######## mux_n_1_rr_flat ########
### The metal 3 layer, mux_n_1_rr_flat

Drawn at 4 px/um.
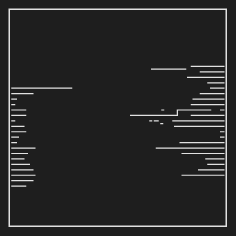

File: config.mk
export PLATFORM = sky130hd
export DESIGN_NAME = mux_n_1_rr_flat
export DESIGN_NICKNAME = d
export VERILOG_FILES = /design/src/rtl/mux_n_1_rr_if.sv /design/src/rtl/mux_n_1_rr.sv /design/src/flat_wrapper.sv
export SDC_FILE = /design/constraint.sdc
export NUM_CORES = 1
export LEC_CHECK = 0
export CAP_MARGIN = 20
export CORE_MARGIN = 3
export CORE_UTILIZATION = 33
export DETAILED_ROUTE_END_ITERATION = 8
export GPL_ROUTABILITY_DRIVEN = 0
export PLACE_DENSITY = 0.81
export SYNTH_ARGS = -nofsm -noshare
export SYNTH_HDL_FRONTEND = slang
export SYNTH_SLANG_ARGS = --single-unit
export TNS_END_PERCENT = 10
File: constraint.sdc
create_clock -name clk -period 2.2 [get_ports clk]
set_input_delay 0.66 -clock clk [delete_from_list [all_inputs] [get_ports clk]]
set_output_delay 0.66 -clock clk [all_outputs]
set_load 0.1 [all_outputs]
File: src/rtl/mux_n_1_rr_if.sv
// Handshake bundle for mux_n_1_rr: N producer channels in, one registered consumer channel out.
// The mux itself uses the slave modport; the environment driving it uses master.
interface mux_n_1_rr_if #(
   parameter int N    = 4,
   parameter int W    = 8,
   parameter int SELW = $clog2(N)
);
   logic [N*W-1:0]  in_data;
   logic [N-1:0]    in_valid;
   logic [N-1:0]    in_ready;
   logic [SELW-1:0] sel;
   logic [W-1:0]    out_data;
   logic            out_valid;
   logic            out_ready;
   logic [SELW-1:0] out_src;

   modport master (
      output in_data, in_valid, sel, out_ready,
      input  in_ready, out_data, out_valid, out_src
   );

   modport slave (
      input  in_data, in_valid, sel, out_ready,
      output in_ready, out_data, out_valid, out_src
   );
endinterface

File: src/rtl/mux_n_1_rr.sv
// N:1 W-bit handshake mux with a single-entry output register; external select (RR=0) or round-robin (RR=1).
// Define MUX_N_1_RR_STATS_EN to add the xfer_cnt / stall_cnt statistics ports.
module mux_n_1_rr #(
   parameter int N    = 4,
   parameter int W    = 8,
   parameter int RR   = 0,
   parameter int SELW = $clog2(N)
) (
   input  logic         clk,
   input  logic         rst,
   mux_n_1_rr_if.slave  bus
`ifdef MUX_N_1_RR_STATS_EN
   ,
   output logic [31:0]  xfer_cnt,
   output logic [31:0]  stall_cnt
`endif
);

   logic            out_valid_q;
   logic [W-1:0]    out_data_q;
   logic [SELW-1:0] out_src_q;

   logic            space;
   logic            gnt_vld;
   logic [SELW-1:0] gnt_idx;
   logic [N-1:0]    gnt_oh;
   logic [N-1:0]    in_ready_c;
   logic [W-1:0]    mux_data;
   logic            accept;

   assign space = !out_valid_q || bus.out_ready;

   generate
      if (RR != 0) begin : g_rr
         logic [SELW-1:0] ptr_q;
         logic            unused_sel;

         assign unused_sel = ^bus.sel;

         // Pick the lowest valid channel at or above ptr; failing that, wrap to the lowest valid overall.
         always_comb begin
            logic            lo_any, hi_any;
            logic [SELW-1:0] lo_idx, hi_idx;
            // NOTE: every comb output gets a default before any branch, otherwise a latch is inferred.
            lo_any = 1'b0;
            hi_any = 1'b0;
            lo_idx = '0;
            hi_idx = '0;
            for (int i = N - 1; i >= 0; i--) begin
               if (bus.in_valid[i]) begin
                  lo_any = 1'b1;
                  lo_idx = SELW'(i);
               end
               if (bus.in_valid[i] && i >= int'(ptr_q)) begin
                  hi_any = 1'b1;
                  hi_idx = SELW'(i);
               end
            end
            gnt_vld = lo_any;
            gnt_idx = hi_any ? hi_idx : lo_idx;
         end

         always_ff @(posedge clk) begin
            if (rst) begin
               ptr_q <= '0;
            end else if (accept) begin
               ptr_q <= (gnt_idx == SELW'(N - 1)) ? '0 : gnt_idx + SELW'(1);
            end
         end
      end else begin : g_ext
         always_comb begin
            gnt_vld = int'(bus.sel) < N;
            gnt_idx = bus.sel;
         end
      end
   endgenerate

   always_comb begin
      gnt_oh = '0;
      for (int i = 0; i < N; i++) begin
         gnt_oh[i] = gnt_vld && (gnt_idx == SELW'(i));
      end
   end

   always_comb begin
      mux_data = '0;
      for (int i = 0; i < N; i++) begin
         // NOTE: blocking assignments in comb logic let the OR accumulate within one evaluation.
         if (gnt_oh[i]) mux_data = mux_data | bus.in_data[i*W +: W];
      end
   end

   // No channel is offered ready while reset is asserted, so a reset cycle never accepts.
   assign in_ready_c   = (space && !rst) ? gnt_oh : '0;
   assign accept       = |(in_ready_c & bus.in_valid);
   assign bus.in_ready = in_ready_c;

   always_ff @(posedge clk) begin
      // NOTE: sequential state uses non-blocking assignments so all registers update from pre-edge values.
      if (rst) begin
         out_valid_q <= 1'b0;
         out_data_q  <= '0;
         out_src_q   <= '0;
      end else if (accept) begin
         out_valid_q <= 1'b1;
         out_data_q  <= mux_data;
         out_src_q   <= gnt_idx;
      end else if (bus.out_ready) begin
         out_valid_q <= 1'b0;
      end
   end

   assign bus.out_valid = out_valid_q;
   assign bus.out_data  = out_data_q;
   assign bus.out_src   = out_src_q;

`ifdef MUX_N_1_RR_STATS_EN
   always_ff @(posedge clk) begin
      if (rst) begin
         xfer_cnt  <= '0;
         stall_cnt <= '0;
      end else begin
         if (out_valid_q && bus.out_ready)  xfer_cnt  <= xfer_cnt + 32'd1;
         if (out_valid_q && !bus.out_ready) stall_cnt <= stall_cnt + 32'd1;
      end
   end
`endif

endmodule

File: src/flat_wrapper.sv
// flat-port wrapper written by rule: the top's interface ports become plain ports
module mux_n_1_rr_flat 
#(
   parameter int N    = 4,
   parameter int W    = 8,
   parameter int RR   = 0,
   parameter int SELW = $clog2(N)
)
  (clk, rst, bus_in_data, bus_in_valid, bus_sel, bus_out_ready, bus_in_ready, bus_out_data, bus_out_valid, bus_out_src);
  mux_n_1_rr_if #(.N(N), .W(W), .SELW(SELW)) bus_i ();
  input  logic clk;
  input  logic rst;
  input wire logic [$bits(bus_i.in_data)-1:0] bus_in_data;
  input wire logic [$bits(bus_i.in_valid)-1:0] bus_in_valid;
  input wire logic [$bits(bus_i.sel)-1:0] bus_sel;
  input wire logic [$bits(bus_i.out_ready)-1:0] bus_out_ready;
  output wire logic [$bits(bus_i.in_ready)-1:0] bus_in_ready;
  output wire logic [$bits(bus_i.out_data)-1:0] bus_out_data;
  output wire logic [$bits(bus_i.out_valid)-1:0] bus_out_valid;
  output wire logic [$bits(bus_i.out_src)-1:0] bus_out_src;
  assign bus_i.in_data = bus_in_data;
  assign bus_i.in_valid = bus_in_valid;
  assign bus_i.sel = bus_sel;
  assign bus_i.out_ready = bus_out_ready;
  assign bus_in_ready = bus_i.in_ready;
  assign bus_out_data = bus_i.out_data;
  assign bus_out_valid = bus_i.out_valid;
  assign bus_out_src = bus_i.out_src;
  mux_n_1_rr #(.N(N), .W(W), .RR(RR), .SELW(SELW)) u_core (.clk(clk), .rst(rst), .bus(bus_i));
endmodule
######## apb_req_bridge ########
===== src/rtl/apb_req_bridge.sv =====
// apb_req_bridge: converts a word-wide req/gnt/rvalid data bus into single
// APB3 transfers, aborting with an error if PREADY stays low too long.
// Ports:
//   clk_i, rst_i          clock, async active-high reset
//   data_req_i/gnt_o      request handshake (gnt only while idle)
//   data_we_i/addr_i/wdata_i  request payload
//   data_rvalid_o/rdata_o/err_o  one-cycle response, data/err held after
//   paddr_o..penable_o    APB master outputs
//   prdata_i/pready_i/pslverr_i  APB slave response
//   timeout_o             pulses with the response of a timed-out transfer
module apb_req_bridge #(
    parameter int unsigned APB_ADDR_WIDTH = 32,
    parameter int unsigned APB_DATA_WIDTH = 32,
    parameter int unsigned TIMEOUT_CYCLES = 255,
    parameter logic [APB_DATA_WIDTH-1:0] ERR_RDATA = 32'hBADCAB1E
) (
    input  logic                      clk_i,
    input  logic                      rst_i,
    input  logic                      data_req_i,
    output logic                      data_gnt_o,
    input  logic                      data_we_i,
    input  logic [APB_ADDR_WIDTH-1:0] data_addr_i,
    input  logic [APB_DATA_WIDTH-1:0] data_wdata_i,
    output logic                      data_rvalid_o,
    output logic [APB_DATA_WIDTH-1:0] data_rdata_o,
    output logic                      data_err_o,
    output logic [APB_ADDR_WIDTH-1:0] paddr_o,
    output logic [APB_DATA_WIDTH-1:0] pwdata_o,
    output logic                      pwrite_o,
    output logic                      psel_o,
    output logic                      penable_o,
    input  logic [APB_DATA_WIDTH-1:0] prdata_i,
    input  logic                      pready_i,
    input  logic                      pslverr_i,
    output logic                      timeout_o
);

    localparam int unsigned CW =
        (TIMEOUT_CYCLES == 0) ? 1 : $clog2(TIMEOUT_CYCLES + 1);
    localparam logic [CW-1:0] CNT_MAX = CW'(TIMEOUT_CYCLES);

    typedef enum logic [1:0] {
        IDLE,
        SETUP,
        ACCESS,
        RESP
    } state_e;

    state_e                    state_q, state_d;
    logic [APB_ADDR_WIDTH-1:0] paddr_q, paddr_d;
    logic [APB_DATA_WIDTH-1:0] pwdata_q, pwdata_d;
    logic                      pwrite_q, pwrite_d;
    logic [APB_DATA_WIDTH-1:0] rdata_q, rdata_d;
    logic                      err_q, err_d;
    logic                      timeout_q, timeout_d;
    logic [CW-1:0]             cnt_q, cnt_d;
    logic [CW-1:0]             cnt_inc;
    logic                      to_hit;

    // Byte-lane bits are dropped: transfers are word-only.
    logic unused_addr_bits;
    assign unused_addr_bits = ^data_addr_i[1:0];

    assign data_gnt_o    = (state_q == IDLE) & data_req_i;
    assign psel_o        = (state_q == SETUP) | (state_q == ACCESS);
    assign penable_o     = (state_q == ACCESS);
    assign data_rvalid_o = (state_q == RESP);
    assign paddr_o       = paddr_q;
    assign pwdata_o      = pwdata_q;
    assign pwrite_o      = pwrite_q;
    assign data_rdata_o  = rdata_q;
    assign data_err_o    = err_q;
    assign timeout_o     = timeout_q;

    // cnt_inc counts the current ACCESS cycle, so the abort happens on the
    // TIMEOUT_CYCLES-th cycle without PREADY.
    assign cnt_inc = cnt_q + CW'(1);
    assign to_hit  = (TIMEOUT_CYCLES != 0) && (cnt_inc == CNT_MAX);

    always_comb begin
        state_d   = state_q;
        paddr_d   = paddr_q;
        pwdata_d  = pwdata_q;
        pwrite_d  = pwrite_q;
        rdata_d   = rdata_q;
        err_d     = err_q;
        cnt_d     = cnt_q;
        timeout_d = 1'b0;
        unique case (state_q)
            IDLE: begin
                if (data_req_i) begin
                    paddr_d  = {data_addr_i[APB_ADDR_WIDTH-1:2], 2'b00};
                    pwdata_d = data_wdata_i;
                    pwrite_d = data_we_i;
                    state_d  = SETUP;
                end
            end
            SETUP: begin
                cnt_d   = '0;
                state_d = ACCESS;
            end
            ACCESS: begin
                if (cnt_q != CNT_MAX) begin
                    cnt_d = cnt_inc;
                end
                if (pready_i) begin
                    rdata_d = pwrite_q ? '0 : prdata_i;
                    err_d   = pslverr_i;
                    state_d = RESP;
                end else if (to_hit) begin
                    rdata_d   = ERR_RDATA;
                    err_d     = 1'b1;
                    timeout_d = 1'b1;
                    state_d   = RESP;
                end
            end
            RESP: begin
                state_d = IDLE;
            end
            default: begin
                state_d = IDLE;
            end
        endcase
    end

    always_ff @(posedge clk_i or posedge rst_i) begin
        if (rst_i) begin
            state_q   <= IDLE;
            paddr_q   <= '0;
            pwdata_q  <= '0;
            pwrite_q  <= 1'b0;
            rdata_q   <= '0;
            err_q     <= 1'b0;
            timeout_q <= 1'b0;
            cnt_q     <= '0;
        end else begin
            state_q   <= state_d;
            paddr_q   <= paddr_d;
            pwdata_q  <= pwdata_d;
            pwrite_q  <= pwrite_d;
            rdata_q   <= rdata_d;
            err_q     <= err_d;
            timeout_q <= timeout_d;
            cnt_q     <= cnt_d;
        end
    end

endmodule

===== config.mk =====
export PLATFORM = sky130hd
export DESIGN_NAME = apb_req_bridge
export DESIGN_NICKNAME = d
export VERILOG_FILES = /design/src/rtl/apb_req_bridge.sv
export SDC_FILE = /design/constraint.sdc
export NUM_CORES = 1
export LEC_CHECK = 0
export CAP_MARGIN = 20
export CORE_ASPECT_RATIO = 1.2
export CORE_MARGIN = 2
export CORE_UTILIZATION = 30
export CTS_CLUSTER_SIZE = 25
export DETAILED_ROUTE_END_ITERATION = 16
export PLACE_DENSITY = 0.71
export REMOVE_ABC_BUFFERS = 1
export SYNTH_ARGS = -nofsm -noshare
export SYNTH_HDL_FRONTEND = slang
export SYNTH_SLANG_ARGS = --single-unit

===== constraint.sdc =====
create_clock -name clk_i -period 4.46 [get_ports clk_i]
set_clock_uncertainty 0.2 [all_clocks]
set_input_delay 0.892 -clock clk_i [delete_from_list [all_inputs] [get_ports clk_i]]
set_output_delay 0.892 -clock clk_i [all_outputs]
set_load 0.02 [all_outputs]

######## pc_sequencer ########
`config.mk`:
```
export PLATFORM = sky130hd
export DESIGN_NAME = pc_sequencer
export DESIGN_NICKNAME = d
export VERILOG_FILES = /design/src/rtl/pc_sequencer_pkg.sv /design/src/rtl/pc_sequencer_incrementor.sv /design/src/rtl/pc_sequencer.sv
export SDC_FILE = /design/constraint.sdc
export NUM_CORES = 1
export LEC_CHECK = 0
export CAP_MARGIN = 30
export CORE_ASPECT_RATIO = 0.9
export CORE_MARGIN = 4
export CORE_UTILIZATION = 25
export CTS_CLUSTER_DIAMETER = 200
export DETAILED_ROUTE_END_ITERATION = 10
export PLACE_DENSITY = 0.59
export SLEW_MARGIN = 40
export SYNTH_ARGS = -nofsm -noshare
export SYNTH_HDL_FRONTEND = slang
export SYNTH_HIERARCHICAL = 1
export SYNTH_SLANG_ARGS = --single-unit
```
`constraint.sdc`:
```
create_clock -name clk -period 2.9 [get_ports clk]
set_input_delay 0.58 -clock clk [delete_from_list [all_inputs] [get_ports clk]]
set_output_delay 0.58 -clock clk [all_outputs]
set_load 0.02 [all_outputs]
```
`src/rtl/pc_sequencer_pkg.sv`:
```
// pc_sequencer_pkg: shared FSM encoding and default parameters for the PC sequencer
package pc_sequencer_pkg;
  typedef enum logic [1:0] {
    IDLE   = 2'b00,
    FETCH  = 2'b01,
    HOLD   = 2'b10,
    HALTED = 2'b11
  } state_t;
  localparam int DEFAULT_WIDTH = 8;
  localparam int DEFAULT_RESET_VECTOR = 0;
endpackage

```
`src/rtl/pc_sequencer_incrementor.sv`:
```
// pc_incrementor: ripple chain of half adders adding a constant carry-in of 1
module pc_incrementor #(
  parameter int WIDTH = 8
) (
  input  logic [WIDTH-1:0] a,
  output logic [WIDTH-1:0] sum,
  output logic             cout
);
  logic [WIDTH:0] c;
  assign c[0] = 1'b1;
  for (genvar i = 0; i < WIDTH; i++) begin : g_ha
    assign sum[i]  = a[i] ^ c[i];
    assign c[i+1]  = a[i] & c[i];
  end
  assign cout = c[WIDTH];
endmodule

```
`src/rtl/pc_sequencer.sv`:
```
// pc_sequencer: program counter with fetch handshake, branch, stall, halt and sticky wrap flag
module pc_sequencer
  import pc_sequencer_pkg::*;
#(
  parameter int               WIDTH        = DEFAULT_WIDTH,
  parameter logic [WIDTH-1:0] RESET_VECTOR = WIDTH'(DEFAULT_RESET_VECTOR)
) (
  input  logic             clk,
  input  logic             rst,
  input  logic             br_en,
  input  logic [WIDTH-1:0] br_addr,
  input  logic             stall,
  input  logic             halt_req,
  input  logic             resume,
  input  logic             iack,
  output logic             ireq,
  output logic [WIDTH-1:0] iaddr,
  output logic [WIDTH-1:0] pc,
  output logic             pc_valid,
  output logic [WIDTH-1:0] faddr,
  output logic             wrap
);
  state_t           state, nxt;
  logic             fire, cout;
  logic [WIDTH-1:0] sum;
  pc_incrementor #(.WIDTH(WIDTH)) u_inc (.a(pc), .sum(sum), .cout(cout));
  assign iaddr = pc;
  // a halt request swallows a simultaneous acknowledge; a branch does not
  assign fire = state == FETCH && iack && !halt_req;
  always_comb
    nxt = state == HALTED ? (resume && !halt_req ? FETCH : HALTED) :
          halt_req ? HALTED :
          br_en ? IDLE :
          (state == FETCH && !iack) ? FETCH :
          stall ? HOLD : FETCH;
  always_ff @(posedge clk or posedge rst)
    if (rst) begin
      state    <= IDLE;
      pc       <= RESET_VECTOR;
      ireq     <= 1'b0;
      pc_valid <= 1'b0;
      faddr    <= '0;
      wrap     <= 1'b0;
    end else begin
      state    <= nxt;
      ireq     <= nxt == FETCH;
      pc_valid <= fire;
      if (fire) faddr <= pc;
      if (state != HALTED && !halt_req) begin
        if (br_en) pc <= br_addr;
        else if (fire) begin
          pc <= sum;
          if (cout) wrap <= 1'b1;
        end
      end
    end
endmodule

```
### Met2 routing, pc_sequencer

Drawn at 4 px/um.
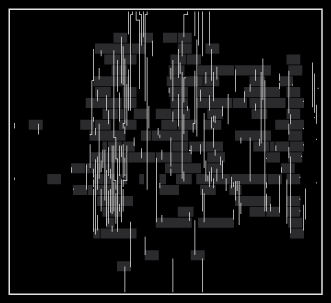
- nets with wire on the layer: 130
- main direction: vertical
- longest straight run: 33.0 um

==> flow_summary.html, pc_sequencer <==
<h2>Implementation results</h2>
<table>
<tr><th>Metric</th><th>Value</th></tr>
<tr><th colspan="2">Run status</th></tr>
<tr><td>Result of the run</td><td>finished clean</td></tr>
<tr><th colspan="2">Synthesis</th></tr>
<tr><td>Synth top cell by count</td><td>sky130_fd_sc_hd__mux2_2</td></tr>
<tr><td>Sequential cell area fraction in the yosys report</td><td>47.9%</td></tr>
<tr><td>Prevailing logic family in the synthesized netlist</td><td>multiplexers</td></tr>
<tr><td>Registers, synthesis</td><td>21</td></tr>
<tr><th colspan="2">Min path</th></tr>
<tr><td>Worst hold-check path type</td><td>flop to flop</td></tr>
<tr><th colspan="2">Power</th></tr>
<tr><td>Clk pwr</td><td>0.193 mW</td></tr>
<tr><td>Final Power</td><td>1.53 mW</td></tr>
<tr><td>Worst vdd ir</td><td>0.000299 V</td></tr>
<tr><td>Share of power burned in combinational logic</td><td>53.6%</td></tr>
<tr><th colspan="2">Timing</th></tr>
<tr><td>Final WS setup</td><td>0.465 ns</td></tr>
<tr><td>Setup TNS Final</td><td>0 ns</td></tr>
<tr><td>Worst slew margin relative to its limit</td><td>69.7%</td></tr>
<tr><th colspan="2">Placement</th></tr>
<tr><td>Final estimated routing congestion in global placement</td><td>0.717</td></tr>
<tr><th colspan="2">Clock tree</th></tr>
<tr><td>Cts bufs inserted</td><td>3</td></tr>
<tr><td>Clock latency of the later-clocked register in the worst-skew pair</td><td>0.26 ns</td></tr>
<tr><td>CTS max path bufs</td><td>2</td></tr>
<tr><th colspan="2">Route</th></tr>
<tr><td>Met3 WL post-DR</td><td>194 um</td></tr>
<tr><td>Initial DRC count</td><td>10</td></tr>
<tr><th colspan="2">Setup path</th></tr>
<tr><td>Cell depth of the worst flop-to-flop path</td><td>9</td></tr>
<tr><th colspan="2">GRT</th></tr>
<tr><td>Number of antenna violations at the first check in global routing</td><td>0</td></tr>
<tr><td>Fraction of met1 tracks used by global routing</td><td>12.7%</td></tr>
<tr><th colspan="2">Layout</th></tr>
<tr><td>Non-clk bufs</td><td>43</td></tr>
</table>
[pc_sequencer: worst register-to-register path: cells and delay by family (launching register included)]
| kind | cells | cell delay, ns |
|---|---|---|
| flip-flops | 1 | 0.43 |
| adder cells (fa/ha/maj) | 7 | 1.39 |
| multiplexers | 2 | 0.51 |
[pc_sequencer: metrics by stage]
stage	hold slack (ns)	std cells
finish	0.478	181
global route	0.519	181
CTS	0.477	181
detailed placement	0.459	177
global placement	0.457	177
floorplan	0.557	84
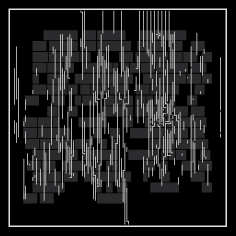
*Met2 routing, mux_n_1_rr_flat*
Drawn at 4 px/um.
- longest straight run: 19.8 um
- share of all routed wire: 52%

## Picture notes: 'The metal 3 layer' of mux_n_1_rr_flat
- wire length on this layer: 259 um
- main direction: horizontal
- nets with wire on the layer: 43
- longest straight run: 16.9 um

==> flow_summary.html, mux_n_1_rr_flat <==
<h2>Implementation results</h2>
<table>
<tr><th>Metric</th><th>Value</th></tr>
<tr><th colspan="2">Floorplanning</th></tr>
<tr><td>Core Box Area</td><td>2060 um2</td></tr>
<tr><td>Overall die area</td><td>2900 um2</td></tr>
<tr><th colspan="2">Clock tree</th></tr>
<tr><td>Hold buffers post-CTS</td><td>0</td></tr>
<tr><td>Cts bufs inserted</td><td>3</td></tr>
<tr><th colspan="2">Min path</th></tr>
<tr><td>Worst hold path stage count</td><td>2</td></tr>
<tr><th colspan="2">GRT</th></tr>
<tr><td>Grt met2 use</td><td>32.7%</td></tr>
<tr><td>Overflow after GRT</td><td>0</td></tr>
<tr><th colspan="2">Route</th></tr>
<tr><td>Routed wire length</td><td>2.48 mm</td></tr>
<tr><td>Vias per cell</td><td>5.36</td></tr>
<tr><td>Initial DRC count</td><td>7</td></tr>
<tr><th colspan="2">Power</th></tr>
<tr><td>Final Power</td><td>0.758 mW</td></tr>
<tr><td>P_int</td><td>0.451 mW</td></tr>
<tr><td>Share of power burned in combinational logic</td><td>52.6%</td></tr>
<tr><td>Worst vdd ir</td><td>0.000297 V</td></tr>
<tr><th colspan="2">Synthesis</th></tr>
<tr><td>Area share of the leading cell type in the synthesized netlist</td><td>29.1%</td></tr>
<tr><td>Yosys warning count</td><td>0</td></tr>
<tr><td>Sequential cell area fraction in the yosys report</td><td>29.1%</td></tr>
<tr><td>Chip area in the Yosys report</td><td>757 um2</td></tr>
<tr><th colspan="2">Flow run</th></tr>
<tr><td>Max cap viols</td><td>0</td></tr>
<tr><th colspan="2">Layout</th></tr>
<tr><td># diodes</td><td>0</td></tr>
<tr><td>Seq area share</td><td>14.9%</td></tr>
<tr><th colspan="2">Run status</th></tr>
<tr><td>Result of the run</td><td>finished clean</td></tr>
<tr><th colspan="2">Setup path</th></tr>
<tr><td>Type of the worst setup path</td><td>primary input to output port</td></tr>
<tr><td>Crit-path cells</td><td>clkdlybuf4s15_2 -&gt; nor2b_4 -&gt; nor4b_4 -&gt; buf_12</td></tr>
</table>
-- mux_n_1_rr_flat: layout by cell type (no fill, tap or decap), drive strengths merged --
cell / instances
buf: 30
mux4: 8
or3: 1
mux2i: 2
or2: 1
clkdlybuf4s50: 36
clkbuf: 4
nand2b: 1
mux2: 1
dfxtp: 11
nor3: 4
a21oi: 10
nor4: 2
nor4b: 2
inv: 1
nor2: 2
o21ai: 8
nand2: 1
clkdlybuf4s15: 2
and3: 1
nor2b: 1
nand3: 9
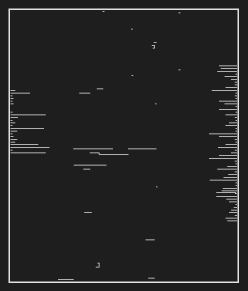
*The metal 3 layer, apb_req_bridge*
Drawn at 2 px/um.
- wire length on this layer: 494 um
- longest straight run: 19.5 um
- nets with wire on the layer: 89

==> flow_summary.html, apb_req_bridge <==
<h2>Implementation results</h2>
<table>
<tr><th>Metric</th><th>Value</th></tr>
<tr><th colspan="2">Run status</th></tr>
<tr><td>Result of the run</td><td>finished clean</td></tr>
<tr><th colspan="2">GRT</th></tr>
<tr><td>Global-route wire length before repair</td><td>17.2 mm</td></tr>
<tr><td>Number of antenna violations at the first check in global routing</td><td>0</td></tr>
<tr><th colspan="2">Setup path</th></tr>
<tr><td>Critical Path Max Stage Delay</td><td>0.65 ns</td></tr>
<tr><td>Capture point of the critical path</td><td>data_gnt_o</td></tr>
<tr><td>Biggest fanout along the worst timing path</td><td>3</td></tr>
<tr><td>Origin of the critical flop-to-flop path</td><td>cnt_q[0]</td></tr>
<tr><th colspan="2">Min path</th></tr>
<tr><td>Worst hold path stage count</td><td>2</td></tr>
<tr><td>Hold Path End</td><td>data_rdata_o[11]</td></tr>
<tr><th colspan="2">Layout</th></tr>
<tr><td>Comb gate area</td><td>1550 um2</td></tr>
<tr><td>Final design area excluding fillers</td><td>6810 um2</td></tr>
<tr><td>Clock buf count</td><td>10</td></tr>
<tr><td>Share of cells above drive strength 1</td><td>16.8%</td></tr>
<tr><th colspan="2">Route</th></tr>
<tr><td>Initial DRC count</td><td>127</td></tr>
<tr><td>Detailed-router iteration count before antenna repair</td><td>4</td></tr>
<tr><td>Vias per cell</td><td>4.64</td></tr>
<tr><th colspan="2">Synthesis</th></tr>
<tr><td>Cell taking the most area after synthesis</td><td>sky130_fd_sc_hd__dfrtp_1</td></tr>
<tr><td>Area share of the leading cell type in the synthesized netlist</td><td>61.7%</td></tr>
<tr><td>Yosys warning count</td><td>0</td></tr>
<tr><td>Gate count of the mapped netlist</td><td>327</td></tr>
<tr><td>Post-synthesis cell type count</td><td>35</td></tr>
<tr><td>Synthesized-area fraction occupied by and/or/nand/nor cells</td><td>7.93%</td></tr>
<tr><th colspan="2">Power</th></tr>
<tr><td>Final Power</td><td>4.74 mW</td></tr>
<tr><td>Worst vdd ir</td><td>0.000435 V</td></tr>
<tr><th colspan="2">Placement</th></tr>
<tr><td>Final estimated routing congestion in global placement</td><td>0.758</td></tr>
<tr><td>Number of cells in the design after placement</td><td>688</td></tr>
<tr><th colspan="2">Floorplanning</th></tr>
<tr><td>Core utilization at floorplan</td><td>30.5%</td></tr>
<tr><th colspan="2">Clock tree</th></tr>
<tr><td>Htree depth</td><td>3</td></tr>
</table>
-- apb_req_bridge: power breakdown --
part           leakage, nW  switching, mW  internal (mW)
Combinational         1.47           1.15           1.21
Sequential            1.32          0.227           1.40
Clock                0.130          0.361          0.393
Total                 2.92           1.74           3.00
-- apb_req_bridge: routing by layer --
layer  vias to the layer above  GRT usage [%]  routed length (um)
li1                       1533              -                   -
met1                      1608           16.8                4410
met2                       105           24.6                5850
met3                        19           2.10                 493
met4                         0           7.72                 306
met5                         -              0                   0

==> screenshots <==
Congestion heat map.
Plate I
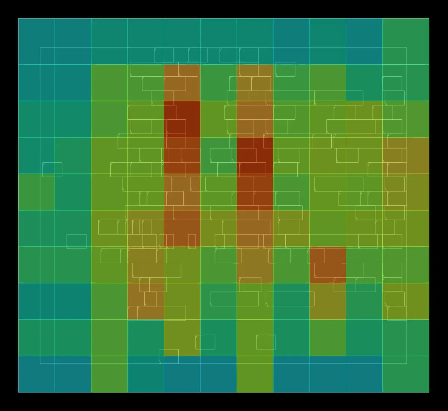
Plate II
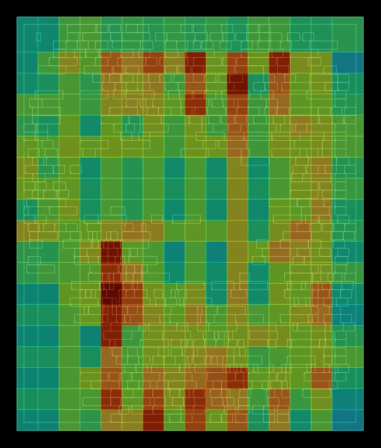
Plate III
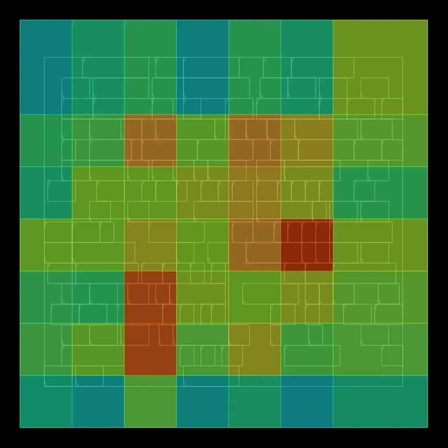
For mux_n_1_rr_flat, see Plate III.
For pc_sequencer, see Plate I.
For apb_req_bridge, see Plate II.
- lowest utilization: Plate I


######## macc_op_sequencer ########
### Met2 routing, macc_op_sequencer

Drawn at 2 px/um.
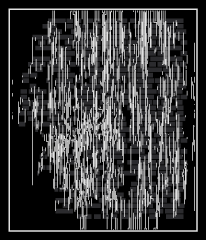

<file path="config.mk">
export PLATFORM = sky130hd
export DESIGN_NAME = macc_op_sequencer
export DESIGN_NICKNAME = d
export VERILOG_FILES = /design/src/rtl/macc_op_sequencer_pkg.sv /design/src/rtl/macc_issue_reg.sv /design/src/rtl/macc_op_sequencer.sv
export VERILOG_INCLUDE_DIRS = /design/src /design/src/rtl
export SDC_FILE = /design/constraint.sdc
export NUM_CORES = 1
export LEC_CHECK = 0
export CORE_ASPECT_RATIO = 1.2
export CORE_MARGIN = 4
export CORE_UTILIZATION = 53
export CTS_CLUSTER_SIZE = 14
export DETAILED_ROUTE_END_ITERATION = 8
export GPL_TIMING_DRIVEN = 0
export PLACE_DENSITY = 0.91
export RECOVER_POWER = 25
export SLEW_MARGIN = 20
export SYNTH_ARGS = -nofsm -noshare
export SYNTH_HDL_FRONTEND = slang
export SYNTH_HIERARCHICAL = 1
export SYNTH_SLANG_ARGS = --single-unit
</file>
<file path="constraint.sdc">
create_clock -name clk -period 6 [get_ports clk]
set_input_delay 0.9 -clock clk [delete_from_list [all_inputs] [get_ports clk]]
set_output_delay 0.9 -clock clk [all_outputs]
set_load 0.02 [all_outputs]
</file>
<file path="src/rtl/macc_defines.vh">
// rtl/macc_defines.vh - opcode encodings shared by the sequencer and the macc primitive
localparam int         OP_CODE_WIDTH = 3;
localparam logic [2:0] OP_MUL        = 3'b000;
localparam logic [2:0] OP_MUL_ACC    = 3'b010;
localparam logic [2:0] OP_MUL_ADD    = 3'b100;
localparam logic [2:0] OP_SQ         = 3'b001;
localparam logic [2:0] OP_SQ_ACC     = 3'b011;
localparam logic [2:0] OP_SQ_ADD     = 3'b101;

</file>
<file path="src/rtl/macc_op_sequencer_pkg.sv">
// rtl/macc_op_sequencer_pkg.sv - states and opcode selection for the macc op sequencer
package macc_op_sequencer_pkg;
  `include "macc_defines.vh"

  typedef enum logic [1:0] {
    S_IDLE  = 2'd0,
    S_RUN   = 2'd1,
    S_DRAIN = 2'd2
  } state_t;

  // First element seeds the accumulator (optionally with bias); the rest accumulate.
  function automatic logic [OP_CODE_WIDTH-1:0] issue_op(input logic first,
                                                        input logic square,
                                                        input logic add);
    logic [OP_CODE_WIDTH-1:0] op;
    if (!first)   op = square ? OP_SQ_ACC : OP_MUL_ACC;
    else if (add) op = square ? OP_SQ_ADD : OP_MUL_ADD;
    else          op = square ? OP_SQ     : OP_MUL;
    return op;
  endfunction
endpackage

</file>
<file path="src/rtl/macc_issue_reg.sv">
// rtl/macc_issue_reg.sv - single-entry valid/ready pipeline register, full throughput
module macc_issue_reg #(
  parameter int WIDTH = 8
) (
  input  logic             clk,
  input  logic             resetn,
  input  logic             in_valid,
  output logic             in_ready,
  input  logic [WIDTH-1:0] in_data,
  output logic             out_valid,
  input  logic             out_ready,
  output logic [WIDTH-1:0] out_data
);
  // Refill is allowed in the same cycle the held beat drains.
  assign in_ready = !out_valid || out_ready;

  always_ff @(posedge clk or negedge resetn) begin
    if (!resetn) begin
      out_valid <= 1'b0;
      out_data  <= '0;
    end else if (in_ready) begin
      out_valid <= in_valid;
      if (in_valid) out_data <= in_data;
    end
  end
endmodule

</file>
<file path="src/rtl/macc_op_sequencer.sv">
// rtl/macc_op_sequencer.sv - turns an operand stream into per-element macc opcodes for one vector
module macc_op_sequencer
  import macc_op_sequencer_pkg::*;
#(
  parameter int DATA_W = 16,
  parameter int LEN_W  = 10
) (
  input  logic                     clk,
  input  logic                     resetn,
  input  logic                     start,
  input  logic [LEN_W-1:0]         vec_len,
  input  logic                     square_mode,
  input  logic                     add_mode,
  input  logic [DATA_W-1:0]        bias,
  input  logic [DATA_W-1:0]        op_a,
  input  logic [DATA_W-1:0]        op_b,
  input  logic                     op_valid,
  output logic                     op_ready,
  output logic [DATA_W-1:0]        macc_a,
  output logic [DATA_W-1:0]        macc_b,
  output logic [DATA_W-1:0]        macc_c,
  output logic [OP_CODE_WIDTH-1:0] macc_op,
  output logic                     macc_valid,
  output logic                     macc_last,
  input  logic                     macc_ready,
  output logic                     busy,
  output logic                     done
);
  localparam int BEAT_W = 3 * DATA_W + OP_CODE_WIDTH + 1;

  state_t             state_q, state_d;
  logic [LEN_W-1:0]   cnt_q, cnt_d;
  logic [LEN_W-1:0]   len_q;
  logic               square_q, add_q;
  logic [DATA_W-1:0]  bias_q;
  logic               done_q, done_d;
  logic               load_cfg;
  logic               accept;
  logic               stage_ready;
  logic               first_el, last_el;
  logic [BEAT_W-1:0]  beat_in, beat_out;

  assign first_el = (cnt_q == '0);
  assign last_el  = (cnt_q == len_q - LEN_W'(1));
  assign accept   = op_valid && op_ready;

  assign beat_in = {op_a,
                    square_q ? {DATA_W{1'b0}} : op_b,
                    (first_el && add_q) ? bias_q : {DATA_W{1'b0}},
                    issue_op(first_el, square_q, add_q),
                    last_el};

  always_comb begin
    state_d  = state_q;
    cnt_d    = cnt_q;
    done_d   = 1'b0;
    load_cfg = 1'b0;
    op_ready = 1'b0;
    case (state_q)
      S_IDLE: begin
        // A start landing on the done cycle belongs to the vector just finished.
        if (start && !done_q) begin
          if (vec_len == '0) begin
            done_d = 1'b1;
          end else begin
            load_cfg = 1'b1;
            cnt_d    = '0;
            state_d  = S_RUN;
          end
        end
      end
      S_RUN: begin
        op_ready = (cnt_q != len_q) && stage_ready;
        if (op_valid && (cnt_q != len_q) && stage_ready) begin
          cnt_d = cnt_q + LEN_W'(1);
          if (last_el) state_d = S_DRAIN;
        end
      end
      S_DRAIN: begin
        if (macc_valid && macc_ready) begin
          done_d  = 1'b1;
          state_d = S_IDLE;
        end
      end
      default: state_d = S_IDLE;
    endcase
  end

  always_ff @(posedge clk or negedge resetn) begin
    if (!resetn) begin
      state_q <= S_IDLE;
      cnt_q   <= '0;
      done_q  <= 1'b0;
    end else begin
      state_q <= state_d;
      cnt_q   <= cnt_d;
      done_q  <= done_d;
    end
  end

  always_ff @(posedge clk or negedge resetn) begin
    if (!resetn) begin
      len_q    <= '0;
      square_q <= 1'b0;
      add_q    <= 1'b0;
      bias_q   <= '0;
    end else if (load_cfg) begin
      len_q    <= vec_len;
      square_q <= square_mode;
      add_q    <= add_mode;
      bias_q   <= bias;
    end
  end

  macc_issue_reg #(.WIDTH(BEAT_W)) u_issue (
    .clk      (clk),
    .resetn   (resetn),
    .in_valid (accept),
    .in_ready (stage_ready),
    .in_data  (beat_in),
    .out_valid(macc_valid),
    .out_ready(macc_ready),
    .out_data (beat_out)
  );

  assign {macc_a, macc_b, macc_c, macc_op, macc_last} = beat_out;
  assign busy = (state_q != S_IDLE);
  assign done = done_q;
endmodule

</file>
######## weave_draft_tx ########
File: src/rtl/weave_draft_tx.sv
// Woven-draft bitmap transmitter.
// Generates plain, twill 2/2, satin-5 or rotated custom rows on the fly and
// shifts them out one row at a time over a source-clocked serial link
// (data, clock, frame), waiting for a receiver acknowledge after every row.
module weave_draft_tx #(
  parameter int WIDTH       = 8,
  parameter int ROWS        = 8,
  parameter int BIT_CYCLES  = 2,
  parameter int ACK_TIMEOUT = 64
) (
  input  logic             clk,
  input  logic             rst,
  input  logic             start,
  input  logic [1:0]       pattern,
  input  logic [WIDTH-1:0] custom_row,
  input  logic             tx_ack,
  output logic             tx_data,
  output logic             tx_clk,
  output logic             tx_frame,
  output logic             busy,
  output logic             done,
  output logic             err
);

  localparam int PW = (BIT_CYCLES  > 1) ? $clog2(BIT_CYCLES)  : 1;
  localparam int TW = (ACK_TIMEOUT > 1) ? $clog2(ACK_TIMEOUT) : 1;

  localparam logic [4:0]    LAST_COL   = 5'(WIDTH - 1);
  localparam logic [4:0]    LAST_ROW   = 5'(ROWS - 1);
  localparam logic [4:0]    WIDTH_5    = 5'(WIDTH);
  localparam logic [PW-1:0] LAST_PHASE = PW'(BIT_CYCLES - 1);
  localparam logic [TW-1:0] LAST_TICK  = TW'(ACK_TIMEOUT - 1);

  typedef enum logic [2:0] {
    S_IDLE,
    S_LOAD,
    S_LOW,
    S_HIGH,
    S_WAIT_ACK,
    S_DONE
  } state_t;

  state_t           state_q, state_d;
  logic [4:0]       row_q, row_d;
  logic [4:0]       col_q, col_d;
  logic [PW-1:0]    phase_q, phase_d;
  logic [TW-1:0]    timer_q, timer_d;
  logic             err_q, err_d;
  logic [1:0]       pattern_q;
  logic [WIDTH-1:0] customRow_q;
  logic             txData_q;
  logic             latchCfg;
  logic             loadBit;

  logic [5:0]       diagSum;
  logic [6:0]       satinSum;
  logic [4:0]       rotAmt;
  logic [WIDTH-1:0] rotated;
  logic [WIDTH-1:0] shifted;
  logic             cellBit;

  // Next-state logic: walks columns within a row, rows within a frame, and
  // handles the ack wait with its timeout; loadBit marks every LOW entry.
  always_comb begin
    state_d  = state_q;
    row_d    = row_q;
    col_d    = col_q;
    phase_d  = phase_q;
    timer_d  = timer_q;
    err_d    = err_q;
    latchCfg = 1'b0;
    loadBit  = 1'b0;
    case (state_q)
      S_IDLE: begin
        if (start) begin
          latchCfg = 1'b1;
          err_d    = 1'b0;
          row_d    = 5'd0;
          col_d    = 5'd0;
          phase_d  = '0;
          timer_d  = '0;
          state_d  = S_LOAD;
        end
      end
      S_LOAD: begin
        row_d   = 5'd0;
        col_d   = 5'd0;
        phase_d = '0;
        loadBit = 1'b1;
        state_d = S_LOW;
      end
      S_LOW: begin
        if (phase_q == LAST_PHASE) begin
          phase_d = '0;
          state_d = S_HIGH;
        end else begin
          phase_d = phase_q + 1'b1;
        end
      end
      S_HIGH: begin
        if (phase_q == LAST_PHASE) begin
          phase_d = '0;
          if (col_q < LAST_COL) begin
            col_d   = col_q + 5'd1;
            loadBit = 1'b1;
            state_d = S_LOW;
          end else begin
            timer_d = '0;
            state_d = S_WAIT_ACK;
          end
        end else begin
          phase_d = phase_q + 1'b1;
        end
      end
      S_WAIT_ACK: begin
        if (tx_ack) begin
          col_d   = 5'd0;
          timer_d = '0;
          if (row_q < LAST_ROW) begin
            row_d   = row_q + 5'd1;
            loadBit = 1'b1;
            state_d = S_LOW;
          end else begin
            state_d = S_DONE;
          end
        end else if (timer_q == LAST_TICK) begin
          err_d   = 1'b1;
          timer_d = '0;
          state_d = S_IDLE;
        end else begin
          timer_d = timer_q + 1'b1;
        end
      end
      S_DONE: begin
        state_d = S_IDLE;
      end
      default: begin
        state_d = S_IDLE;
      end
    endcase
  end

  // Cell generator: the draft bit for the row/column about to be sent.
  always_comb begin
    diagSum  = {1'b0, row_d} + {1'b0, col_d};
    satinSum = {1'b0, col_d, 1'b0} + {2'b00, row_d};
    rotAmt   = row_d % WIDTH_5;
    rotated  = (customRow_q << rotAmt) | (customRow_q >> (WIDTH_5 - rotAmt));
    shifted  = rotated >> col_d;
    case (pattern_q)
      2'd0:    cellBit = diagSum[0];
      2'd1:    cellBit = ~diagSum[1];
      2'd2:    cellBit = ((satinSum % 7'd5) == 7'd0);
      default: cellBit = shifted[0];
    endcase
  end

  // State, counters, latched configuration and the registered data bit.
  always_ff @(posedge clk or posedge rst) begin
    if (rst) begin
      state_q     <= S_IDLE;
      row_q       <= 5'd0;
      col_q       <= 5'd0;
      phase_q     <= '0;
      timer_q     <= '0;
      err_q       <= 1'b0;
      pattern_q   <= 2'd0;
      customRow_q <= '0;
      txData_q    <= 1'b0;
    end else begin
      state_q <= state_d;
      row_q   <= row_d;
      col_q   <= col_d;
      phase_q <= phase_d;
      timer_q <= timer_d;
      err_q   <= err_d;
      if (latchCfg) begin
        pattern_q   <= pattern;
        customRow_q <= custom_row;
        txData_q    <= 1'b0;
      end
      if (loadBit) begin
        txData_q <= cellBit;
      end
    end
  end

  assign tx_data  = txData_q;
  assign tx_clk   = (state_q == S_HIGH);
  assign tx_frame = (state_q == S_LOAD) || (state_q == S_LOW) ||
                    (state_q == S_HIGH) || (state_q == S_WAIT_ACK);
  assign busy     = (state_q != S_IDLE);
  assign done     = (state_q == S_DONE);
  assign err      = err_q;

endmodule

File: config.mk
export PLATFORM = sky130hd
export DESIGN_NAME = weave_draft_tx
export DESIGN_NICKNAME = d
export VERILOG_FILES = /design/src/rtl/weave_draft_tx.sv
export SDC_FILE = /design/constraint.sdc
export NUM_CORES = 1
export LEC_CHECK = 0
export ABC_CLOCK_PERIOD_IN_PS = 3500
export CORE_MARGIN = 2
export CORE_UTILIZATION = 55
export CTS_BUF_LIST = sky130_fd_sc_hd__clkbuf_4 sky130_fd_sc_hd__clkbuf_8
export CTS_CLUSTER_SIZE = 8
export DETAILED_ROUTE_END_ITERATION = 6
export GPL_TIMING_DRIVEN = 0
export PLACE_DENSITY = 0.79
export SLEW_MARGIN = 0
export SYNTH_ARGS = -nofsm -noshare
export SYNTH_HDL_FRONTEND = slang
export SYNTH_SLANG_ARGS = --single-unit
File: constraint.sdc
create_clock -name clk -period 3.5 [get_ports clk]
set_input_delay 0.7 -clock clk [delete_from_list [all_inputs] [get_ports clk]]
set_output_delay 0.7 -clock clk [all_outputs]
set_load 0.01 [all_outputs]

## Gallery

Cells by drive strength.
panel A
Drawn at 4 px/um.
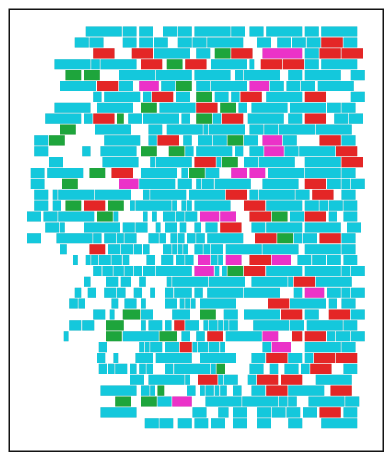
panel B
Drawn at 6 px/um.
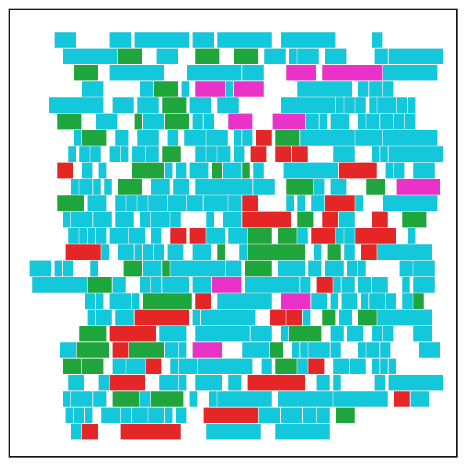
Of these, most cells: panel A
Of these, largest die: panel A
- macc_op_sequencer = panel A
- weave_draft_tx = panel B

### The metal 3 layer, macc_op_sequencer

Drawn at 2 px/um.
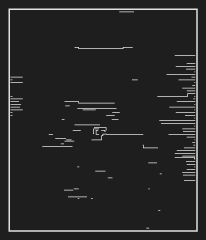
- longest straight run: 22.3 um
- wire length on this layer: 533 um

Notes on 'Met2 routing' of macc_op_sequencer above:
- main direction: vertical
- longest straight run: 40.3 um
- wire length on this layer: 5900 um
- share of all routed wire: 53%
- nets with wire on the layer: 524

==> flow_summary.html, macc_op_sequencer <==
<h2>Implementation results</h2>
<table>
<tr><th>Metric</th><th>Value</th></tr>
<tr><th colspan="2">Route</th></tr>
<tr><td>Met3 WL post-DR</td><td>533 um</td></tr>
<tr><th colspan="2">Power</th></tr>
<tr><td>Final Power</td><td>2.84 mW</td></tr>
<tr><td>P_int</td><td>1.79 mW</td></tr>
<tr><td>Comb power</td><td>1.36 mW</td></tr>
<tr><td>Clk pwr</td><td>0.398 mW</td></tr>
<tr><th colspan="2">Clock tree</th></tr>
<tr><td>Postcts setup bufs</td><td>0</td></tr>
<tr><td>CTS max path bufs</td><td>2</td></tr>
<tr><th colspan="2">Floorplanning</th></tr>
<tr><td>Floorplan die height</td><td>110 um</td></tr>
<tr><td>Overall die area</td><td>10300 um2</td></tr>
<tr><th colspan="2">Setup path</th></tr>
<tr><td>CP required</td><td>5.10 ns</td></tr>
<tr><td>Cell depth of the worst flop-to-flop path</td><td>8</td></tr>
<tr><th colspan="2">Synthesis</th></tr>
<tr><td>Adders+Majority by Area</td><td>0.815%</td></tr>
<tr><td>Post-synthesis cell type count</td><td>45</td></tr>
<tr><td>Post-synthesis instance area</td><td>4610 um2</td></tr>
<tr><td>Sequential cell area fraction in the yosys report</td><td>51.1%</td></tr>
<tr><td>Chip area in the Yosys report</td><td>4610 um2</td></tr>
<tr><th colspan="2">GRT</th></tr>
<tr><td>Global-route wire length before repair</td><td>17.7 mm</td></tr>
<tr><td>Fraction of met1 tracks used by global routing</td><td>26.0%</td></tr>
<tr><th colspan="2">Layout</th></tr>
<tr><td>Top logic cell by instance count in the layout</td><td>sky130_fd_sc_hd__clkdlybuf4s50_1</td></tr>
<tr><td>Final design area excluding fillers</td><td>6160 um2</td></tr>
<tr><th colspan="2">Timing</th></tr>
<tr><td>Final WS setup</td><td>2.61 ns</td></tr>
<tr><td>Slew @ Worst Pin</td><td>2.45 ns</td></tr>
<tr><td>Final Slew Violations</td><td>45</td></tr>
<tr><th colspan="2">Min path</th></tr>
<tr><td>Worst hold-check path type</td><td>flop to flop</td></tr>
<tr><th colspan="2">Placement</th></tr>
<tr><td>Worst-case setup slack after placement</td><td>2.48 ns</td></tr>
<tr><th colspan="2">Run status</th></tr>
<tr><td>Result of the run</td><td>finished, violations left</td></tr>
<tr><td>Violations in the final reports</td><td>max-capacitance violations, max-slew violations</td></tr>
<tr><th colspan="2">Flow run</th></tr>
<tr><td>Max cap viols</td><td>1</td></tr>
</table>
macc_op_sequencer: critical path: cells and delay by family, from the launching register on:
kind                   cells  cell delay, ns
AND/OR/NAND/NOR            3            0.59
buffers and inverters      1            0.53
XOR/XNOR                   1            0.51
flip-flops                 1            0.47
macc_op_sequencer: layout make-up:
cell class	count	area [um2]
well taps	117	146
repair buffers	121	1220
clock inverters	4	30.0
clock buffers	11	151
multi-input cells	242	2120
inverters	8	30.0
plain buffers	15	98.8
fillers	588	2360
flip-flops and latches	94	2350
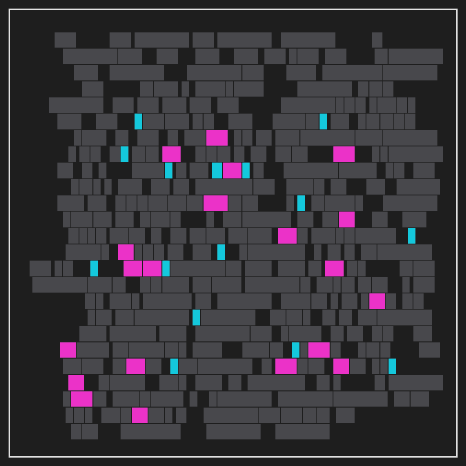
*Gate-type map, weave_draft_tx*
Drawn at 6 px/um.
- non-inverting ao/oa cells: magenta (cells 20; most used a21o_1)
- inv cells: cyan (cells 15; most used inv_1)

==> flow_summary.html, weave_draft_tx <==
<h2>Implementation results</h2>
<table>
<tr><th>Metric</th><th>Value</th></tr>
<tr><th colspan="2">Run status</th></tr>
<tr><td>Result of the run</td><td>finished, violations left</td></tr>
<tr><td>Violations in the final reports</td><td>negative setup slack</td></tr>
<tr><th colspan="2">Timing</th></tr>
<tr><td>Final WS setup</td><td>-0.233 ns</td></tr>
<tr><td>Final setup fails</td><td>1</td></tr>
<tr><td>Worst hold-check slack</td><td>0.519 ns</td></tr>
<tr><td>Highest clock frequency the design can meet</td><td>268 MHz</td></tr>
<tr><th colspan="2">Clock tree</th></tr>
<tr><td>Htree depth</td><td>2</td></tr>
<tr><td>Clock transition at the registers of the reported paths</td><td>0.07 ns</td></tr>
<tr><td>CTS tree</td><td>built</td></tr>
<tr><th colspan="2">Min path</th></tr>
<tr><td>Hold Path End</td><td>err</td></tr>
<tr><th colspan="2">Setup path</th></tr>
<tr><td>Origin of the critical flop-to-flop path</td><td>row_q[4]</td></tr>
<tr><td>Endpoint type of the worst setup path</td><td>flop</td></tr>
<tr><th colspan="2">Placement</th></tr>
<tr><td>Number of cells in the design after placement</td><td>398</td></tr>
<tr><td>Worst-case setup slack after placement</td><td>-1.04 ns</td></tr>
<tr><th colspan="2">Synthesis</th></tr>
<tr><td>Synthesized-area fraction occupied by and/or/nand/nor cells</td><td>19.3%</td></tr>
<tr><td>Post-synthesis instance area</td><td>2720 um2</td></tr>
<tr><td>Adders+Majority by Area</td><td>5.24%</td></tr>
<tr><td>Yosys warning count</td><td>0</td></tr>
<tr><th colspan="2">Route</th></tr>
<tr><td>Routed wire length</td><td>7.33 mm</td></tr>
<tr><td>Mean routed wirelength per cell</td><td>17.5 um</td></tr>
<tr><th colspan="2">Layout</th></tr>
<tr><td>Growth of design area from synthesis to finish</td><td>24.5%</td></tr>
</table>
==> weave_draft_tx: power by group <==
| part | switching (mW) | internal, mW | leakage (nW) | total, mW |
|---|---|---|---|---|
| Combinational | 0.432 | 0.384 | 0.947 | 0.816 |
| Sequential | 0.0803 | 0.424 | 0.425 | 0.504 |
| Clock | 0.137 | 0.176 | 0.0523 | 0.313 |
==> weave_draft_tx: per-layer routing <==
layer	share of wire (%)	wire length, um	up-vias	GRT usage (%)
met5	0	0	-	0
met4	2.9	215	0	12.5
met3	7.7	561	22	5.42
met2	49	3560	117	44.9
met1	41	2990	1271	35.0
li1	-	-	1257	-

######## line_simplifier_flat ########
### Congestion heat map, line_simplifier_flat

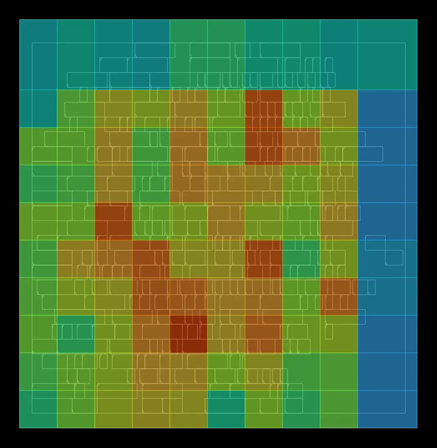

--- src/rtl/line_simplifier_if.sv ---
`default_nettype none
// ============================================================================
// Module      : line_simplifier_if
// Description : Bundle of line-setup, option-stream and result signals
//               between the solver controller and line_simplifier.
// Revision    : 1.0 - initial release
// ============================================================================
interface line_simplifier_if #(
    parameter int SIZE  = 3,
    parameter int CNT_W = 8
);
    logic             start;
    logic [SIZE-1:0]  assigned;
    logic [SIZE-1:0]  known;
    logic             option_valid;
    logic [SIZE-1:0]  option;
    logic             option_last;
    logic             option_ready;
    logic             busy;
    logic             done;
    logic [SIZE-1:0]  new_assigned;
    logic [SIZE-1:0]  new_known;
    logic [CNT_W-1:0] num_valid;
    logic             contradict;
    logic             changed;

    // Controller side: issues the line and the option stream, reads results
    modport master (
        output start, assigned, known, option_valid, option, option_last,
        input  option_ready, busy, done, new_assigned, new_known,
               num_valid, contradict, changed
    );

    // Simplifier side
    modport slave (
        input  start, assigned, known, option_valid, option, option_last,
        output option_ready, busy, done, new_assigned, new_known,
               num_valid, contradict, changed
    );
endinterface
`default_nettype wire

--- src/rtl/line_simplifier.sv ---
`default_nettype none
// ============================================================================
// Module      : line_simplifier
// Description : Streams candidate fills for one nonogram line, discards
//               those contradicting known cells and merges the survivors
//               into a refined assignment / known mask.
// Revision    : 1.0 - initial release
// ============================================================================
module line_simplifier #(
    parameter int SIZE  = 3,
    parameter int CNT_W = 8
) (
    input  logic               clk,
    input  logic               rst,
    line_simplifier_if.slave   bus
);

    localparam logic [1:0] S_IDLE = 2'd0;
    localparam logic [1:0] S_SCAN = 2'd1;
    localparam logic [1:0] S_DONE = 2'd2;

    localparam logic [CNT_W-1:0] c_cnt_max = {CNT_W{1'b1}};

    logic [1:0]       r_state;
    logic [1:0]       w_state_nxt;
    logic             w_option_ready;
    logic             w_busy;
    logic             w_done;

    logic [SIZE-1:0]  r_assigned;
    logic [SIZE-1:0]  r_known;
    logic [SIZE-1:0]  r_and_acc;
    logic [SIZE-1:0]  r_or_acc;
    logic [CNT_W-1:0] r_cnt;

    logic [SIZE-1:0]  r_new_assigned;
    logic [SIZE-1:0]  r_new_known;
    logic [CNT_W-1:0] r_num_valid;
    logic             r_contradict;
    logic             r_changed;

    logic             w_start_acc;
    logic             w_beat;
    logic             w_consistent;
    logic             w_take;
    logic             w_finish;
    logic [SIZE-1:0]  w_and_nxt;
    logic [SIZE-1:0]  w_or_nxt;
    logic [CNT_W-1:0] w_cnt_nxt;
    logic [SIZE-1:0]  w_res_known;
    logic [SIZE-1:0]  w_res_assigned;
    logic             w_res_contradict;

    // Handshake qualifiers; a beat only counts while scanning
    assign w_start_acc  = (r_state == S_IDLE) && bus.start;
    assign w_beat       = (r_state == S_SCAN) && bus.option_valid;
    assign w_consistent = (((bus.option ^ r_assigned) & r_known) == '0);
    assign w_take       = w_beat && w_consistent;
    assign w_finish     = w_beat && bus.option_last;

    // Accumulator values including the current beat, so the result can be
    // registered on the same edge that accepts the last option
    assign w_and_nxt = w_take ? (r_and_acc & bus.option) : r_and_acc;
    assign w_or_nxt  = w_take ? (r_or_acc  | bus.option) : r_or_acc;
    assign w_cnt_nxt = (w_take && (r_cnt != c_cnt_max)) ? (r_cnt + CNT_W'(1)) : r_cnt;

    // A saturated counter never wraps to zero, so zero means no survivors
    assign w_res_contradict = (w_cnt_nxt == '0);
    assign w_res_known      = w_res_contradict ? r_known
                                               : (r_known | w_and_nxt | ~w_or_nxt);
    assign w_res_assigned   = w_res_contradict ? (r_assigned & r_known)
                                               : ((r_assigned & r_known) | w_and_nxt);

    // State register
    always_ff @(posedge clk) begin
        if (rst) begin
            r_state <= S_IDLE;
        end else begin
            r_state <= w_state_nxt;
        end
    end

    // Next-state and state-decoded handshake outputs
    always_comb begin
        w_state_nxt    = r_state;
        w_option_ready = 1'b0;
        w_busy         = 1'b0;
        w_done         = 1'b0;
        case (r_state)
            S_IDLE: begin
                if (bus.start) begin
                    w_state_nxt = S_SCAN;
                end
            end
            S_SCAN: begin
                w_option_ready = 1'b1;
                w_busy         = 1'b1;
                if (w_finish) begin
                    w_state_nxt = S_DONE;
                end
            end
            S_DONE: begin
                w_busy      = 1'b1;
                w_done      = 1'b1;
                w_state_nxt = S_IDLE;
            end
            default: begin
                w_state_nxt = S_IDLE;
            end
        endcase
    end

    // Line capture and option accumulation
    always_ff @(posedge clk) begin
        if (rst) begin
            r_assigned <= '0;
            r_known    <= '0;
            r_and_acc  <= '1;
            r_or_acc   <= '0;
            r_cnt      <= '0;
        end else if (w_start_acc) begin
            r_assigned <= bus.assigned;
            r_known    <= bus.known;
            r_and_acc  <= '1;
            r_or_acc   <= '0;
            r_cnt      <= '0;
        end else begin
            r_and_acc  <= w_and_nxt;
            r_or_acc   <= w_or_nxt;
            r_cnt      <= w_cnt_nxt;
        end
    end

    // Result registers, loaded as the pass ends and held until the next one
    always_ff @(posedge clk) begin
        if (rst) begin
            r_new_assigned <= '0;
            r_new_known    <= '0;
            r_num_valid    <= '0;
            r_contradict   <= 1'b0;
            r_changed      <= 1'b0;
        end else if (w_finish) begin
            r_new_assigned <= w_res_assigned;
            r_new_known    <= w_res_known;
            r_num_valid    <= w_cnt_nxt;
            r_contradict   <= w_res_contradict;
            r_changed      <= (w_res_known != r_known);
        end
    end

    assign bus.option_ready = w_option_ready;
    assign bus.busy         = w_busy;
    assign bus.done         = w_done;
    assign bus.new_assigned = r_new_assigned;
    assign bus.new_known    = r_new_known;
    assign bus.num_valid    = r_num_valid;
    assign bus.contradict   = r_contradict;
    assign bus.changed      = r_changed;

endmodule
`default_nettype wire
--- src/flat_wrapper.sv ---
// flat-port wrapper written by rule: the top's interface ports become plain ports
module line_simplifier_flat 
#(
    parameter int SIZE  = 3,
    parameter int CNT_W = 8
)
  (clk, rst, bus_start, bus_assigned, bus_known, bus_option_valid, bus_option, bus_option_last, bus_option_ready, bus_busy, bus_done, bus_new_assigned, bus_new_known, bus_num_valid, bus_contradict, bus_changed);
  line_simplifier_if #(.SIZE(SIZE), .CNT_W(CNT_W)) bus_i ();
  input  logic clk;
  input  logic rst;
  input wire logic [$bits(bus_i.start)-1:0] bus_start;
  input wire logic [$bits(bus_i.assigned)-1:0] bus_assigned;
  input wire logic [$bits(bus_i.known)-1:0] bus_known;
  input wire logic [$bits(bus_i.option_valid)-1:0] bus_option_valid;
  input wire logic [$bits(bus_i.option)-1:0] bus_option;
  input wire logic [$bits(bus_i.option_last)-1:0] bus_option_last;
  output wire logic [$bits(bus_i.option_ready)-1:0] bus_option_ready;
  output wire logic [$bits(bus_i.busy)-1:0] bus_busy;
  output wire logic [$bits(bus_i.done)-1:0] bus_done;
  output wire logic [$bits(bus_i.new_assigned)-1:0] bus_new_assigned;
  output wire logic [$bits(bus_i.new_known)-1:0] bus_new_known;
  output wire logic [$bits(bus_i.num_valid)-1:0] bus_num_valid;
  output wire logic [$bits(bus_i.contradict)-1:0] bus_contradict;
  output wire logic [$bits(bus_i.changed)-1:0] bus_changed;
  assign bus_i.start = bus_start;
  assign bus_i.assigned = bus_assigned;
  assign bus_i.known = bus_known;
  assign bus_i.option_valid = bus_option_valid;
  assign bus_i.option = bus_option;
  assign bus_i.option_last = bus_option_last;
  assign bus_option_ready = bus_i.option_ready;
  assign bus_busy = bus_i.busy;
  assign bus_done = bus_i.done;
  assign bus_new_assigned = bus_i.new_assigned;
  assign bus_new_known = bus_i.new_known;
  assign bus_num_valid = bus_i.num_valid;
  assign bus_contradict = bus_i.contradict;
  assign bus_changed = bus_i.changed;
  line_simplifier #(.SIZE(SIZE), .CNT_W(CNT_W)) u_core (.clk(clk), .rst(rst), .bus(bus_i));
endmodule
--- config.mk ---
export PLATFORM = sky130hd
export DESIGN_NAME = line_simplifier_flat
export DESIGN_NICKNAME = d
export VERILOG_FILES = /design/src/rtl/line_simplifier_if.sv /design/src/rtl/line_simplifier.sv /design/src/flat_wrapper.sv
export SDC_FILE = /design/constraint.sdc
export NUM_CORES = 1
export LEC_CHECK = 0
export ABC_AREA = 1
export CORE_AREA = 2 2 71 73
export DETAILED_ROUTE_END_ITERATION = 10
export DIE_AREA = 0 0 73 75
export GPL_ROUTABILITY_DRIVEN = 1
export PLACE_DENSITY = 0.66
export SETUP_SLACK_MARGIN = 0.3
export SKIP_LAST_GASP = 1
export SLEW_MARGIN = 40
export SYNTH_ARGS = -nofsm -noshare
export SYNTH_HDL_FRONTEND = slang
export SYNTH_SLANG_ARGS = --single-unit
--- constraint.sdc ---
create_clock -name clk -period 2 [get_ports clk]
set_clock_uncertainty 0.2 [all_clocks]
set_input_delay 0.4 -clock clk [delete_from_list [all_inputs] [get_ports clk]]
set_output_delay 0.4 -clock clk [all_outputs]
set_load 0.1 [all_outputs]
######## regfile_sb ########
$ cat config.mk
export PLATFORM = sky130hd
export DESIGN_NAME = regfile_sb
export DESIGN_NICKNAME = d
export VERILOG_FILES = /design/src/rtl/regfile_sb.sv
export SDC_FILE = /design/constraint.sdc
export NUM_CORES = 1
export LEC_CHECK = 0
export CELL_PAD_IN_SITES_DETAIL_PLACEMENT = 0
export CELL_PAD_IN_SITES_GLOBAL_PLACEMENT = 2
export CORE_MARGIN = 10
export CORE_UTILIZATION = 25
export DETAILED_ROUTE_END_ITERATION = 16
export GPL_TIMING_DRIVEN = 0
export PLACE_DENSITY_LB_ADDON = 0.1
export SYNTH_ARGS = -nofsm -noshare
export SYNTH_HDL_FRONTEND = slang
export SYNTH_SLANG_ARGS = --single-unit
$ cat constraint.sdc
create_clock -name clk -period 3.7 [get_ports clk]
set_clock_uncertainty 0.2 [all_clocks]
set_input_delay 0.74 -clock clk [delete_from_list [all_inputs] [get_ports clk]]
set_output_delay 0.74 -clock clk [all_outputs]
set_load 0.01 [all_outputs]
$ cat src/rtl/regfile_sb.sv
`default_nettype none
// ============================================================================
//  Module   : regfile_sb
//  Purpose  : Two-read / two-write register file with a per-register busy
//             scoreboard. r0 reads as zero and is never written or busy.
//             Port M has write priority over port E.
//             Optional macro REGFILE_SB_BYPASS_EN forwards same-cycle write
//             data to the read ports (M > E > array).
//  Revision : 1.0 - initial release
// ============================================================================
module regfile_sb #(
    parameter int DW = 8,
    parameter int AW = 3
) (
    input  logic          clk,
    input  logic          rst,
    input  logic [AW-1:0] srcA,
    input  logic [AW-1:0] srcB,
    output logic [DW-1:0] A,
    output logic [DW-1:0] B,
    output logic          A_busy,
    output logic          B_busy,
    input  logic [AW-1:0] dstM,
    input  logic [DW-1:0] M,
    input  logic [AW-1:0] dstE,
    input  logic [DW-1:0] E,
    input  logic          iss_en,
    input  logic [AW-1:0] iss_dst,
    output logic [AW:0]   busy_cnt
);

    localparam int NREG = 2**AW;

    logic [DW-1:0]   r_rf [NREG];
    logic [NREG-1:0] r_busy;
    logic [AW:0]     r_cnt;

    logic            w_wr_m;
    logic            w_wr_e;
    logic [NREG-1:0] w_busy_nxt;
    logic [AW:0]     w_cnt_nxt;
    logic            w_a_fwd_m;
    logic            w_a_fwd_e;
    logic            w_b_fwd_m;
    logic            w_b_fwd_e;

    // E is dropped when it collides with M, so only M updates that register
    assign w_wr_m = (dstM != '0);
    assign w_wr_e = (dstE != '0) && (dstE != dstM);

    // Next busy vector: writebacks clear first, then issue sets, so set wins
    always_comb begin
        w_busy_nxt = r_busy;
        if (w_wr_m) w_busy_nxt[dstM] = 1'b0;
        if (w_wr_e) w_busy_nxt[dstE] = 1'b0;
        if (iss_en) w_busy_nxt[iss_dst] = 1'b1;
        w_busy_nxt[0] = 1'b0;
    end

    // Popcount of the next busy vector; bounded by NREG-1 so it cannot wrap
    always_comb begin
        w_cnt_nxt = '0;
        for (int i = 1; i < NREG; i++) begin
            w_cnt_nxt = w_cnt_nxt + {{AW{1'b0}}, w_busy_nxt[i]};
        end
    end

    // Register storage; reset clears everything and overrides writes
    always_ff @(posedge clk) begin
        if (rst) begin
            for (int i = 0; i < NREG; i++) begin
                r_rf[i] <= '0;
            end
        end else begin
            if (w_wr_m) r_rf[dstM] <= M;
            if (w_wr_e) r_rf[dstE] <= E;
        end
    end

    // Scoreboard state and its population count; reset discards pending issues
    always_ff @(posedge clk) begin
        if (rst) begin
            r_busy <= '0;
            r_cnt  <= '0;
        end else begin
            r_busy <= w_busy_nxt;
            r_cnt  <= w_cnt_nxt;
        end
    end

`ifdef REGFILE_SB_BYPASS_EN
    assign w_a_fwd_m = w_wr_m && (srcA == dstM);
    assign w_a_fwd_e = (dstE != '0) && (srcA == dstE);
    assign w_b_fwd_m = w_wr_m && (srcB == dstM);
    assign w_b_fwd_e = (dstE != '0) && (srcB == dstE);
`else
    assign w_a_fwd_m = 1'b0;
    assign w_a_fwd_e = 1'b0;
    assign w_b_fwd_m = 1'b0;
    assign w_b_fwd_e = 1'b0;
`endif

    // Read port A: r0 is zero, forwarded data wins over the array
    always_comb begin
        A      = '0;
        A_busy = 1'b0;
        if (srcA != '0) begin
            if (w_a_fwd_m)      A = M;
            else if (w_a_fwd_e) A = E;
            else                A = r_rf[srcA];
            // A forwarded value is the result itself, so it is never busy
            A_busy = r_busy[srcA] && !(w_a_fwd_m || w_a_fwd_e);
        end
    end

    // Read port B: same rules as port A
    always_comb begin
        B      = '0;
        B_busy = 1'b0;
        if (srcB != '0) begin
            if (w_b_fwd_m)      B = M;
            else if (w_b_fwd_e) B = E;
            else                B = r_rf[srcB];
            B_busy = r_busy[srcB] && !(w_b_fwd_m || w_b_fwd_e);
        end
    end

    assign busy_cnt = r_cnt;

endmodule
`default_nettype wire

######## id_ex_hazard_reg ########
**config.mk**
```make
export PLATFORM = sky130hd
export DESIGN_NAME = id_ex_hazard_reg
export DESIGN_NICKNAME = d
export VERILOG_FILES = /design/src/rtl/id_ex_hazard_reg.sv
export SDC_FILE = /design/constraint.sdc
export NUM_CORES = 1
export LEC_CHECK = 0
export ABC_AREA = 1
export ABC_CLOCK_PERIOD_IN_PS = 2600
export CAP_MARGIN = 20
export CORE_AREA = 2 2 137 139
export DETAILED_ROUTE_END_ITERATION = 6
export DIE_AREA = 0 0 139 141
export GPL_ROUTABILITY_DRIVEN = 0
export PLACE_DENSITY = 0.77
export SETUP_SLACK_MARGIN = 0.2
export SLEW_MARGIN = 5
export SYNTH_ARGS = -nofsm -noshare
export SYNTH_HDL_FRONTEND = slang
export SYNTH_SLANG_ARGS = --single-unit
export TNS_END_PERCENT = 50
```
**constraint.sdc**
```tcl
create_clock -name clk -period 2.6 [get_ports clk]
set_clock_uncertainty 0.05 [all_clocks]
set_input_delay 0.52 -clock clk [delete_from_list [all_inputs] [get_ports clk]]
set_output_delay 0.52 -clock clk [all_outputs]
set_load 0.1 [all_outputs]
```
**src/rtl/id_ex_hazard_reg.sv**
```systemverilog
// ID/EX pipeline register with load-use hazard detection, stall FSM and NOP insertion.
// Optional performance counters are built when HAZARD_PERF_EN is defined.
module id_ex_hazard_reg #(
    parameter int LU_STALL = 1,
    parameter int CTRL_W   = 8
) (
    input  logic              clk,
    input  logic              reset,
    input  logic [31:0]       IR_IF_ID_out,
    input  logic [31:0]       PC_IF_ID_out,
    input  logic [31:0]       RegA_ID,
    input  logic [31:0]       RegB_ID,
    input  logic              RegWrite_ID,
    input  logic [1:0]        RegDst_ID,
    input  logic              MemRead_ID,
    input  logic              MemWrite_ID,
    input  logic [CTRL_W-1:0] Ctrl_ID,
    input  logic              Flush_ID,
    output logic [31:0]       IR_ID_EX_out,
    output logic [31:0]       PC_ID_EX_out,
    output logic [31:0]       RegA_ID_EX_out,
    output logic [31:0]       RegB_ID_EX_out,
    output logic              RegWrite_ID_EX_out,
    output logic              MemRead_ID_EX_out,
    output logic              MemWrite_ID_EX_out,
    output logic [1:0]        RegDst_ID_EX_out,
    output logic [CTRL_W-1:0] Ctrl_ID_EX_out,
    output logic              Stall_IF_ID,
    output logic              Bubble_ID_EX,
    output logic [31:0]       StallCnt,
    output logic [31:0]       FlushCnt
);

    typedef enum logic {IDLE = 1'b0, STALL = 1'b1} state_t;

    state_t            state_q, state_d;
    logic [2:0]        cnt_q, cnt_d;
    logic [31:0]       ir_q, ir_d, pc_q, pc_d, rega_q, rega_d, regb_q, regb_d;
    logic              rw_q, rw_d, mr_q, mr_d, mw_q, mw_d, bubble_q, bubble_d;
    logic [1:0]        rd_q, rd_d;
    logic [CTRL_W-1:0] ctrl_q, ctrl_d;
    logic              haz_s, stall_s, load_bubble_s;
    logic              unused_ir_bits_s;

    // Only the rs/rt fields of the ID instruction take part in hazard detection.
    assign unused_ir_bits_s = ^{IR_IF_ID_out[31:26], IR_IF_ID_out[15:0]};

    // rt of the load in EX is compared against both rs and rt of ID (conservative).
    assign haz_s = mr_q && (rd_q == 2'b00) && (ir_q[20:16] != 5'd0) &&
                   ((ir_q[20:16] == IR_IF_ID_out[25:21]) ||
                    (ir_q[20:16] == IR_IF_ID_out[20:16]));

    assign stall_s       = (((state_q == IDLE) && haz_s) || (state_q == STALL)) && !Flush_ID;
    assign load_bubble_s = Flush_ID || stall_s;

    // Stall FSM next state: IDLE starts a multi-cycle stall, STALL counts it down.
    always_comb begin
        state_d = state_q;
        cnt_d   = cnt_q;
        case (state_q)
            IDLE: begin
                if (haz_s && !Flush_ID && (LU_STALL > 1)) begin
                    state_d = STALL;
                    cnt_d   = 3'(LU_STALL - 1);
                end else begin
                    state_d = IDLE;
                end
            end
            STALL: begin
                if (Flush_ID || (cnt_q == 3'd1)) begin
                    state_d = IDLE;
                    cnt_d   = 3'd0;
                end else begin
                    cnt_d   = cnt_q - 3'd1;
                end
            end
            default: begin
                state_d = IDLE;
                cnt_d   = 3'd0;
            end
        endcase
    end

    // Pipeline register next state: bubble on flush or stall, otherwise capture ID.
    always_comb begin
        ir_d     = IR_IF_ID_out;
        pc_d     = PC_IF_ID_out;
        rega_d   = RegA_ID;
        regb_d   = RegB_ID;
        rw_d     = RegWrite_ID;
        rd_d     = RegDst_ID;
        mr_d     = MemRead_ID;
        mw_d     = MemWrite_ID;
        ctrl_d   = Ctrl_ID;
        bubble_d = 1'b0;
        if (load_bubble_s) begin
            // PC and operands keep their old values; EX ignores them for a NOP.
            ir_d     = 32'd0;
            pc_d     = pc_q;
            rega_d   = rega_q;
            regb_d   = regb_q;
            rw_d     = 1'b0;
            rd_d     = 2'b00;
            mr_d     = 1'b0;
            mw_d     = 1'b0;
            ctrl_d   = '0;
            bubble_d = 1'b1;
        end else begin
            bubble_d = 1'b0;
        end
    end

    // State and pipeline registers.
    always_ff @(posedge clk or negedge reset) begin
        if (!reset) begin
            state_q  <= IDLE;
            cnt_q    <= 3'd0;
            ir_q     <= 32'd0;
            pc_q     <= 32'd0;
            rega_q   <= 32'd0;
            regb_q   <= 32'd0;
            rw_q     <= 1'b0;
            rd_q     <= 2'b00;
            mr_q     <= 1'b0;
            mw_q     <= 1'b0;
            ctrl_q   <= '0;
            bubble_q <= 1'b0;
        end else begin
            state_q  <= state_d;
            cnt_q    <= cnt_d;
            ir_q     <= ir_d;
            pc_q     <= pc_d;
            rega_q   <= rega_d;
            regb_q   <= regb_d;
            rw_q     <= rw_d;
            rd_q     <= rd_d;
            mr_q     <= mr_d;
            mw_q     <= mw_d;
            ctrl_q   <= ctrl_d;
            bubble_q <= bubble_d;
        end
    end

    assign IR_ID_EX_out       = ir_q;
    assign PC_ID_EX_out       = pc_q;
    assign RegA_ID_EX_out     = rega_q;
    assign RegB_ID_EX_out     = regb_q;
    assign RegWrite_ID_EX_out = rw_q;
    assign MemRead_ID_EX_out  = mr_q;
    assign MemWrite_ID_EX_out = mw_q;
    assign RegDst_ID_EX_out   = rd_q;
    assign Ctrl_ID_EX_out     = ctrl_q;
    assign Bubble_ID_EX       = bubble_q;
    assign Stall_IF_ID        = stall_s;

`ifdef HAZARD_PERF_EN
    logic [31:0] stall_cnt_q, flush_cnt_q;

    // Free-running, wrapping performance counters.
    always_ff @(posedge clk or negedge reset) begin
        if (!reset) begin
            stall_cnt_q <= 32'd0;
            flush_cnt_q <= 32'd0;
        end else begin
            stall_cnt_q <= stall_s  ? stall_cnt_q + 32'd1 : stall_cnt_q;
            flush_cnt_q <= Flush_ID ? flush_cnt_q + 32'd1 : flush_cnt_q;
        end
    end

    assign StallCnt = stall_cnt_q;
    assign FlushCnt = flush_cnt_q;
`else
    assign StallCnt = 32'd0;
    assign FlushCnt = 32'd0;
`endif

endmodule

```
######## lfsr_decrypt_engine ########
File: src/rtl/lfsr_decrypt_engine.sv
// lfsr_decrypt_engine: recovers the LFSR tap and seed from a space preamble, then
// decrypts the ciphertext block and writes the space-stripped plaintext to memory.
module lfsr_decrypt_engine #(
  parameter int MSG_BASE  = 64,
  parameter int MSG_LEN   = 64,
  parameter int OUT_LEN   = 41,
  parameter int PRE_CHECK = 8
) (
  input  logic       clk,
  input  logic       reset,
  input  logic       start,
  output logic       done,
  output logic       error,
  output logic [2:0] tap_idx,
  output logic [7:0] mem_addr,
  output logic       mem_rd,
  output logic       mem_wr,
  output logic [7:0] mem_wdata,
  input  logic [7:0] mem_rdata
);
  localparam int PW = $clog2(PRE_CHECK + 2);
  localparam logic [PW-1:0] PC = PW'(PRE_CHECK);
  localparam logic [7:0] MB = 8'(MSG_BASE);
  localparam logic [7:0] ML = 8'(MSG_LEN);
  localparam logic [7:0] OL = 8'(OUT_LEN);
  localparam logic [7:0] TAPS [8] = '{8'he1, 8'hd4, 8'hc6, 8'hb8, 8'hb4, 8'hb2, 8'hfa, 8'hf3};
  typedef enum logic [2:0] {IDLE, PRE_RD, SEARCH, SCAN, COPY, PAD, DONE} state_t;
  state_t state;
  logic [7:0] pre [0:PRE_CHECK];
  logic [7:0] s, s0, ra, i, wp;
  logic [2:0] k;
  logic [PW-1:0] j, rc;
  logic rv, ph;
  logic [7:0] nxt, p;
  assign nxt = {s[6:0], ^(s & TAPS[k])};
  assign p = mem_rdata ^ s;
  // pre[] holds the preamble already xor'ed with 0x20, i.e. the expected LFSR states
  always_ff @(posedge clk or negedge reset) begin
    if (!reset) begin
      state <= IDLE;
      done <= 1'b0;
      error <= 1'b0;
      tap_idx <= '0;
      mem_addr <= '0;
      mem_rd <= 1'b0;
      mem_wr <= 1'b0;
      mem_wdata <= '0;
      s <= '0;
      s0 <= '0;
      ra <= '0;
      i <= '0;
      wp <= '0;
      k <= '0;
      j <= '0;
      rc <= '0;
      rv <= 1'b0;
      ph <= 1'b0;
      for (int n = 0; n <= PRE_CHECK; n++) pre[n] <= '0;
    end else begin
      case (state)
        IDLE, DONE: if (start) begin
          state <= PRE_RD;
          done <= 1'b0;
          error <= 1'b0;
          mem_rd <= 1'b1;
          mem_addr <= MB;
          rc <= '0;
        end
        PRE_RD: begin
          if (rc != '0) pre[rc - 1'b1] <= mem_rdata ^ 8'h20;
          rc <= rc + 1'b1;
          mem_rd <= rc < PC;
          mem_addr <= MB + 8'(rc) + 8'd1;
          if (rc == PC + 1'b1) begin
            state <= SEARCH;
            s <= pre[0];
            s0 <= pre[0];
            k <= '0;
            j <= PW'(1);
          end
        end
        SEARCH: if (nxt == pre[j]) begin
          s <= nxt;
          j <= j + 1'b1;
          if (j == PC) begin
            state <= SCAN;
            tap_idx <= k;
            s <= s0;
            ra <= 8'd1;
            i <= '0;
            rv <= 1'b0;
            mem_rd <= 1'b1;
            mem_addr <= MB;
          end
        end else if (k == 3'd7) begin
          state <= DONE;
          error <= 1'b1;
          done <= 1'b1;
        end else begin
          k <= k + 1'b1;
          s <= s0;
          j <= PW'(1);
        end
        SCAN: begin
          rv <= mem_rd;
          mem_rd <= ra < ML;
          mem_addr <= MB + ra;
          ra <= ra + 8'd1;
          if (rv) begin
            s <= nxt;
            i <= i + 8'd1;
            if (p != 8'h20) begin
              state <= COPY;
              ph <= 1'b1;
              mem_rd <= 1'b0;
              mem_wr <= 1'b1;
              mem_addr <= '0;
              mem_wdata <= p;
              wp <= '0;
            end else if (i == ML - 8'd1) begin
              state <= PAD;
              mem_rd <= 1'b0;
              mem_wr <= 1'b1;
              mem_addr <= '0;
              mem_wdata <= 8'h20;
              wp <= '0;
            end
          end
        end
        // ph=1: write cycle, rdata carries byte i from the read issued in the ph=0 cycle
        COPY: if (ph) begin
          ph <= 1'b0;
          wp <= wp + 8'd1;
          mem_wr <= 1'b0;
          if (wp == OL - 8'd1) begin
            state <= DONE;
            done <= 1'b1;
          end else if (i == ML) begin
            state <= PAD;
            mem_wr <= 1'b1;
            mem_addr <= wp + 8'd1;
            mem_wdata <= 8'h20;
          end else begin
            mem_wdata <= p;
            s <= nxt;
            i <= i + 8'd1;
            mem_rd <= i + 8'd1 < ML;
            mem_addr <= MB + i + 8'd1;
          end
        end else begin
          ph <= 1'b1;
          mem_rd <= 1'b0;
          mem_wr <= 1'b1;
          mem_addr <= wp;
        end
        PAD: begin
          wp <= wp + 8'd1;
          mem_addr <= wp + 8'd1;
          if (wp == OL - 8'd1) begin
            state <= DONE;
            done <= 1'b1;
            mem_wr <= 1'b0;
          end
        end
        default: state <= IDLE;
      endcase
    end
  end
endmodule
File: config.mk
export PLATFORM = sky130hd
export DESIGN_NAME = lfsr_decrypt_engine
export DESIGN_NICKNAME = d
export VERILOG_FILES = /design/src/rtl/lfsr_decrypt_engine.sv
export SDC_FILE = /design/constraint.sdc
export NUM_CORES = 1
export LEC_CHECK = 0
export ABC_AREA = 1
export CAP_MARGIN = 5
export CORE_MARGIN = 5
export CORE_UTILIZATION = 45
export CTS_CLUSTER_SIZE = 8
export DETAILED_ROUTE_END_ITERATION = 8
export PLACE_DENSITY_LB_ADDON = 0.2
export RECOVER_POWER = 50
export SYNTH_ARGS = -nofsm -noshare
export SYNTH_HDL_FRONTEND = slang
export SYNTH_SLANG_ARGS = --single-unit
File: constraint.sdc
create_clock -name clk -period 4.8 [get_ports clk]
set_clock_uncertainty 0.05 [all_clocks]
set_input_delay 0.72 -clock clk [delete_from_list [all_inputs] [get_ports clk]]
set_output_delay 0.72 -clock clk [all_outputs]
set_load 0.005 [all_outputs]
### Congestion heat map, lfsr_decrypt_engine

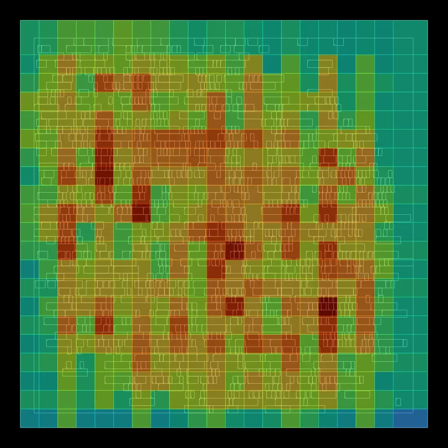
fraction of met1 tracks used by global routing: 32.6%
mean routed wirelength per cell: 16.6 um

==> flow_summary.html, lfsr_decrypt_engine <==
<h2>Implementation results</h2>
<table>
<tr><th>Metric</th><th>Value</th></tr>
<tr><th colspan="2">Run status</th></tr>
<tr><td>Result of the run</td><td>finished, violations left</td></tr>
<tr><td>Violations in the final reports</td><td>max-capacitance violations, max-slew violations</td></tr>
<tr><th colspan="2">Power</th></tr>
<tr><td>Worst vdd ir</td><td>0.000316 V</td></tr>
<tr><td>Clk network pwr share</td><td>23.6%</td></tr>
<tr><td>Share of power burned in combinational logic</td><td>42.3%</td></tr>
<tr><th colspan="2">Synthesis</th></tr>
<tr><td>Registers, synthesis</td><td>151</td></tr>
<tr><td>Commonest cells in the netlist</td><td>sky130_fd_sc_hd__nand2_1 (307), sky130_fd_sc_hd__dfrtp_1 (151), sky130_fd_sc_hd__inv_1 (122)</td></tr>
<tr><td>Most common flop cell mapped by yosys</td><td>sky130_fd_sc_hd__dfrtp_1</td></tr>
<tr><td>Post-synthesis instance area</td><td>8910 um2</td></tr>
<tr><td>Sequential cell area fraction in the yosys report</td><td>42.4%</td></tr>
<tr><th colspan="2">Timing</th></tr>
<tr><td>Final Slew Violations</td><td>83</td></tr>
<tr><th colspan="2">Layout</th></tr>
<tr><td>Max reg flops</td><td>72</td></tr>
<tr><th colspan="2">Floorplanning</th></tr>
<tr><td>Floorplan die height</td><td>151 um</td></tr>
<tr><th colspan="2">Clock tree</th></tr>
<tr><td>Htree depth</td><td>4</td></tr>
<tr><th colspan="2">Flow run</th></tr>
<tr><td>Max cap viols</td><td>1</td></tr>
<tr><th colspan="2">Setup path</th></tr>
<tr><td>Worst setup slack for register-to-register paths</td><td>1.70 ns</td></tr>
</table>
## lfsr_decrypt_engine: cells by family (layout without fill, tap and decap cells)
| logic type | after synthesis | after routing | synth area share [%] |
|---|---|---|---|
| AOI/OAI and AO/OA | 190 | 190 | 12.3 |
| DFF | 151 | 151 | 42.4 |
| buffers and inverters | 170 | 205 | 8.82 |
| adders and majority gates | 19 | 19 | 2.67 |
| and+or+nand+nor | 537 | 537 | 27.5 |
| muxes | 29 | 29 | 3.66 |
| xor gates and xnor gates | 27 | 27 | 2.65 |
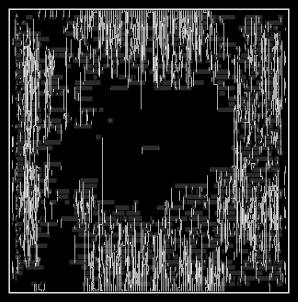
*Met2 routing, id_ex_hazard_reg*
Drawn at 2 px/um.
- nets with wire on the layer: 899
- wire length on this layer: 8560 um

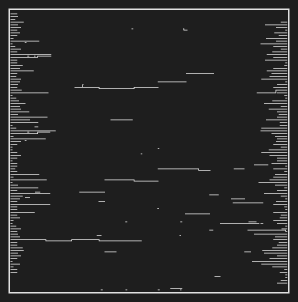
*The metal 3 layer, id_ex_hazard_reg*
Drawn at 2 px/um.
- share of all routed wire: 8.3%
- wire length on this layer: 1490 um
- nets with wire on the layer: 210
- main direction: horizontal

==> flow_summary.html, id_ex_hazard_reg <==
<h2>Implementation results</h2>
<table>
<tr><th>Metric</th><th>Value</th></tr>
<tr><th colspan="2">Layout</th></tr>
<tr><td>Final design area excluding fillers</td><td>9490 um2</td></tr>
<tr><td>Inverter count of the layout excluding clock inverters</td><td>58</td></tr>
<tr><th colspan="2">Run status</th></tr>
<tr><td>Result of the run</td><td>finished clean</td></tr>
<tr><th colspan="2">GRT</th></tr>
<tr><td>Grt met2 use</td><td>29.6%</td></tr>
<tr><td>Maximum number of pins on one net before global-route repair</td><td>78</td></tr>
<tr><th colspan="2">Setup path</th></tr>
<tr><td>CP required</td><td>2.03 ns</td></tr>
<tr><td>Arrival time of data at the critical path endpoint</td><td>1.83 ns</td></tr>
<tr><td>Cell repeated most along the worst path</td><td>sky130_fd_sc_hd__nand2_1</td></tr>
<tr><th colspan="2">Route</th></tr>
<tr><td>Via count of the routed design</td><td>5516</td></tr>
<tr><th colspan="2">Power</th></tr>
<tr><td>Register share of total power</td><td>33.7%</td></tr>
<tr><td>Worst vdd ir</td><td>0.000467 V</td></tr>
<tr><th colspan="2">Flow run</th></tr>
<tr><td>Total number of warnings across the stage logs</td><td>30</td></tr>
<tr><td>Max cap viols</td><td>0</td></tr>
<tr><th colspan="2">Timing</th></tr>
<tr><td>Unrepaired setup endpoints after global routing</td><td>yes</td></tr>
<tr><td>Minimum period implied by the final worst setup slack</td><td>2.40 ns</td></tr>
<tr><th colspan="2">Floorplanning</th></tr>
<tr><td>Core Box Area</td><td>18300 um2</td></tr>
<tr><td>Die width</td><td>139 um</td></tr>
<tr><td>Floorplan die height</td><td>141 um</td></tr>
<tr><th colspan="2">Synthesis</th></tr>
<tr><td>Post-synthesis cell type count</td><td>20</td></tr>
<tr><td>Adders+Majority by Area</td><td>0.398%</td></tr>
<tr><th colspan="2">Placement</th></tr>
<tr><td>Buffers on Ports</td><td>286</td></tr>
</table>
[id_ex_hazard_reg: path summary, 6_finish.rpt]
check / startpoint / endpoint / cells past startpoint
setup / recovery: IR_ID_EX_out[16] / Stall_IF_ID / 8
hold / removal: RegA_ID_EX_out[9] / RegA_ID_EX_out[9] / 2
setup reg to reg: IR_ID_EX_out[16] / IR_ID_EX_out[20] / 10
hold reg to reg: RegA_ID_EX_out[9] / RegA_ID_EX_out[9] / 2
max in group asynchronous: reset / RegA_ID_EX_out[4] / 3
min in group asynchronous: reset / Bubble_ID_EX / 2
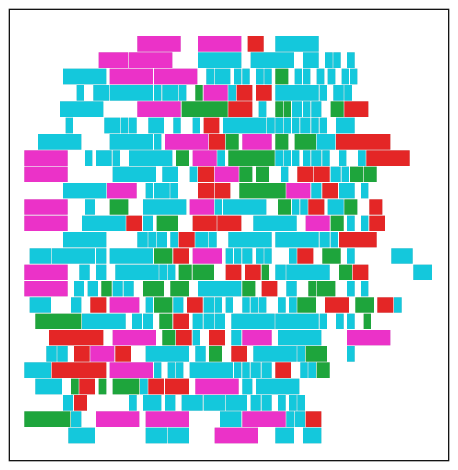
*Cells by drive strength, line_simplifier_flat*
Drawn at 6 px/um.
- x1 and smaller: cyan (cells 203)
- x3 and x4: red (cells 47)
- x6 and larger: magenta (cells 34)
- x2: green (cells 47)

Notes on 'Congestion heat map' of line_simplifier_flat above:
met3 GRT Util: 2.95%
grt met2 use: 29.7%
fraction of met1 tracks used by global routing: 25.5%
most utilized layer in the global route result: met2
mean routed wirelength per cell: 12.1 um

==> flow_summary.html, line_simplifier_flat <==
<h2>Implementation results</h2>
<table>
<tr><th>Metric</th><th>Value</th></tr>
<tr><th colspan="2">Run status</th></tr>
<tr><td>Violations in the final reports</td><td>negative setup slack</td></tr>
<tr><td>Result of the run</td><td>finished, violations left</td></tr>
<tr><th colspan="2">Timing</th></tr>
<tr><td>Final WS setup</td><td>-0.0627 ns</td></tr>
<tr><td>Highest clock frequency the design can meet</td><td>485 MHz</td></tr>
<tr><td>Final setup fails</td><td>7</td></tr>
<tr><th colspan="2">Clock tree</th></tr>
<tr><td>Cts repair resizes</td><td>28</td></tr>
<tr><td>TritonCTS sink count</td><td>38</td></tr>
<tr><td>Clock transition at the registers of the reported paths</td><td>0.07 ns</td></tr>
<tr><th colspan="2">Synthesis</th></tr>
<tr><td>Share of async-settable or async-resettable flops after synthesis</td><td>0%</td></tr>
<tr><td>Adders+Majority by Area</td><td>3.99%</td></tr>
<tr><td>Post-synthesis cell type count</td><td>25</td></tr>
<tr><td>Synth top cell by count</td><td>sky130_fd_sc_hd__nand2_1</td></tr>
<tr><td>Cell taking the most area after synthesis</td><td>sky130_fd_sc_hd__dfxtp_1</td></tr>
<tr><td>Yosys warning count</td><td>0</td></tr>
<tr><th colspan="2">Layout</th></tr>
<tr><td>Seq area share</td><td>25.6%</td></tr>
<tr><td>Clock buf count</td><td>7</td></tr>
<tr><td>Final design area excluding fillers</td><td>3000 um2</td></tr>
<tr><td>Comb/total area</td><td>34.5%</td></tr>
<tr><td>Proportion of final cell area spent on non-clock buffers</td><td>29.3%</td></tr>
<tr><th colspan="2">Placement</th></tr>
<tr><td>Total half-perimeter wirelength after legalization and detailed placement</td><td>3.44 mm</td></tr>
<tr><td>Final estimated routing congestion in global placement</td><td>0.798</td></tr>
<tr><th colspan="2">Power</th></tr>
<tr><td>Final Power</td><td>3.81 mW</td></tr>
<tr><th colspan="2">Flow run</th></tr>
<tr><td>Total number of warnings across the stage logs</td><td>33</td></tr>
<tr><th colspan="2">Setup path</th></tr>
<tr><td>Cell depth of the worst flop-to-flop path</td><td>16</td></tr>
<tr><td>Endpoint type of the worst setup path</td><td>flop</td></tr>
<tr><th colspan="2">Route</th></tr>
<tr><td>Met2 routed wirelength</td><td>2.26 mm</td></tr>
<tr><th colspan="2">Min path</th></tr>
<tr><td>Startpoint of the most critical hold path</td><td>u_core.r_and_acc[2]</td></tr>
</table>
==> line_simplifier_flat: worst max-delay path: cells and delay by family (launching register included) <==
family,cells,cell delay [ns]
AND/OR/NAND/NOR,8,0.62
buffers and inverters,5,0.46
flip-flops,1,0.35
adder cells (fa/ha/maj),1,0.16
AND-OR/OR-AND,2,0.13
==> line_simplifier_flat: where the power goes <==
group | total, mW | internal, mW | switching (mW)
Sequential | 1.00 | 0.885 | 0.118
Clock | 0.542 | 0.278 | 0.264
Combinational | 2.27 | 0.950 | 1.32
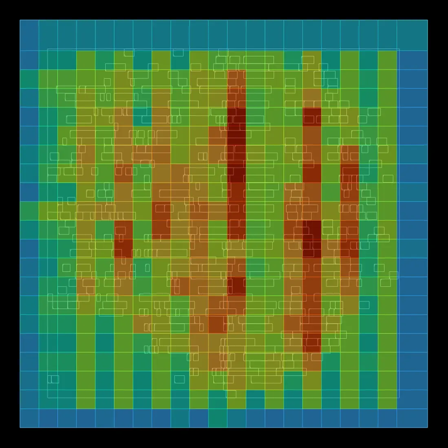
*Congestion heat map, regfile_sb*
fraction of met1 tracks used by global routing: 18.4%
met3 GRT Util: 2.46%

==> flow_summary.html, regfile_sb <==
<h2>Implementation results</h2>
<table>
<tr><th>Metric</th><th>Value</th></tr>
<tr><th colspan="2">Layout</th></tr>
<tr><td>Top logic cell by instance count in the layout</td><td>sky130_fd_sc_hd__edfxtp_1</td></tr>
<tr><td>Comb gate area</td><td>2310 um2</td></tr>
<tr><td>Count of fill cells added during filler insertion</td><td>1697</td></tr>
<tr><td>Max reg flops</td><td>56</td></tr>
<tr><td>Seq. cell area</td><td>1880 um2</td></tr>
<tr><th colspan="2">Floorplanning</th></tr>
<tr><td>Floorplan die height</td><td>149 um</td></tr>
<tr><th colspan="2">Synthesis</th></tr>
<tr><td>Post-synth EDFFs</td><td>56</td></tr>
<tr><td>Prevailing logic family in the synthesized netlist</td><td>AND-OR/OR-AND gates</td></tr>
<tr><th colspan="2">Run status</th></tr>
<tr><td>Result of the run</td><td>finished clean</td></tr>
<tr><th colspan="2">Clock tree</th></tr>
<tr><td>Postcts setup bufs</td><td>1</td></tr>
<tr><td>Htree depth</td><td>3</td></tr>
<tr><th colspan="2">Placement</th></tr>
<tr><td>Buffers on Ports</td><td>52</td></tr>
<tr><td>Final estimated routing congestion in global placement</td><td>0.816</td></tr>
<tr><td>Worst-case setup slack after placement</td><td>-0.654 ns</td></tr>
<tr><th colspan="2">Power</th></tr>
<tr><td>Net Sw Power</td><td>0.598 mW</td></tr>
<tr><td>Clk pwr</td><td>0.970 mW</td></tr>
<tr><th colspan="2">GRT</th></tr>
<tr><td>Most utilized layer in the global route result</td><td>met2</td></tr>
<tr><td>Overflow after GRT</td><td>0</td></tr>
<tr><td>Maximum number of pins on one net before global-route repair</td><td>13</td></tr>
<tr><th colspan="2">Timing</th></tr>
<tr><td>Final Slew Violations</td><td>0</td></tr>
<tr><td>Slew @ Worst Pin</td><td>0.799 ns</td></tr>
<tr><td>Setup TNS Final</td><td>0 ns</td></tr>
<tr><th colspan="2">Min path</th></tr>
<tr><td>Hold Path End</td><td>r_busy[2]</td></tr>
<tr><th colspan="2">Setup path</th></tr>
<tr><td>Startpoint type of the worst setup path</td><td>primary input</td></tr>
<tr><td>Type of the worst setup path</td><td>primary input to output port</td></tr>
<tr><td>Capture point of the critical path</td><td>A[2]</td></tr>
<tr><td>Biggest fanout along the worst timing path</td><td>10</td></tr>
<tr><th colspan="2">Route</th></tr>
<tr><td>Number of nets with antenna violations after routing</td><td>0</td></tr>
</table>
regfile_sb: synth_stat cells, types with 7 or more instances:
library cell / count
sky130_fd_sc_hd__nand2_1: 48
sky130_fd_sc_hd__o21ai_0: 32
sky130_fd_sc_hd__dfxtp_1: 10
sky130_fd_sc_hd__nor2_1: 7
sky130_fd_sc_hd__buf_4: 8
sky130_fd_sc_hd__mux2_2: 17
sky130_fd_sc_hd__a221oi_1: 29
sky130_fd_sc_hd__edfxtp_1: 56
sky130_fd_sc_hd__mux2i_1: 33
sky130_fd_sc_hd__a22o_1: 24

==> gallery <==
Gate-type map.
(a)
Drawn at 6 px/um.
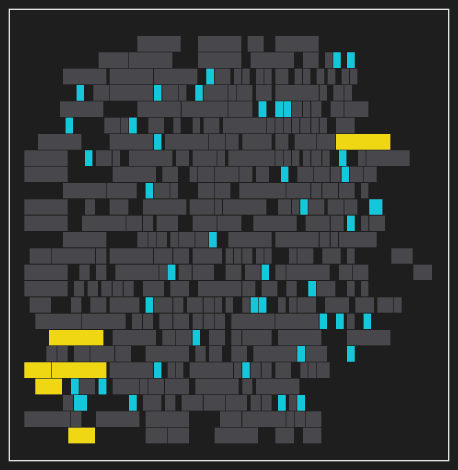
(b)
Drawn at 3 px/um.
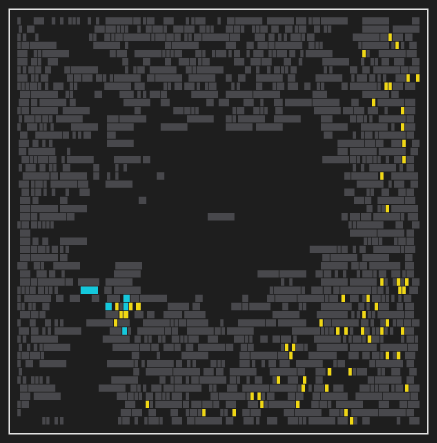
(c)
Drawn at 3 px/um.
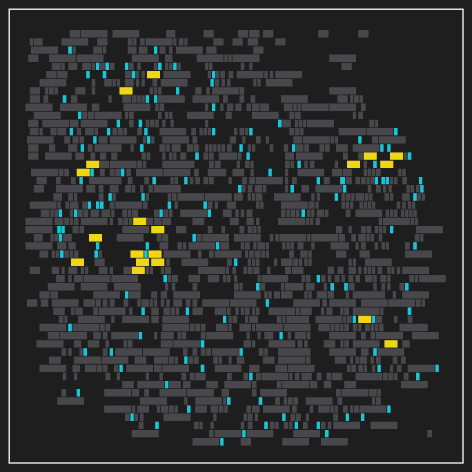
(d)
Drawn at 3 px/um.
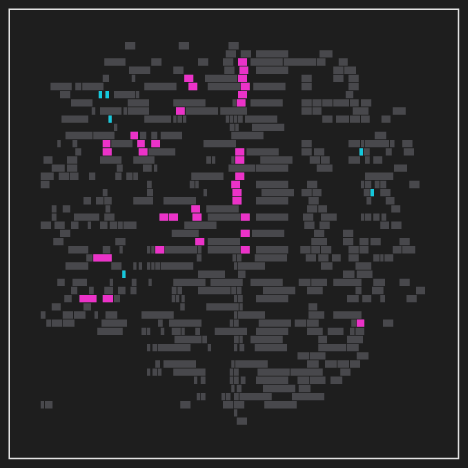
| from | picture |
|---|---|
| lfsr_decrypt_engine | (c) |
| line_simplifier_flat | (a) |
| regfile_sb | (d) |
| id_ex_hazard_reg | (b) |


######## shift_concat_seq ########
### The metal 3 layer, shift_concat_seq

Drawn at 4 px/um.
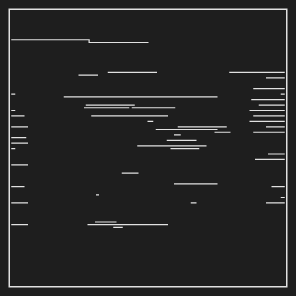

$ cat src/rtl/shift_concat_seq_pkg.sv
// Shared types and constants for the shift-and-concatenate engine.
package shift_concat_seq_pkg;

    typedef enum logic [1:0] {
        IDLE  = 2'd0,
        SHIFT = 2'd1,
        DONE  = 2'd2
    } state_e;

    localparam logic DIR_LEFT  = 1'b0;
    localparam logic DIR_RIGHT = 1'b1;

endpackage

$ cat src/rtl/shift_concat_step.sv
// One shift step: moves base one position and inserts new_bit at the vacated end.
module shift_concat_step
    import shift_concat_seq_pkg::*;
#(
    parameter int unsigned W = 12
) (
    input  logic [W-1:0] base,
    input  logic         new_bit,
    input  logic         dir,
    output logic [W-1:0] shifted_c,
    output logic         discarded_c
);

    always_comb begin
        shifted_c   = {base[W-2:0], new_bit};
        discarded_c = base[W-1];
        if (dir == DIR_RIGHT) begin
            shifted_c   = {new_bit, base[W-1:1]};
            discarded_c = base[0];
        end
    end

endmodule

$ cat src/rtl/shift_concat_seq.sv
// Sequential shift-and-concatenate engine: D single-bit shifts of a W-bit register,
// with optional per-step substitution of an externally adjusted value.
module shift_concat_seq
    import shift_concat_seq_pkg::*;
#(
    parameter  int unsigned W  = 12,
    parameter  int unsigned D  = 12,
    localparam int unsigned CW = $clog2(D + 1)
) (
    input  logic          clk,
    input  logic          rst,
    input  logic          start,
    input  logic          abort,
    input  logic          dir,
    input  logic [W-1:0]  init,
    input  logic [D-1:0]  src,
    input  logic          adj_en,
    input  logic [W-1:0]  adj_val,
    output logic [W-1:0]  saida,
    output logic          descartado,
    output logic [CW-1:0] passo,
    output logic          busy,
    output logic          done
);

    state_e        state_q, state_d;
    logic [D-1:0]  src_q;
    logic          dir_q;
    logic          load;
    logic [W-1:0]  saida_d;
    logic          desc_d;
    logic [CW-1:0] passo_d;
    logic [W-1:0]  base;
    logic [CW-1:0] src_idx;
    logic          new_bit;
    logic [W-1:0]  step_word;
    logic          step_bit;

    // Left consumes the source MSB-first, right consumes it LSB-first.
    always_comb begin
        base    = adj_en ? adj_val : saida;
        src_idx = (dir_q == DIR_RIGHT) ? passo : CW'(D - 1) - passo;
        new_bit = 1'b0;
        for (int unsigned i = 0; i < D; i++) begin
            if (CW'(i) == src_idx) begin
                new_bit = src_q[i];
            end
        end
    end

    shift_concat_step #(.W(W)) u_step (
        .base        (base),
        .new_bit     (new_bit),
        .dir         (dir_q),
        .shifted_c   (step_word),
        .discarded_c (step_bit)
    );

    // Next-state and next-output logic.
    always_comb begin
        state_d = state_q;
        saida_d = saida;
        desc_d  = descartado;
        passo_d = passo;
        load    = 1'b0;
        case (state_q)
            IDLE: begin
                if (start) begin
                    saida_d = init;
                    passo_d = '0;
                    load    = 1'b1;
                    state_d = SHIFT;
                end
            end
            SHIFT: begin
                if (abort) begin
                    state_d = IDLE;
                end else begin
                    saida_d = step_word;
                    desc_d  = step_bit;
                    passo_d = passo + CW'(1);
                    if (passo == CW'(D - 1)) begin
                        state_d = DONE;
                    end
                end
            end
            DONE:    state_d = IDLE;
            default: state_d = IDLE;
        endcase
    end

    always_ff @(posedge clk or posedge rst) begin
        if (rst) begin
            state_q    <= IDLE;
            src_q      <= '0;
            dir_q      <= 1'b0;
            saida      <= '0;
            descartado <= 1'b0;
            passo      <= '0;
            busy       <= 1'b0;
            done       <= 1'b0;
        end else begin
            state_q    <= state_d;
            saida      <= saida_d;
            descartado <= desc_d;
            passo      <= passo_d;
            busy       <= (state_d == SHIFT);
            done       <= (state_d == DONE);
            if (load) begin
                src_q <= src;
                dir_q <= dir;
            end
        end
    end

endmodule

$ cat config.mk
export PLATFORM = sky130hd
export DESIGN_NAME = shift_concat_seq
export DESIGN_NICKNAME = d
export VERILOG_FILES = /design/src/rtl/shift_concat_seq_pkg.sv /design/src/rtl/shift_concat_step.sv /design/src/rtl/shift_concat_seq.sv
export SDC_FILE = /design/constraint.sdc
export NUM_CORES = 1
export LEC_CHECK = 0
export ABC_AREA = 1
export CORE_MARGIN = 3
export CORE_UTILIZATION = 50
export CTS_CLUSTER_DIAMETER = 100
export CTS_CLUSTER_SIZE = 12
export DETAILED_ROUTE_END_ITERATION = 8
export PLACE_DENSITY_LB_ADDON = 0.15
export SKIP_LAST_GASP = 1
export SYNTH_ARGS = -nofsm -noshare
export SYNTH_HDL_FRONTEND = slang
export SYNTH_SLANG_ARGS = --single-unit
$ cat constraint.sdc
create_clock -name clk -period 4.3 [get_ports clk]
set_input_delay 1.075 -clock clk [delete_from_list [all_inputs] [get_ports clk]]
set_output_delay 1.075 -clock clk [all_outputs]
set_load 0.01 [all_outputs]
######## main_slave_session_sequencer_flat ########
==> src/rtl/main_slave_session_sequencer_if.sv <==
`default_nettype none
// ============================================================================
// Module   : main_slave_session_sequencer_if
// Purpose  : Bundles the three handshake groups of the session sequencer:
//            the input byte stream, the slave RAM port of the accelerator and
//            the readback byte stream.
// Modports : master - sequencer side (accepts input bytes, drives S_*,
//                     produces readback bytes)
//            slave  - environment side (byte source, RAM slave, byte sink)
// Revision : 1.0 - initial release
// ============================================================================
interface main_slave_session_sequencer_if #(
  parameter int ADDR_W = 14,
  parameter int DATA_W = 16
);
  // input byte stream
  logic              in_valid;
  logic [7:0]        in_data;
  logic              in_last;
  logic              in_ready;
  // accelerator slave RAM port (channel 0 only)
  logic [1:0]        S_oe_ram;
  logic [1:0]        S_we_ram;
  logic [ADDR_W-1:0] S_addr_ram;
  logic [DATA_W-1:0] S_Wdata_ram;
  logic [7:0]        S_data_ram_size;
  logic [DATA_W-1:0] Sout_Rdata_ram;
  logic [1:0]        Sout_DataRdy;
  // readback byte stream
  logic              out_valid;
  logic [7:0]        out_data;
  logic              out_last;
  logic              out_ready;

  modport master (
    input  in_valid, in_data, in_last,
    output in_ready,
    output S_oe_ram, S_we_ram, S_addr_ram, S_Wdata_ram, S_data_ram_size,
    input  Sout_Rdata_ram, Sout_DataRdy,
    output out_valid, out_data, out_last,
    input  out_ready
  );

  modport slave (
    output in_valid, in_data, in_last,
    input  in_ready,
    input  S_oe_ram, S_we_ram, S_addr_ram, S_Wdata_ram, S_data_ram_size,
    output Sout_Rdata_ram, Sout_DataRdy,
    input  out_valid, out_data, out_last,
    output out_ready
  );
endinterface
`default_nettype wire

==> src/rtl/main_slave_session_sequencer.sv <==
`default_nettype none
// ============================================================================
// Module   : main_slave_session_sequencer
// Purpose  : Runs one session of the HLS `main` accelerator through its slave
//            RAM port: streams input bytes into accelerator memory, pulses
//            start_port, counts cycles until done_port (with abort after
//            TIMEOUT cycles), then reads a result window back as bytes.
// Ports    : clock, reset (async, active low)
//            go / load_base / rd_base / rd_len - session control, latched on go
//            bus (master modport) - input stream, slave RAM, readback stream
//            start_port / done_port - accelerator control
//            cycle_count / busy / finished / timeout - session status
// Revision : 1.0 - initial release
// ============================================================================
module main_slave_session_sequencer #(
  parameter int ADDR_W  = 14,
  parameter int DATA_W  = 16,
  parameter int CNT_W   = 32,
  parameter int TIMEOUT = 200000000
) (
  input  logic                clock,
  input  logic                reset,
  input  logic                go,
  input  logic [ADDR_W-1:0]   load_base,
  input  logic [ADDR_W-1:0]   rd_base,
  input  logic [ADDR_W-1:0]   rd_len,
  main_slave_session_sequencer_if.master bus,
  output logic                start_port,
  input  logic                done_port,
  output logic [CNT_W-1:0]    cycle_count,
  output logic                busy,
  output logic                finished,
  output logic                timeout
);

  localparam logic [CNT_W-1:0]  c_TIMEOUT = CNT_W'(TIMEOUT);
  localparam logic [ADDR_W-1:0] c_ONE     = ADDR_W'(1);
  localparam logic [7:0]        c_SIZE8   = 8'd8;

  typedef enum logic [2:0] {
    ST_IDLE     = 3'd0,
    ST_LOAD     = 3'd1,
    ST_START    = 3'd2,
    ST_RUN      = 3'd3,
    ST_READ_REQ = 3'd4,
    ST_READ_OUT = 3'd5,
    ST_FINISH   = 3'd6
  } state_t;

  state_t            r_state;
  logic [ADDR_W-1:0] r_wr_ptr;
  logic [ADDR_W-1:0] r_rd_ptr;
  logic [ADDR_W-1:0] r_remaining;
  logic [CNT_W-1:0]  r_counter;
  logic              r_req_pending;  // a write is on the slave port
  logic              r_last_beat;    // the pending write carries in_last

  // Only channel 0 and the low read byte are consumed.
  logic w_unused;
  assign w_unused = &{1'b0, bus.Sout_DataRdy[1], bus.Sout_Rdata_ram[DATA_W-1:8]};

  // Accept a new byte only when no write is outstanding, which limits the
  // load rate to one byte every two cycles.
  assign bus.in_ready = (r_state == ST_LOAD) && !r_req_pending;

  always_ff @(posedge clock or negedge reset) begin
    if (!reset) begin
      r_state             <= ST_IDLE;
      r_wr_ptr            <= '0;
      r_rd_ptr            <= '0;
      r_remaining         <= '0;
      r_counter           <= '0;
      r_req_pending       <= 1'b0;
      r_last_beat         <= 1'b0;
      bus.S_oe_ram        <= 2'b00;
      bus.S_we_ram        <= 2'b00;
      bus.S_addr_ram      <= '0;
      bus.S_Wdata_ram     <= '0;
      bus.S_data_ram_size <= 8'd0;
      bus.out_valid       <= 1'b0;
      bus.out_data        <= 8'd0;
      bus.out_last        <= 1'b0;
      start_port          <= 1'b0;
      cycle_count         <= '0;
      busy                <= 1'b0;
      finished            <= 1'b0;
      timeout             <= 1'b0;
    end else begin
      case (r_state)
        ST_IDLE: begin
          if (go) begin
            r_wr_ptr      <= load_base;
            r_rd_ptr      <= rd_base;
            r_remaining   <= rd_len;
            r_req_pending <= 1'b0;
            timeout       <= 1'b0;
            busy          <= 1'b1;
            r_state       <= ST_LOAD;
          end
        end

        ST_LOAD: begin
          if (!r_req_pending) begin
            if (bus.in_valid) begin
              r_req_pending       <= 1'b1;
              r_last_beat         <= bus.in_last;
              bus.S_we_ram        <= 2'b01;
              bus.S_addr_ram      <= r_wr_ptr;
              bus.S_Wdata_ram     <= {{(DATA_W-8){1'b0}}, bus.in_data};
              bus.S_data_ram_size <= c_SIZE8;
            end
          end else if (bus.Sout_DataRdy[0]) begin
            r_req_pending       <= 1'b0;
            bus.S_we_ram        <= 2'b00;
            bus.S_addr_ram      <= '0;
            bus.S_Wdata_ram     <= '0;
            bus.S_data_ram_size <= 8'd0;
            r_wr_ptr            <= r_wr_ptr + c_ONE;
            if (r_last_beat) begin
              start_port <= 1'b1;
              r_counter  <= CNT_W'(1);  // the start cycle counts as cycle 1
              r_state    <= ST_START;
            end
          end
        end

        ST_START: begin
          start_port <= 1'b0;
          r_counter  <= r_counter + CNT_W'(1);
          r_state    <= ST_RUN;
        end

        ST_RUN: begin
          if (done_port) begin
            cycle_count <= r_counter;
            if (r_remaining != '0) begin
              bus.S_oe_ram        <= 2'b01;
              bus.S_addr_ram      <= r_rd_ptr;
              bus.S_data_ram_size <= c_SIZE8;
              r_state             <= ST_READ_REQ;
            end else begin
              finished <= 1'b1;
              r_state  <= ST_FINISH;
            end
          end else if (r_counter >= c_TIMEOUT) begin
            cycle_count <= c_TIMEOUT;
            timeout     <= 1'b1;
            finished    <= 1'b1;
            r_state     <= ST_FINISH;
          end else begin
            r_counter <= r_counter + CNT_W'(1);
          end
        end

        ST_READ_REQ: begin
          if (bus.Sout_DataRdy[0]) begin
            bus.S_oe_ram        <= 2'b00;
            bus.S_addr_ram      <= '0;
            bus.S_data_ram_size <= 8'd0;
            bus.out_data        <= bus.Sout_Rdata_ram[7:0];
            bus.out_last        <= (r_remaining == c_ONE);
            bus.out_valid       <= 1'b1;
            r_state             <= ST_READ_OUT;
          end
        end

        ST_READ_OUT: begin
          if (bus.out_ready) begin
            bus.out_valid <= 1'b0;
            bus.out_last  <= 1'b0;
            r_rd_ptr      <= r_rd_ptr + c_ONE;
            r_remaining   <= r_remaining - c_ONE;
            if (bus.out_last) begin
              finished <= 1'b1;
              r_state  <= ST_FINISH;
            end else begin
              // Issue the next read directly so the address is valid on the
              // first READ_REQ cycle.
              bus.S_oe_ram        <= 2'b01;
              bus.S_addr_ram      <= r_rd_ptr + c_ONE;
              bus.S_data_ram_size <= c_SIZE8;
              r_state             <= ST_READ_REQ;
            end
          end
        end

        ST_FINISH: begin
          finished <= 1'b0;
          busy     <= 1'b0;
          r_state  <= ST_IDLE;
        end

        default: r_state <= ST_IDLE;
      endcase
    end
  end

endmodule
`default_nettype wire

==> src/flat_wrapper.sv <==
// flat-port wrapper written by rule: the top's interface ports become plain ports
module main_slave_session_sequencer_flat 
#(
  parameter int ADDR_W  = 14,
  parameter int DATA_W  = 16,
  parameter int CNT_W   = 32,
  parameter int TIMEOUT = 200000000
)
  (clock, reset, go, load_base, rd_base, rd_len, start_port, done_port, cycle_count, busy, finished, timeout, bus_in_valid, bus_in_data, bus_in_last, bus_in_ready, bus_S_oe_ram, bus_S_we_ram, bus_S_addr_ram, bus_S_Wdata_ram, bus_S_data_ram_size, bus_Sout_Rdata_ram, bus_Sout_DataRdy, bus_out_valid, bus_out_data, bus_out_last, bus_out_ready);
  main_slave_session_sequencer_if #(.ADDR_W(ADDR_W), .DATA_W(DATA_W)) bus_i ();
  input  logic clock;
  input  logic reset;
  input  logic go;
  input  logic [ADDR_W-1:0] load_base;
  input  logic [ADDR_W-1:0] rd_base;
  input  logic [ADDR_W-1:0] rd_len;
  output logic start_port;
  input  logic done_port;
  output logic [CNT_W-1:0] cycle_count;
  output logic busy;
  output logic finished;
  output logic timeout;
  input wire logic [$bits(bus_i.in_valid)-1:0] bus_in_valid;
  input wire logic [$bits(bus_i.in_data)-1:0] bus_in_data;
  input wire logic [$bits(bus_i.in_last)-1:0] bus_in_last;
  output wire logic [$bits(bus_i.in_ready)-1:0] bus_in_ready;
  output wire logic [$bits(bus_i.S_oe_ram)-1:0] bus_S_oe_ram;
  output wire logic [$bits(bus_i.S_we_ram)-1:0] bus_S_we_ram;
  output wire logic [$bits(bus_i.S_addr_ram)-1:0] bus_S_addr_ram;
  output wire logic [$bits(bus_i.S_Wdata_ram)-1:0] bus_S_Wdata_ram;
  output wire logic [$bits(bus_i.S_data_ram_size)-1:0] bus_S_data_ram_size;
  input wire logic [$bits(bus_i.Sout_Rdata_ram)-1:0] bus_Sout_Rdata_ram;
  input wire logic [$bits(bus_i.Sout_DataRdy)-1:0] bus_Sout_DataRdy;
  output wire logic [$bits(bus_i.out_valid)-1:0] bus_out_valid;
  output wire logic [$bits(bus_i.out_data)-1:0] bus_out_data;
  output wire logic [$bits(bus_i.out_last)-1:0] bus_out_last;
  input wire logic [$bits(bus_i.out_ready)-1:0] bus_out_ready;
  assign bus_i.in_valid = bus_in_valid;
  assign bus_i.in_data = bus_in_data;
  assign bus_i.in_last = bus_in_last;
  assign bus_in_ready = bus_i.in_ready;
  assign bus_S_oe_ram = bus_i.S_oe_ram;
  assign bus_S_we_ram = bus_i.S_we_ram;
  assign bus_S_addr_ram = bus_i.S_addr_ram;
  assign bus_S_Wdata_ram = bus_i.S_Wdata_ram;
  assign bus_S_data_ram_size = bus_i.S_data_ram_size;
  assign bus_i.Sout_Rdata_ram = bus_Sout_Rdata_ram;
  assign bus_i.Sout_DataRdy = bus_Sout_DataRdy;
  assign bus_out_valid = bus_i.out_valid;
  assign bus_out_data = bus_i.out_data;
  assign bus_out_last = bus_i.out_last;
  assign bus_i.out_ready = bus_out_ready;
  main_slave_session_sequencer #(.ADDR_W(ADDR_W), .DATA_W(DATA_W), .CNT_W(CNT_W), .TIMEOUT(TIMEOUT)) u_core (.clock(clock), .reset(reset), .go(go), .load_base(load_base), .rd_base(rd_base), .rd_len(rd_len), .bus(bus_i), .start_port(start_port), .done_port(done_port), .cycle_count(cycle_count), .busy(busy), .finished(finished), .timeout(timeout));
endmodule
==> config.mk <==
export PLATFORM = sky130hd
export DESIGN_NAME = main_slave_session_sequencer_flat
export DESIGN_NICKNAME = d
export VERILOG_FILES = /design/src/rtl/main_slave_session_sequencer_if.sv /design/src/rtl/main_slave_session_sequencer.sv /design/src/flat_wrapper.sv
export SDC_FILE = /design/constraint.sdc
export NUM_CORES = 1
export LEC_CHECK = 0
export CAP_MARGIN = 20
export CORE_MARGIN = 2
export CORE_UTILIZATION = 50
export CTS_BUF_LIST = sky130_fd_sc_hd__clkbuf_8 sky130_fd_sc_hd__clkbuf_16
export CTS_CLUSTER_DIAMETER = 200
export CTS_CLUSTER_SIZE = 12
export DETAILED_ROUTE_END_ITERATION = 10
export GPL_TIMING_DRIVEN = 0
export PLACE_DENSITY = 0.88
export SLEW_MARGIN = 10
export SYNTH_ARGS = -nofsm -noshare
export SYNTH_HDL_FRONTEND = slang
export SYNTH_SLANG_ARGS = --single-unit
==> constraint.sdc <==
create_clock -name clock -period 2.7 [get_ports clock]
set_input_delay 0.27 -clock clock [delete_from_list [all_inputs] [get_ports clock]]
set_output_delay 0.27 -clock clock [all_outputs]
set_load 0.03 [all_outputs]

==> screenshots <==
Congestion heat map.
shot_01.png
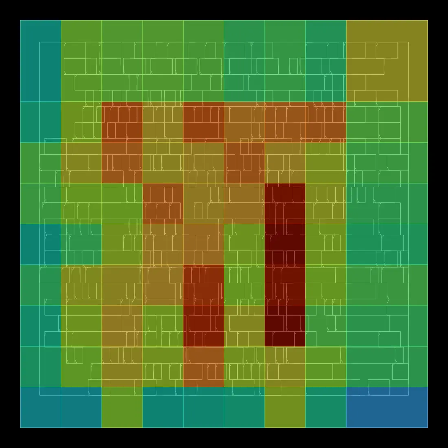
shot_02.png
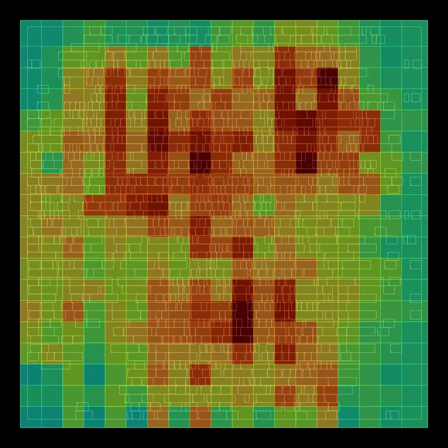
For shift_concat_seq, see shot_01.png.
For main_slave_session_sequencer_flat, see shot_02.png.
Of these, most wire per cell: shot_02.png

### Met2 routing, shift_concat_seq

Drawn at 4 px/um.
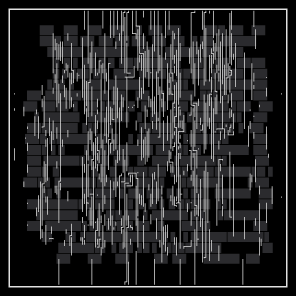
- main direction: vertical
- longest straight run: 24.0 um
- nets with wire on the layer: 291
- share of all routed wire: 47%
- wire length on this layer: 2350 um

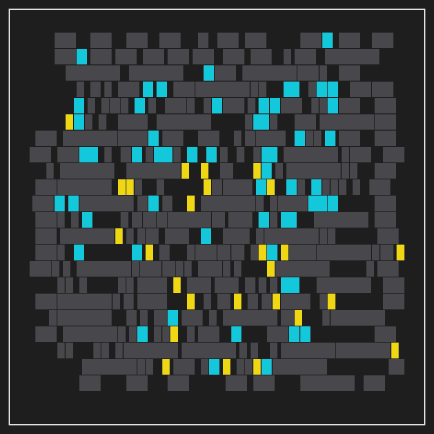
*Gate-type map, shift_concat_seq*
Drawn at 6 px/um.
- aoi and oai cells: cyan (cells 49; most used a21oi_1)
- inv cells: yellow (cells 26; most used inv_1)

About 'The metal 3 layer' of shift_concat_seq:
- wire length on this layer: 376 um
- nets with wire on the layer: 44
- share of all routed wire: 7.5%
- longest straight run: 38.2 um
- main direction: horizontal

==> flow_summary.html, shift_concat_seq <==
<h2>Implementation results</h2>
<table>
<tr><th>Metric</th><th>Value</th></tr>
<tr><th colspan="2">Route</th></tr>
<tr><td>Mean routed wirelength per cell</td><td>13.7 um</td></tr>
<tr><td>Vias per cell</td><td>5.22</td></tr>
<tr><th colspan="2">Setup path</th></tr>
<tr><td>Type of the worst setup path</td><td>primary input to flop</td></tr>
<tr><td>Capture point of the critical path</td><td>saida[4]</td></tr>
<tr><td>Worst setup slack for register-to-register paths</td><td>1.97 ns</td></tr>
<tr><th colspan="2">Clock tree</th></tr>
<tr><td>Htree depth</td><td>2</td></tr>
<tr><th colspan="2">Synthesis</th></tr>
<tr><td>Synthesized-area fraction occupied by and/or/nand/nor cells</td><td>31.0%</td></tr>
<tr><td>Per-instance average area after synthesis</td><td>7.63 um2</td></tr>
<tr><th colspan="2">Power</th></tr>
<tr><td>Leakage</td><td>1.25 nW</td></tr>
<tr><td>Clk network pwr share</td><td>21.3%</td></tr>
<tr><th colspan="2">Timing</th></tr>
<tr><td>Worst hold-check slack</td><td>0.486 ns</td></tr>
<tr><td>Final Slew Violations</td><td>0</td></tr>
<tr><th colspan="2">Run status</th></tr>
<tr><td>Result of the run</td><td>finished clean</td></tr>
<tr><th colspan="2">Layout</th></tr>
<tr><td>Multi-input gates</td><td>190</td></tr>
<tr><th colspan="2">GRT</th></tr>
<tr><td>Most utilized layer in the global route result</td><td>met2</td></tr>
<tr><th colspan="2">Flow run</th></tr>
<tr><td>Total number of warnings across the stage logs</td><td>26</td></tr>
</table>
## shift_concat_seq: power groups by stage
stage          clock network [mW]  logic (mW)  registers [mW]
4_1_cts                     0.278       0.546           0.470
6_report                    0.275       0.544           0.472
2_1_floorplan                   0       0.332           0.476
3_3_place_gp                    0       0.528           0.474
3_5_place_dp                    0       0.541           0.475
5_1_grt                     0.292       0.608           0.481
## shift_concat_seq: per-stage QoR
stage	utilization [%]	worst slack [ns]	power (mW)
floorplan	-	2.33	0.808
global placement	69.4	1.44	1.00
detailed placement	69.4	1.39	1.02
CTS	72.3	1.67	1.29
global route	72.3	1.54	1.38
finish	72.3	1.68	1.29
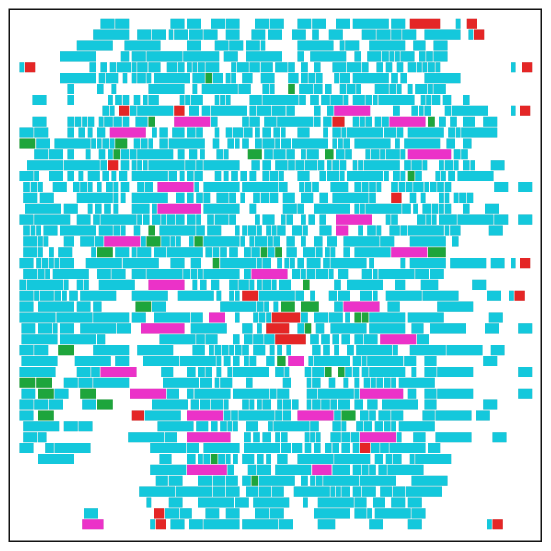
*Cells by drive strength, main_slave_session_sequencer_flat*
Drawn at 4 px/um.
- x2: green (cells 38)
- x3 and x4: red (cells 22)
- x1 and smaller: cyan (cells 1022)
- x6 and larger: magenta (cells 28)

==> flow_summary.html, main_slave_session_sequencer_flat <==
<h2>Implementation results</h2>
<table>
<tr><th>Metric</th><th>Value</th></tr>
<tr><th colspan="2">Timing</th></tr>
<tr><td>Slew @ Worst Pin</td><td>0.915 ns</td></tr>
<tr><th colspan="2">Power</th></tr>
<tr><td>Comb power</td><td>6.24 mW</td></tr>
<tr><td>Power density normalized to cell area</td><td>1190 nW/um2</td></tr>
<tr><td>Share of power burned in combinational logic</td><td>48.6%</td></tr>
<tr><th colspan="2">Run status</th></tr>
<tr><td>Result of the run</td><td>finished clean</td></tr>
<tr><th colspan="2">Clock tree</th></tr>
<tr><td>Cts bufs inserted</td><td>17</td></tr>
<tr><td>Cts repair resizes</td><td>13</td></tr>
<tr><th colspan="2">Layout</th></tr>
<tr><td>Clock tree cell share of total cell area</td><td>6.09%</td></tr>
<tr><th colspan="2">Setup path</th></tr>
<tr><td>Delay-heaviest family, CP</td><td>buffers and inverters</td></tr>
<tr><td>Critical Path Max Stage Delay</td><td>0.40 ns</td></tr>
<tr><td>Logic depth of the worst path, buffers included</td><td>7</td></tr>
<tr><th colspan="2">Synthesis</th></tr>
<tr><td>Prevailing logic family in the synthesized netlist</td><td>AND-OR/OR-AND gates</td></tr>
<tr><td>Adders+Majority by Area</td><td>0.907%</td></tr>
<tr><td>Compound-cell area share of the yosys netlist</td><td>24.8%</td></tr>
<tr><th colspan="2">GRT</th></tr>
<tr><td>Number of antenna violations at the first check in global routing</td><td>0</td></tr>
</table>
main_slave_session_sequencer_flat: stage by stage:
step	setup slack (ns)	instances	cell area, um2
floorplan	0.427	934	8310
global placement	-5.09	1297	10000
detailed placement	-0.265	1298	10000
CTS	0.0183	1331	10700
global route	0.00844	1330	10800
finish	0.156	1330	10800
main_slave_session_sequencer_flat: layer usage:
metal	track usage, %	vias up	routed length (um)
met4	12.7	0	993
li1	-	3751	-
met5	0	-	0
met2	44.0	525	11400
met3	7.97	100	2560
met1	39.3	3954	10300


==> layout pictures side by side <==
Gate-type map.
image #1
Drawn at 4 px/um.
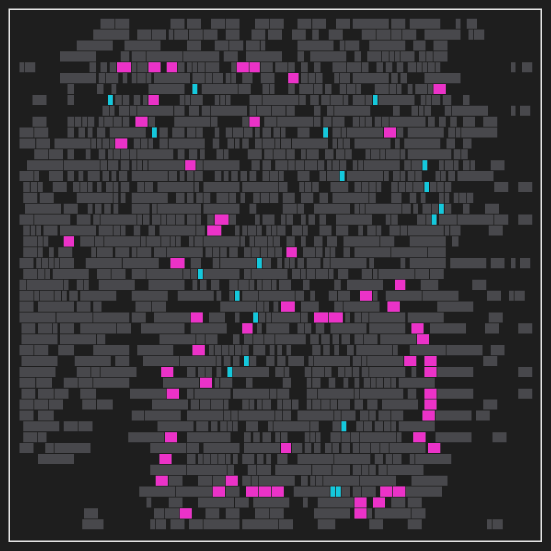
image #2
Drawn at 4 px/um.
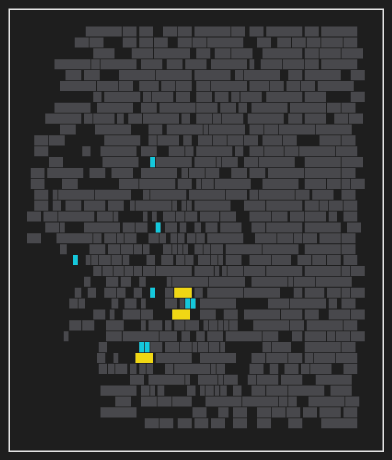
image #3
Drawn at 10 px/um.
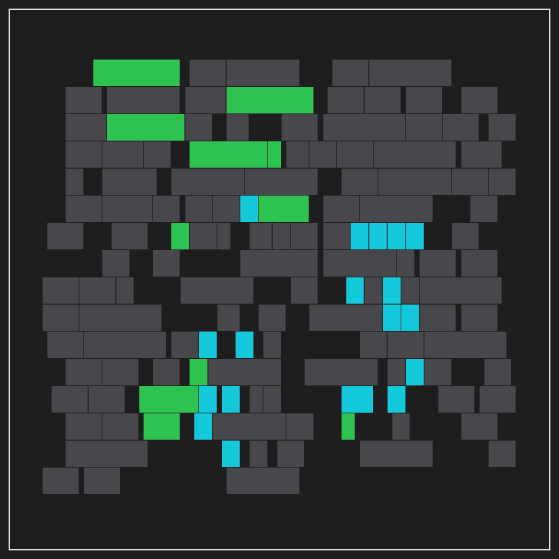
image #4
Drawn at 6 px/um.
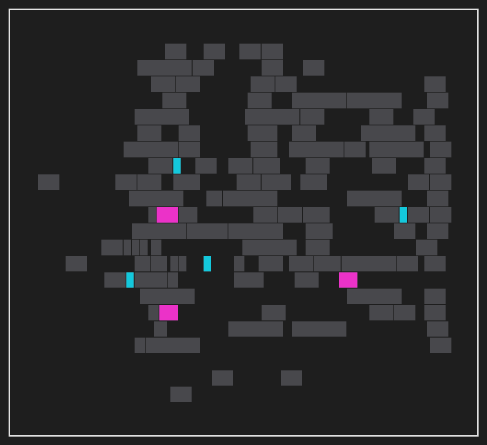
image #5
Drawn at 3 px/um.
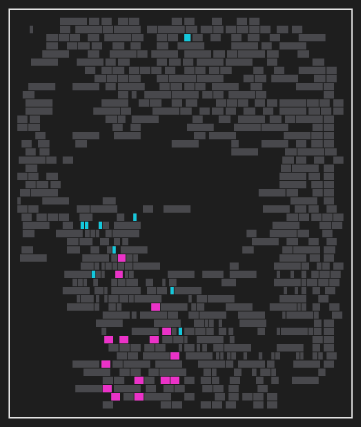
Image #1 is main_slave_session_sequencer_flat.
Image #2 is macc_op_sequencer.
Image #5 is apb_req_bridge.
Image #3 is mux_n_1_rr_flat.
Image #4 is pc_sequencer.
Of these, smallest die: image #3


==> notes/layouts.md <==
Pictures saved along the way, in no particular order.

The metal 3 layer.
picture 1
Drawn at 2 px/um.
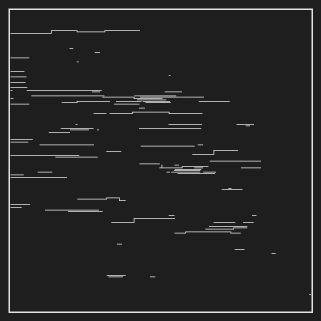
picture 2
Drawn at 4 px/um.
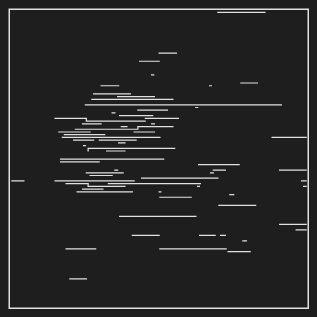
picture 3
Drawn at 4 px/um.
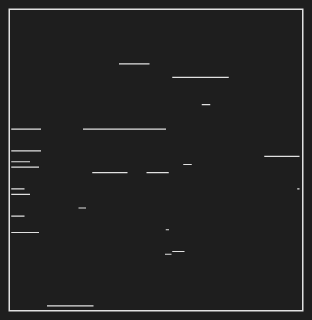
picture 4
Drawn at 4 px/um.
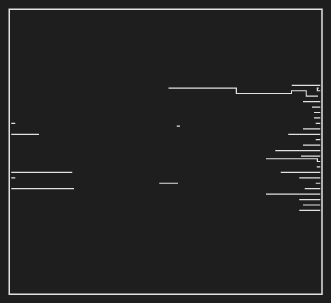
picture 5
Drawn at 2 px/um.
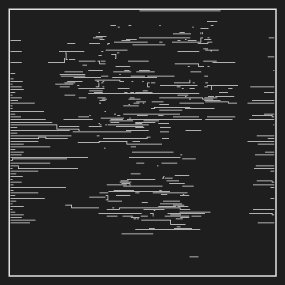
picture 6
Drawn at 2 px/um.
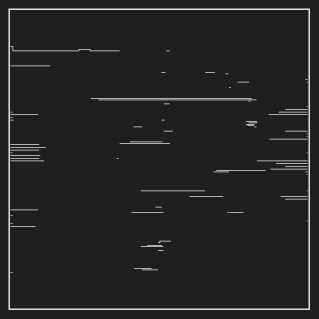
Picture 5 is main_slave_session_sequencer_flat.
Picture 2 is weave_draft_tx.
Picture 1 is lfsr_decrypt_engine.
Picture 4 is pc_sequencer.
Picture 6 is regfile_sb.
Picture 3 is line_simplifier_flat.

Key to picture 3:
- longest straight run: 20.5 um
- share of all routed wire: 2.7%
- nets with wire on the layer: 18

Power and IR drop assume default switching activity.
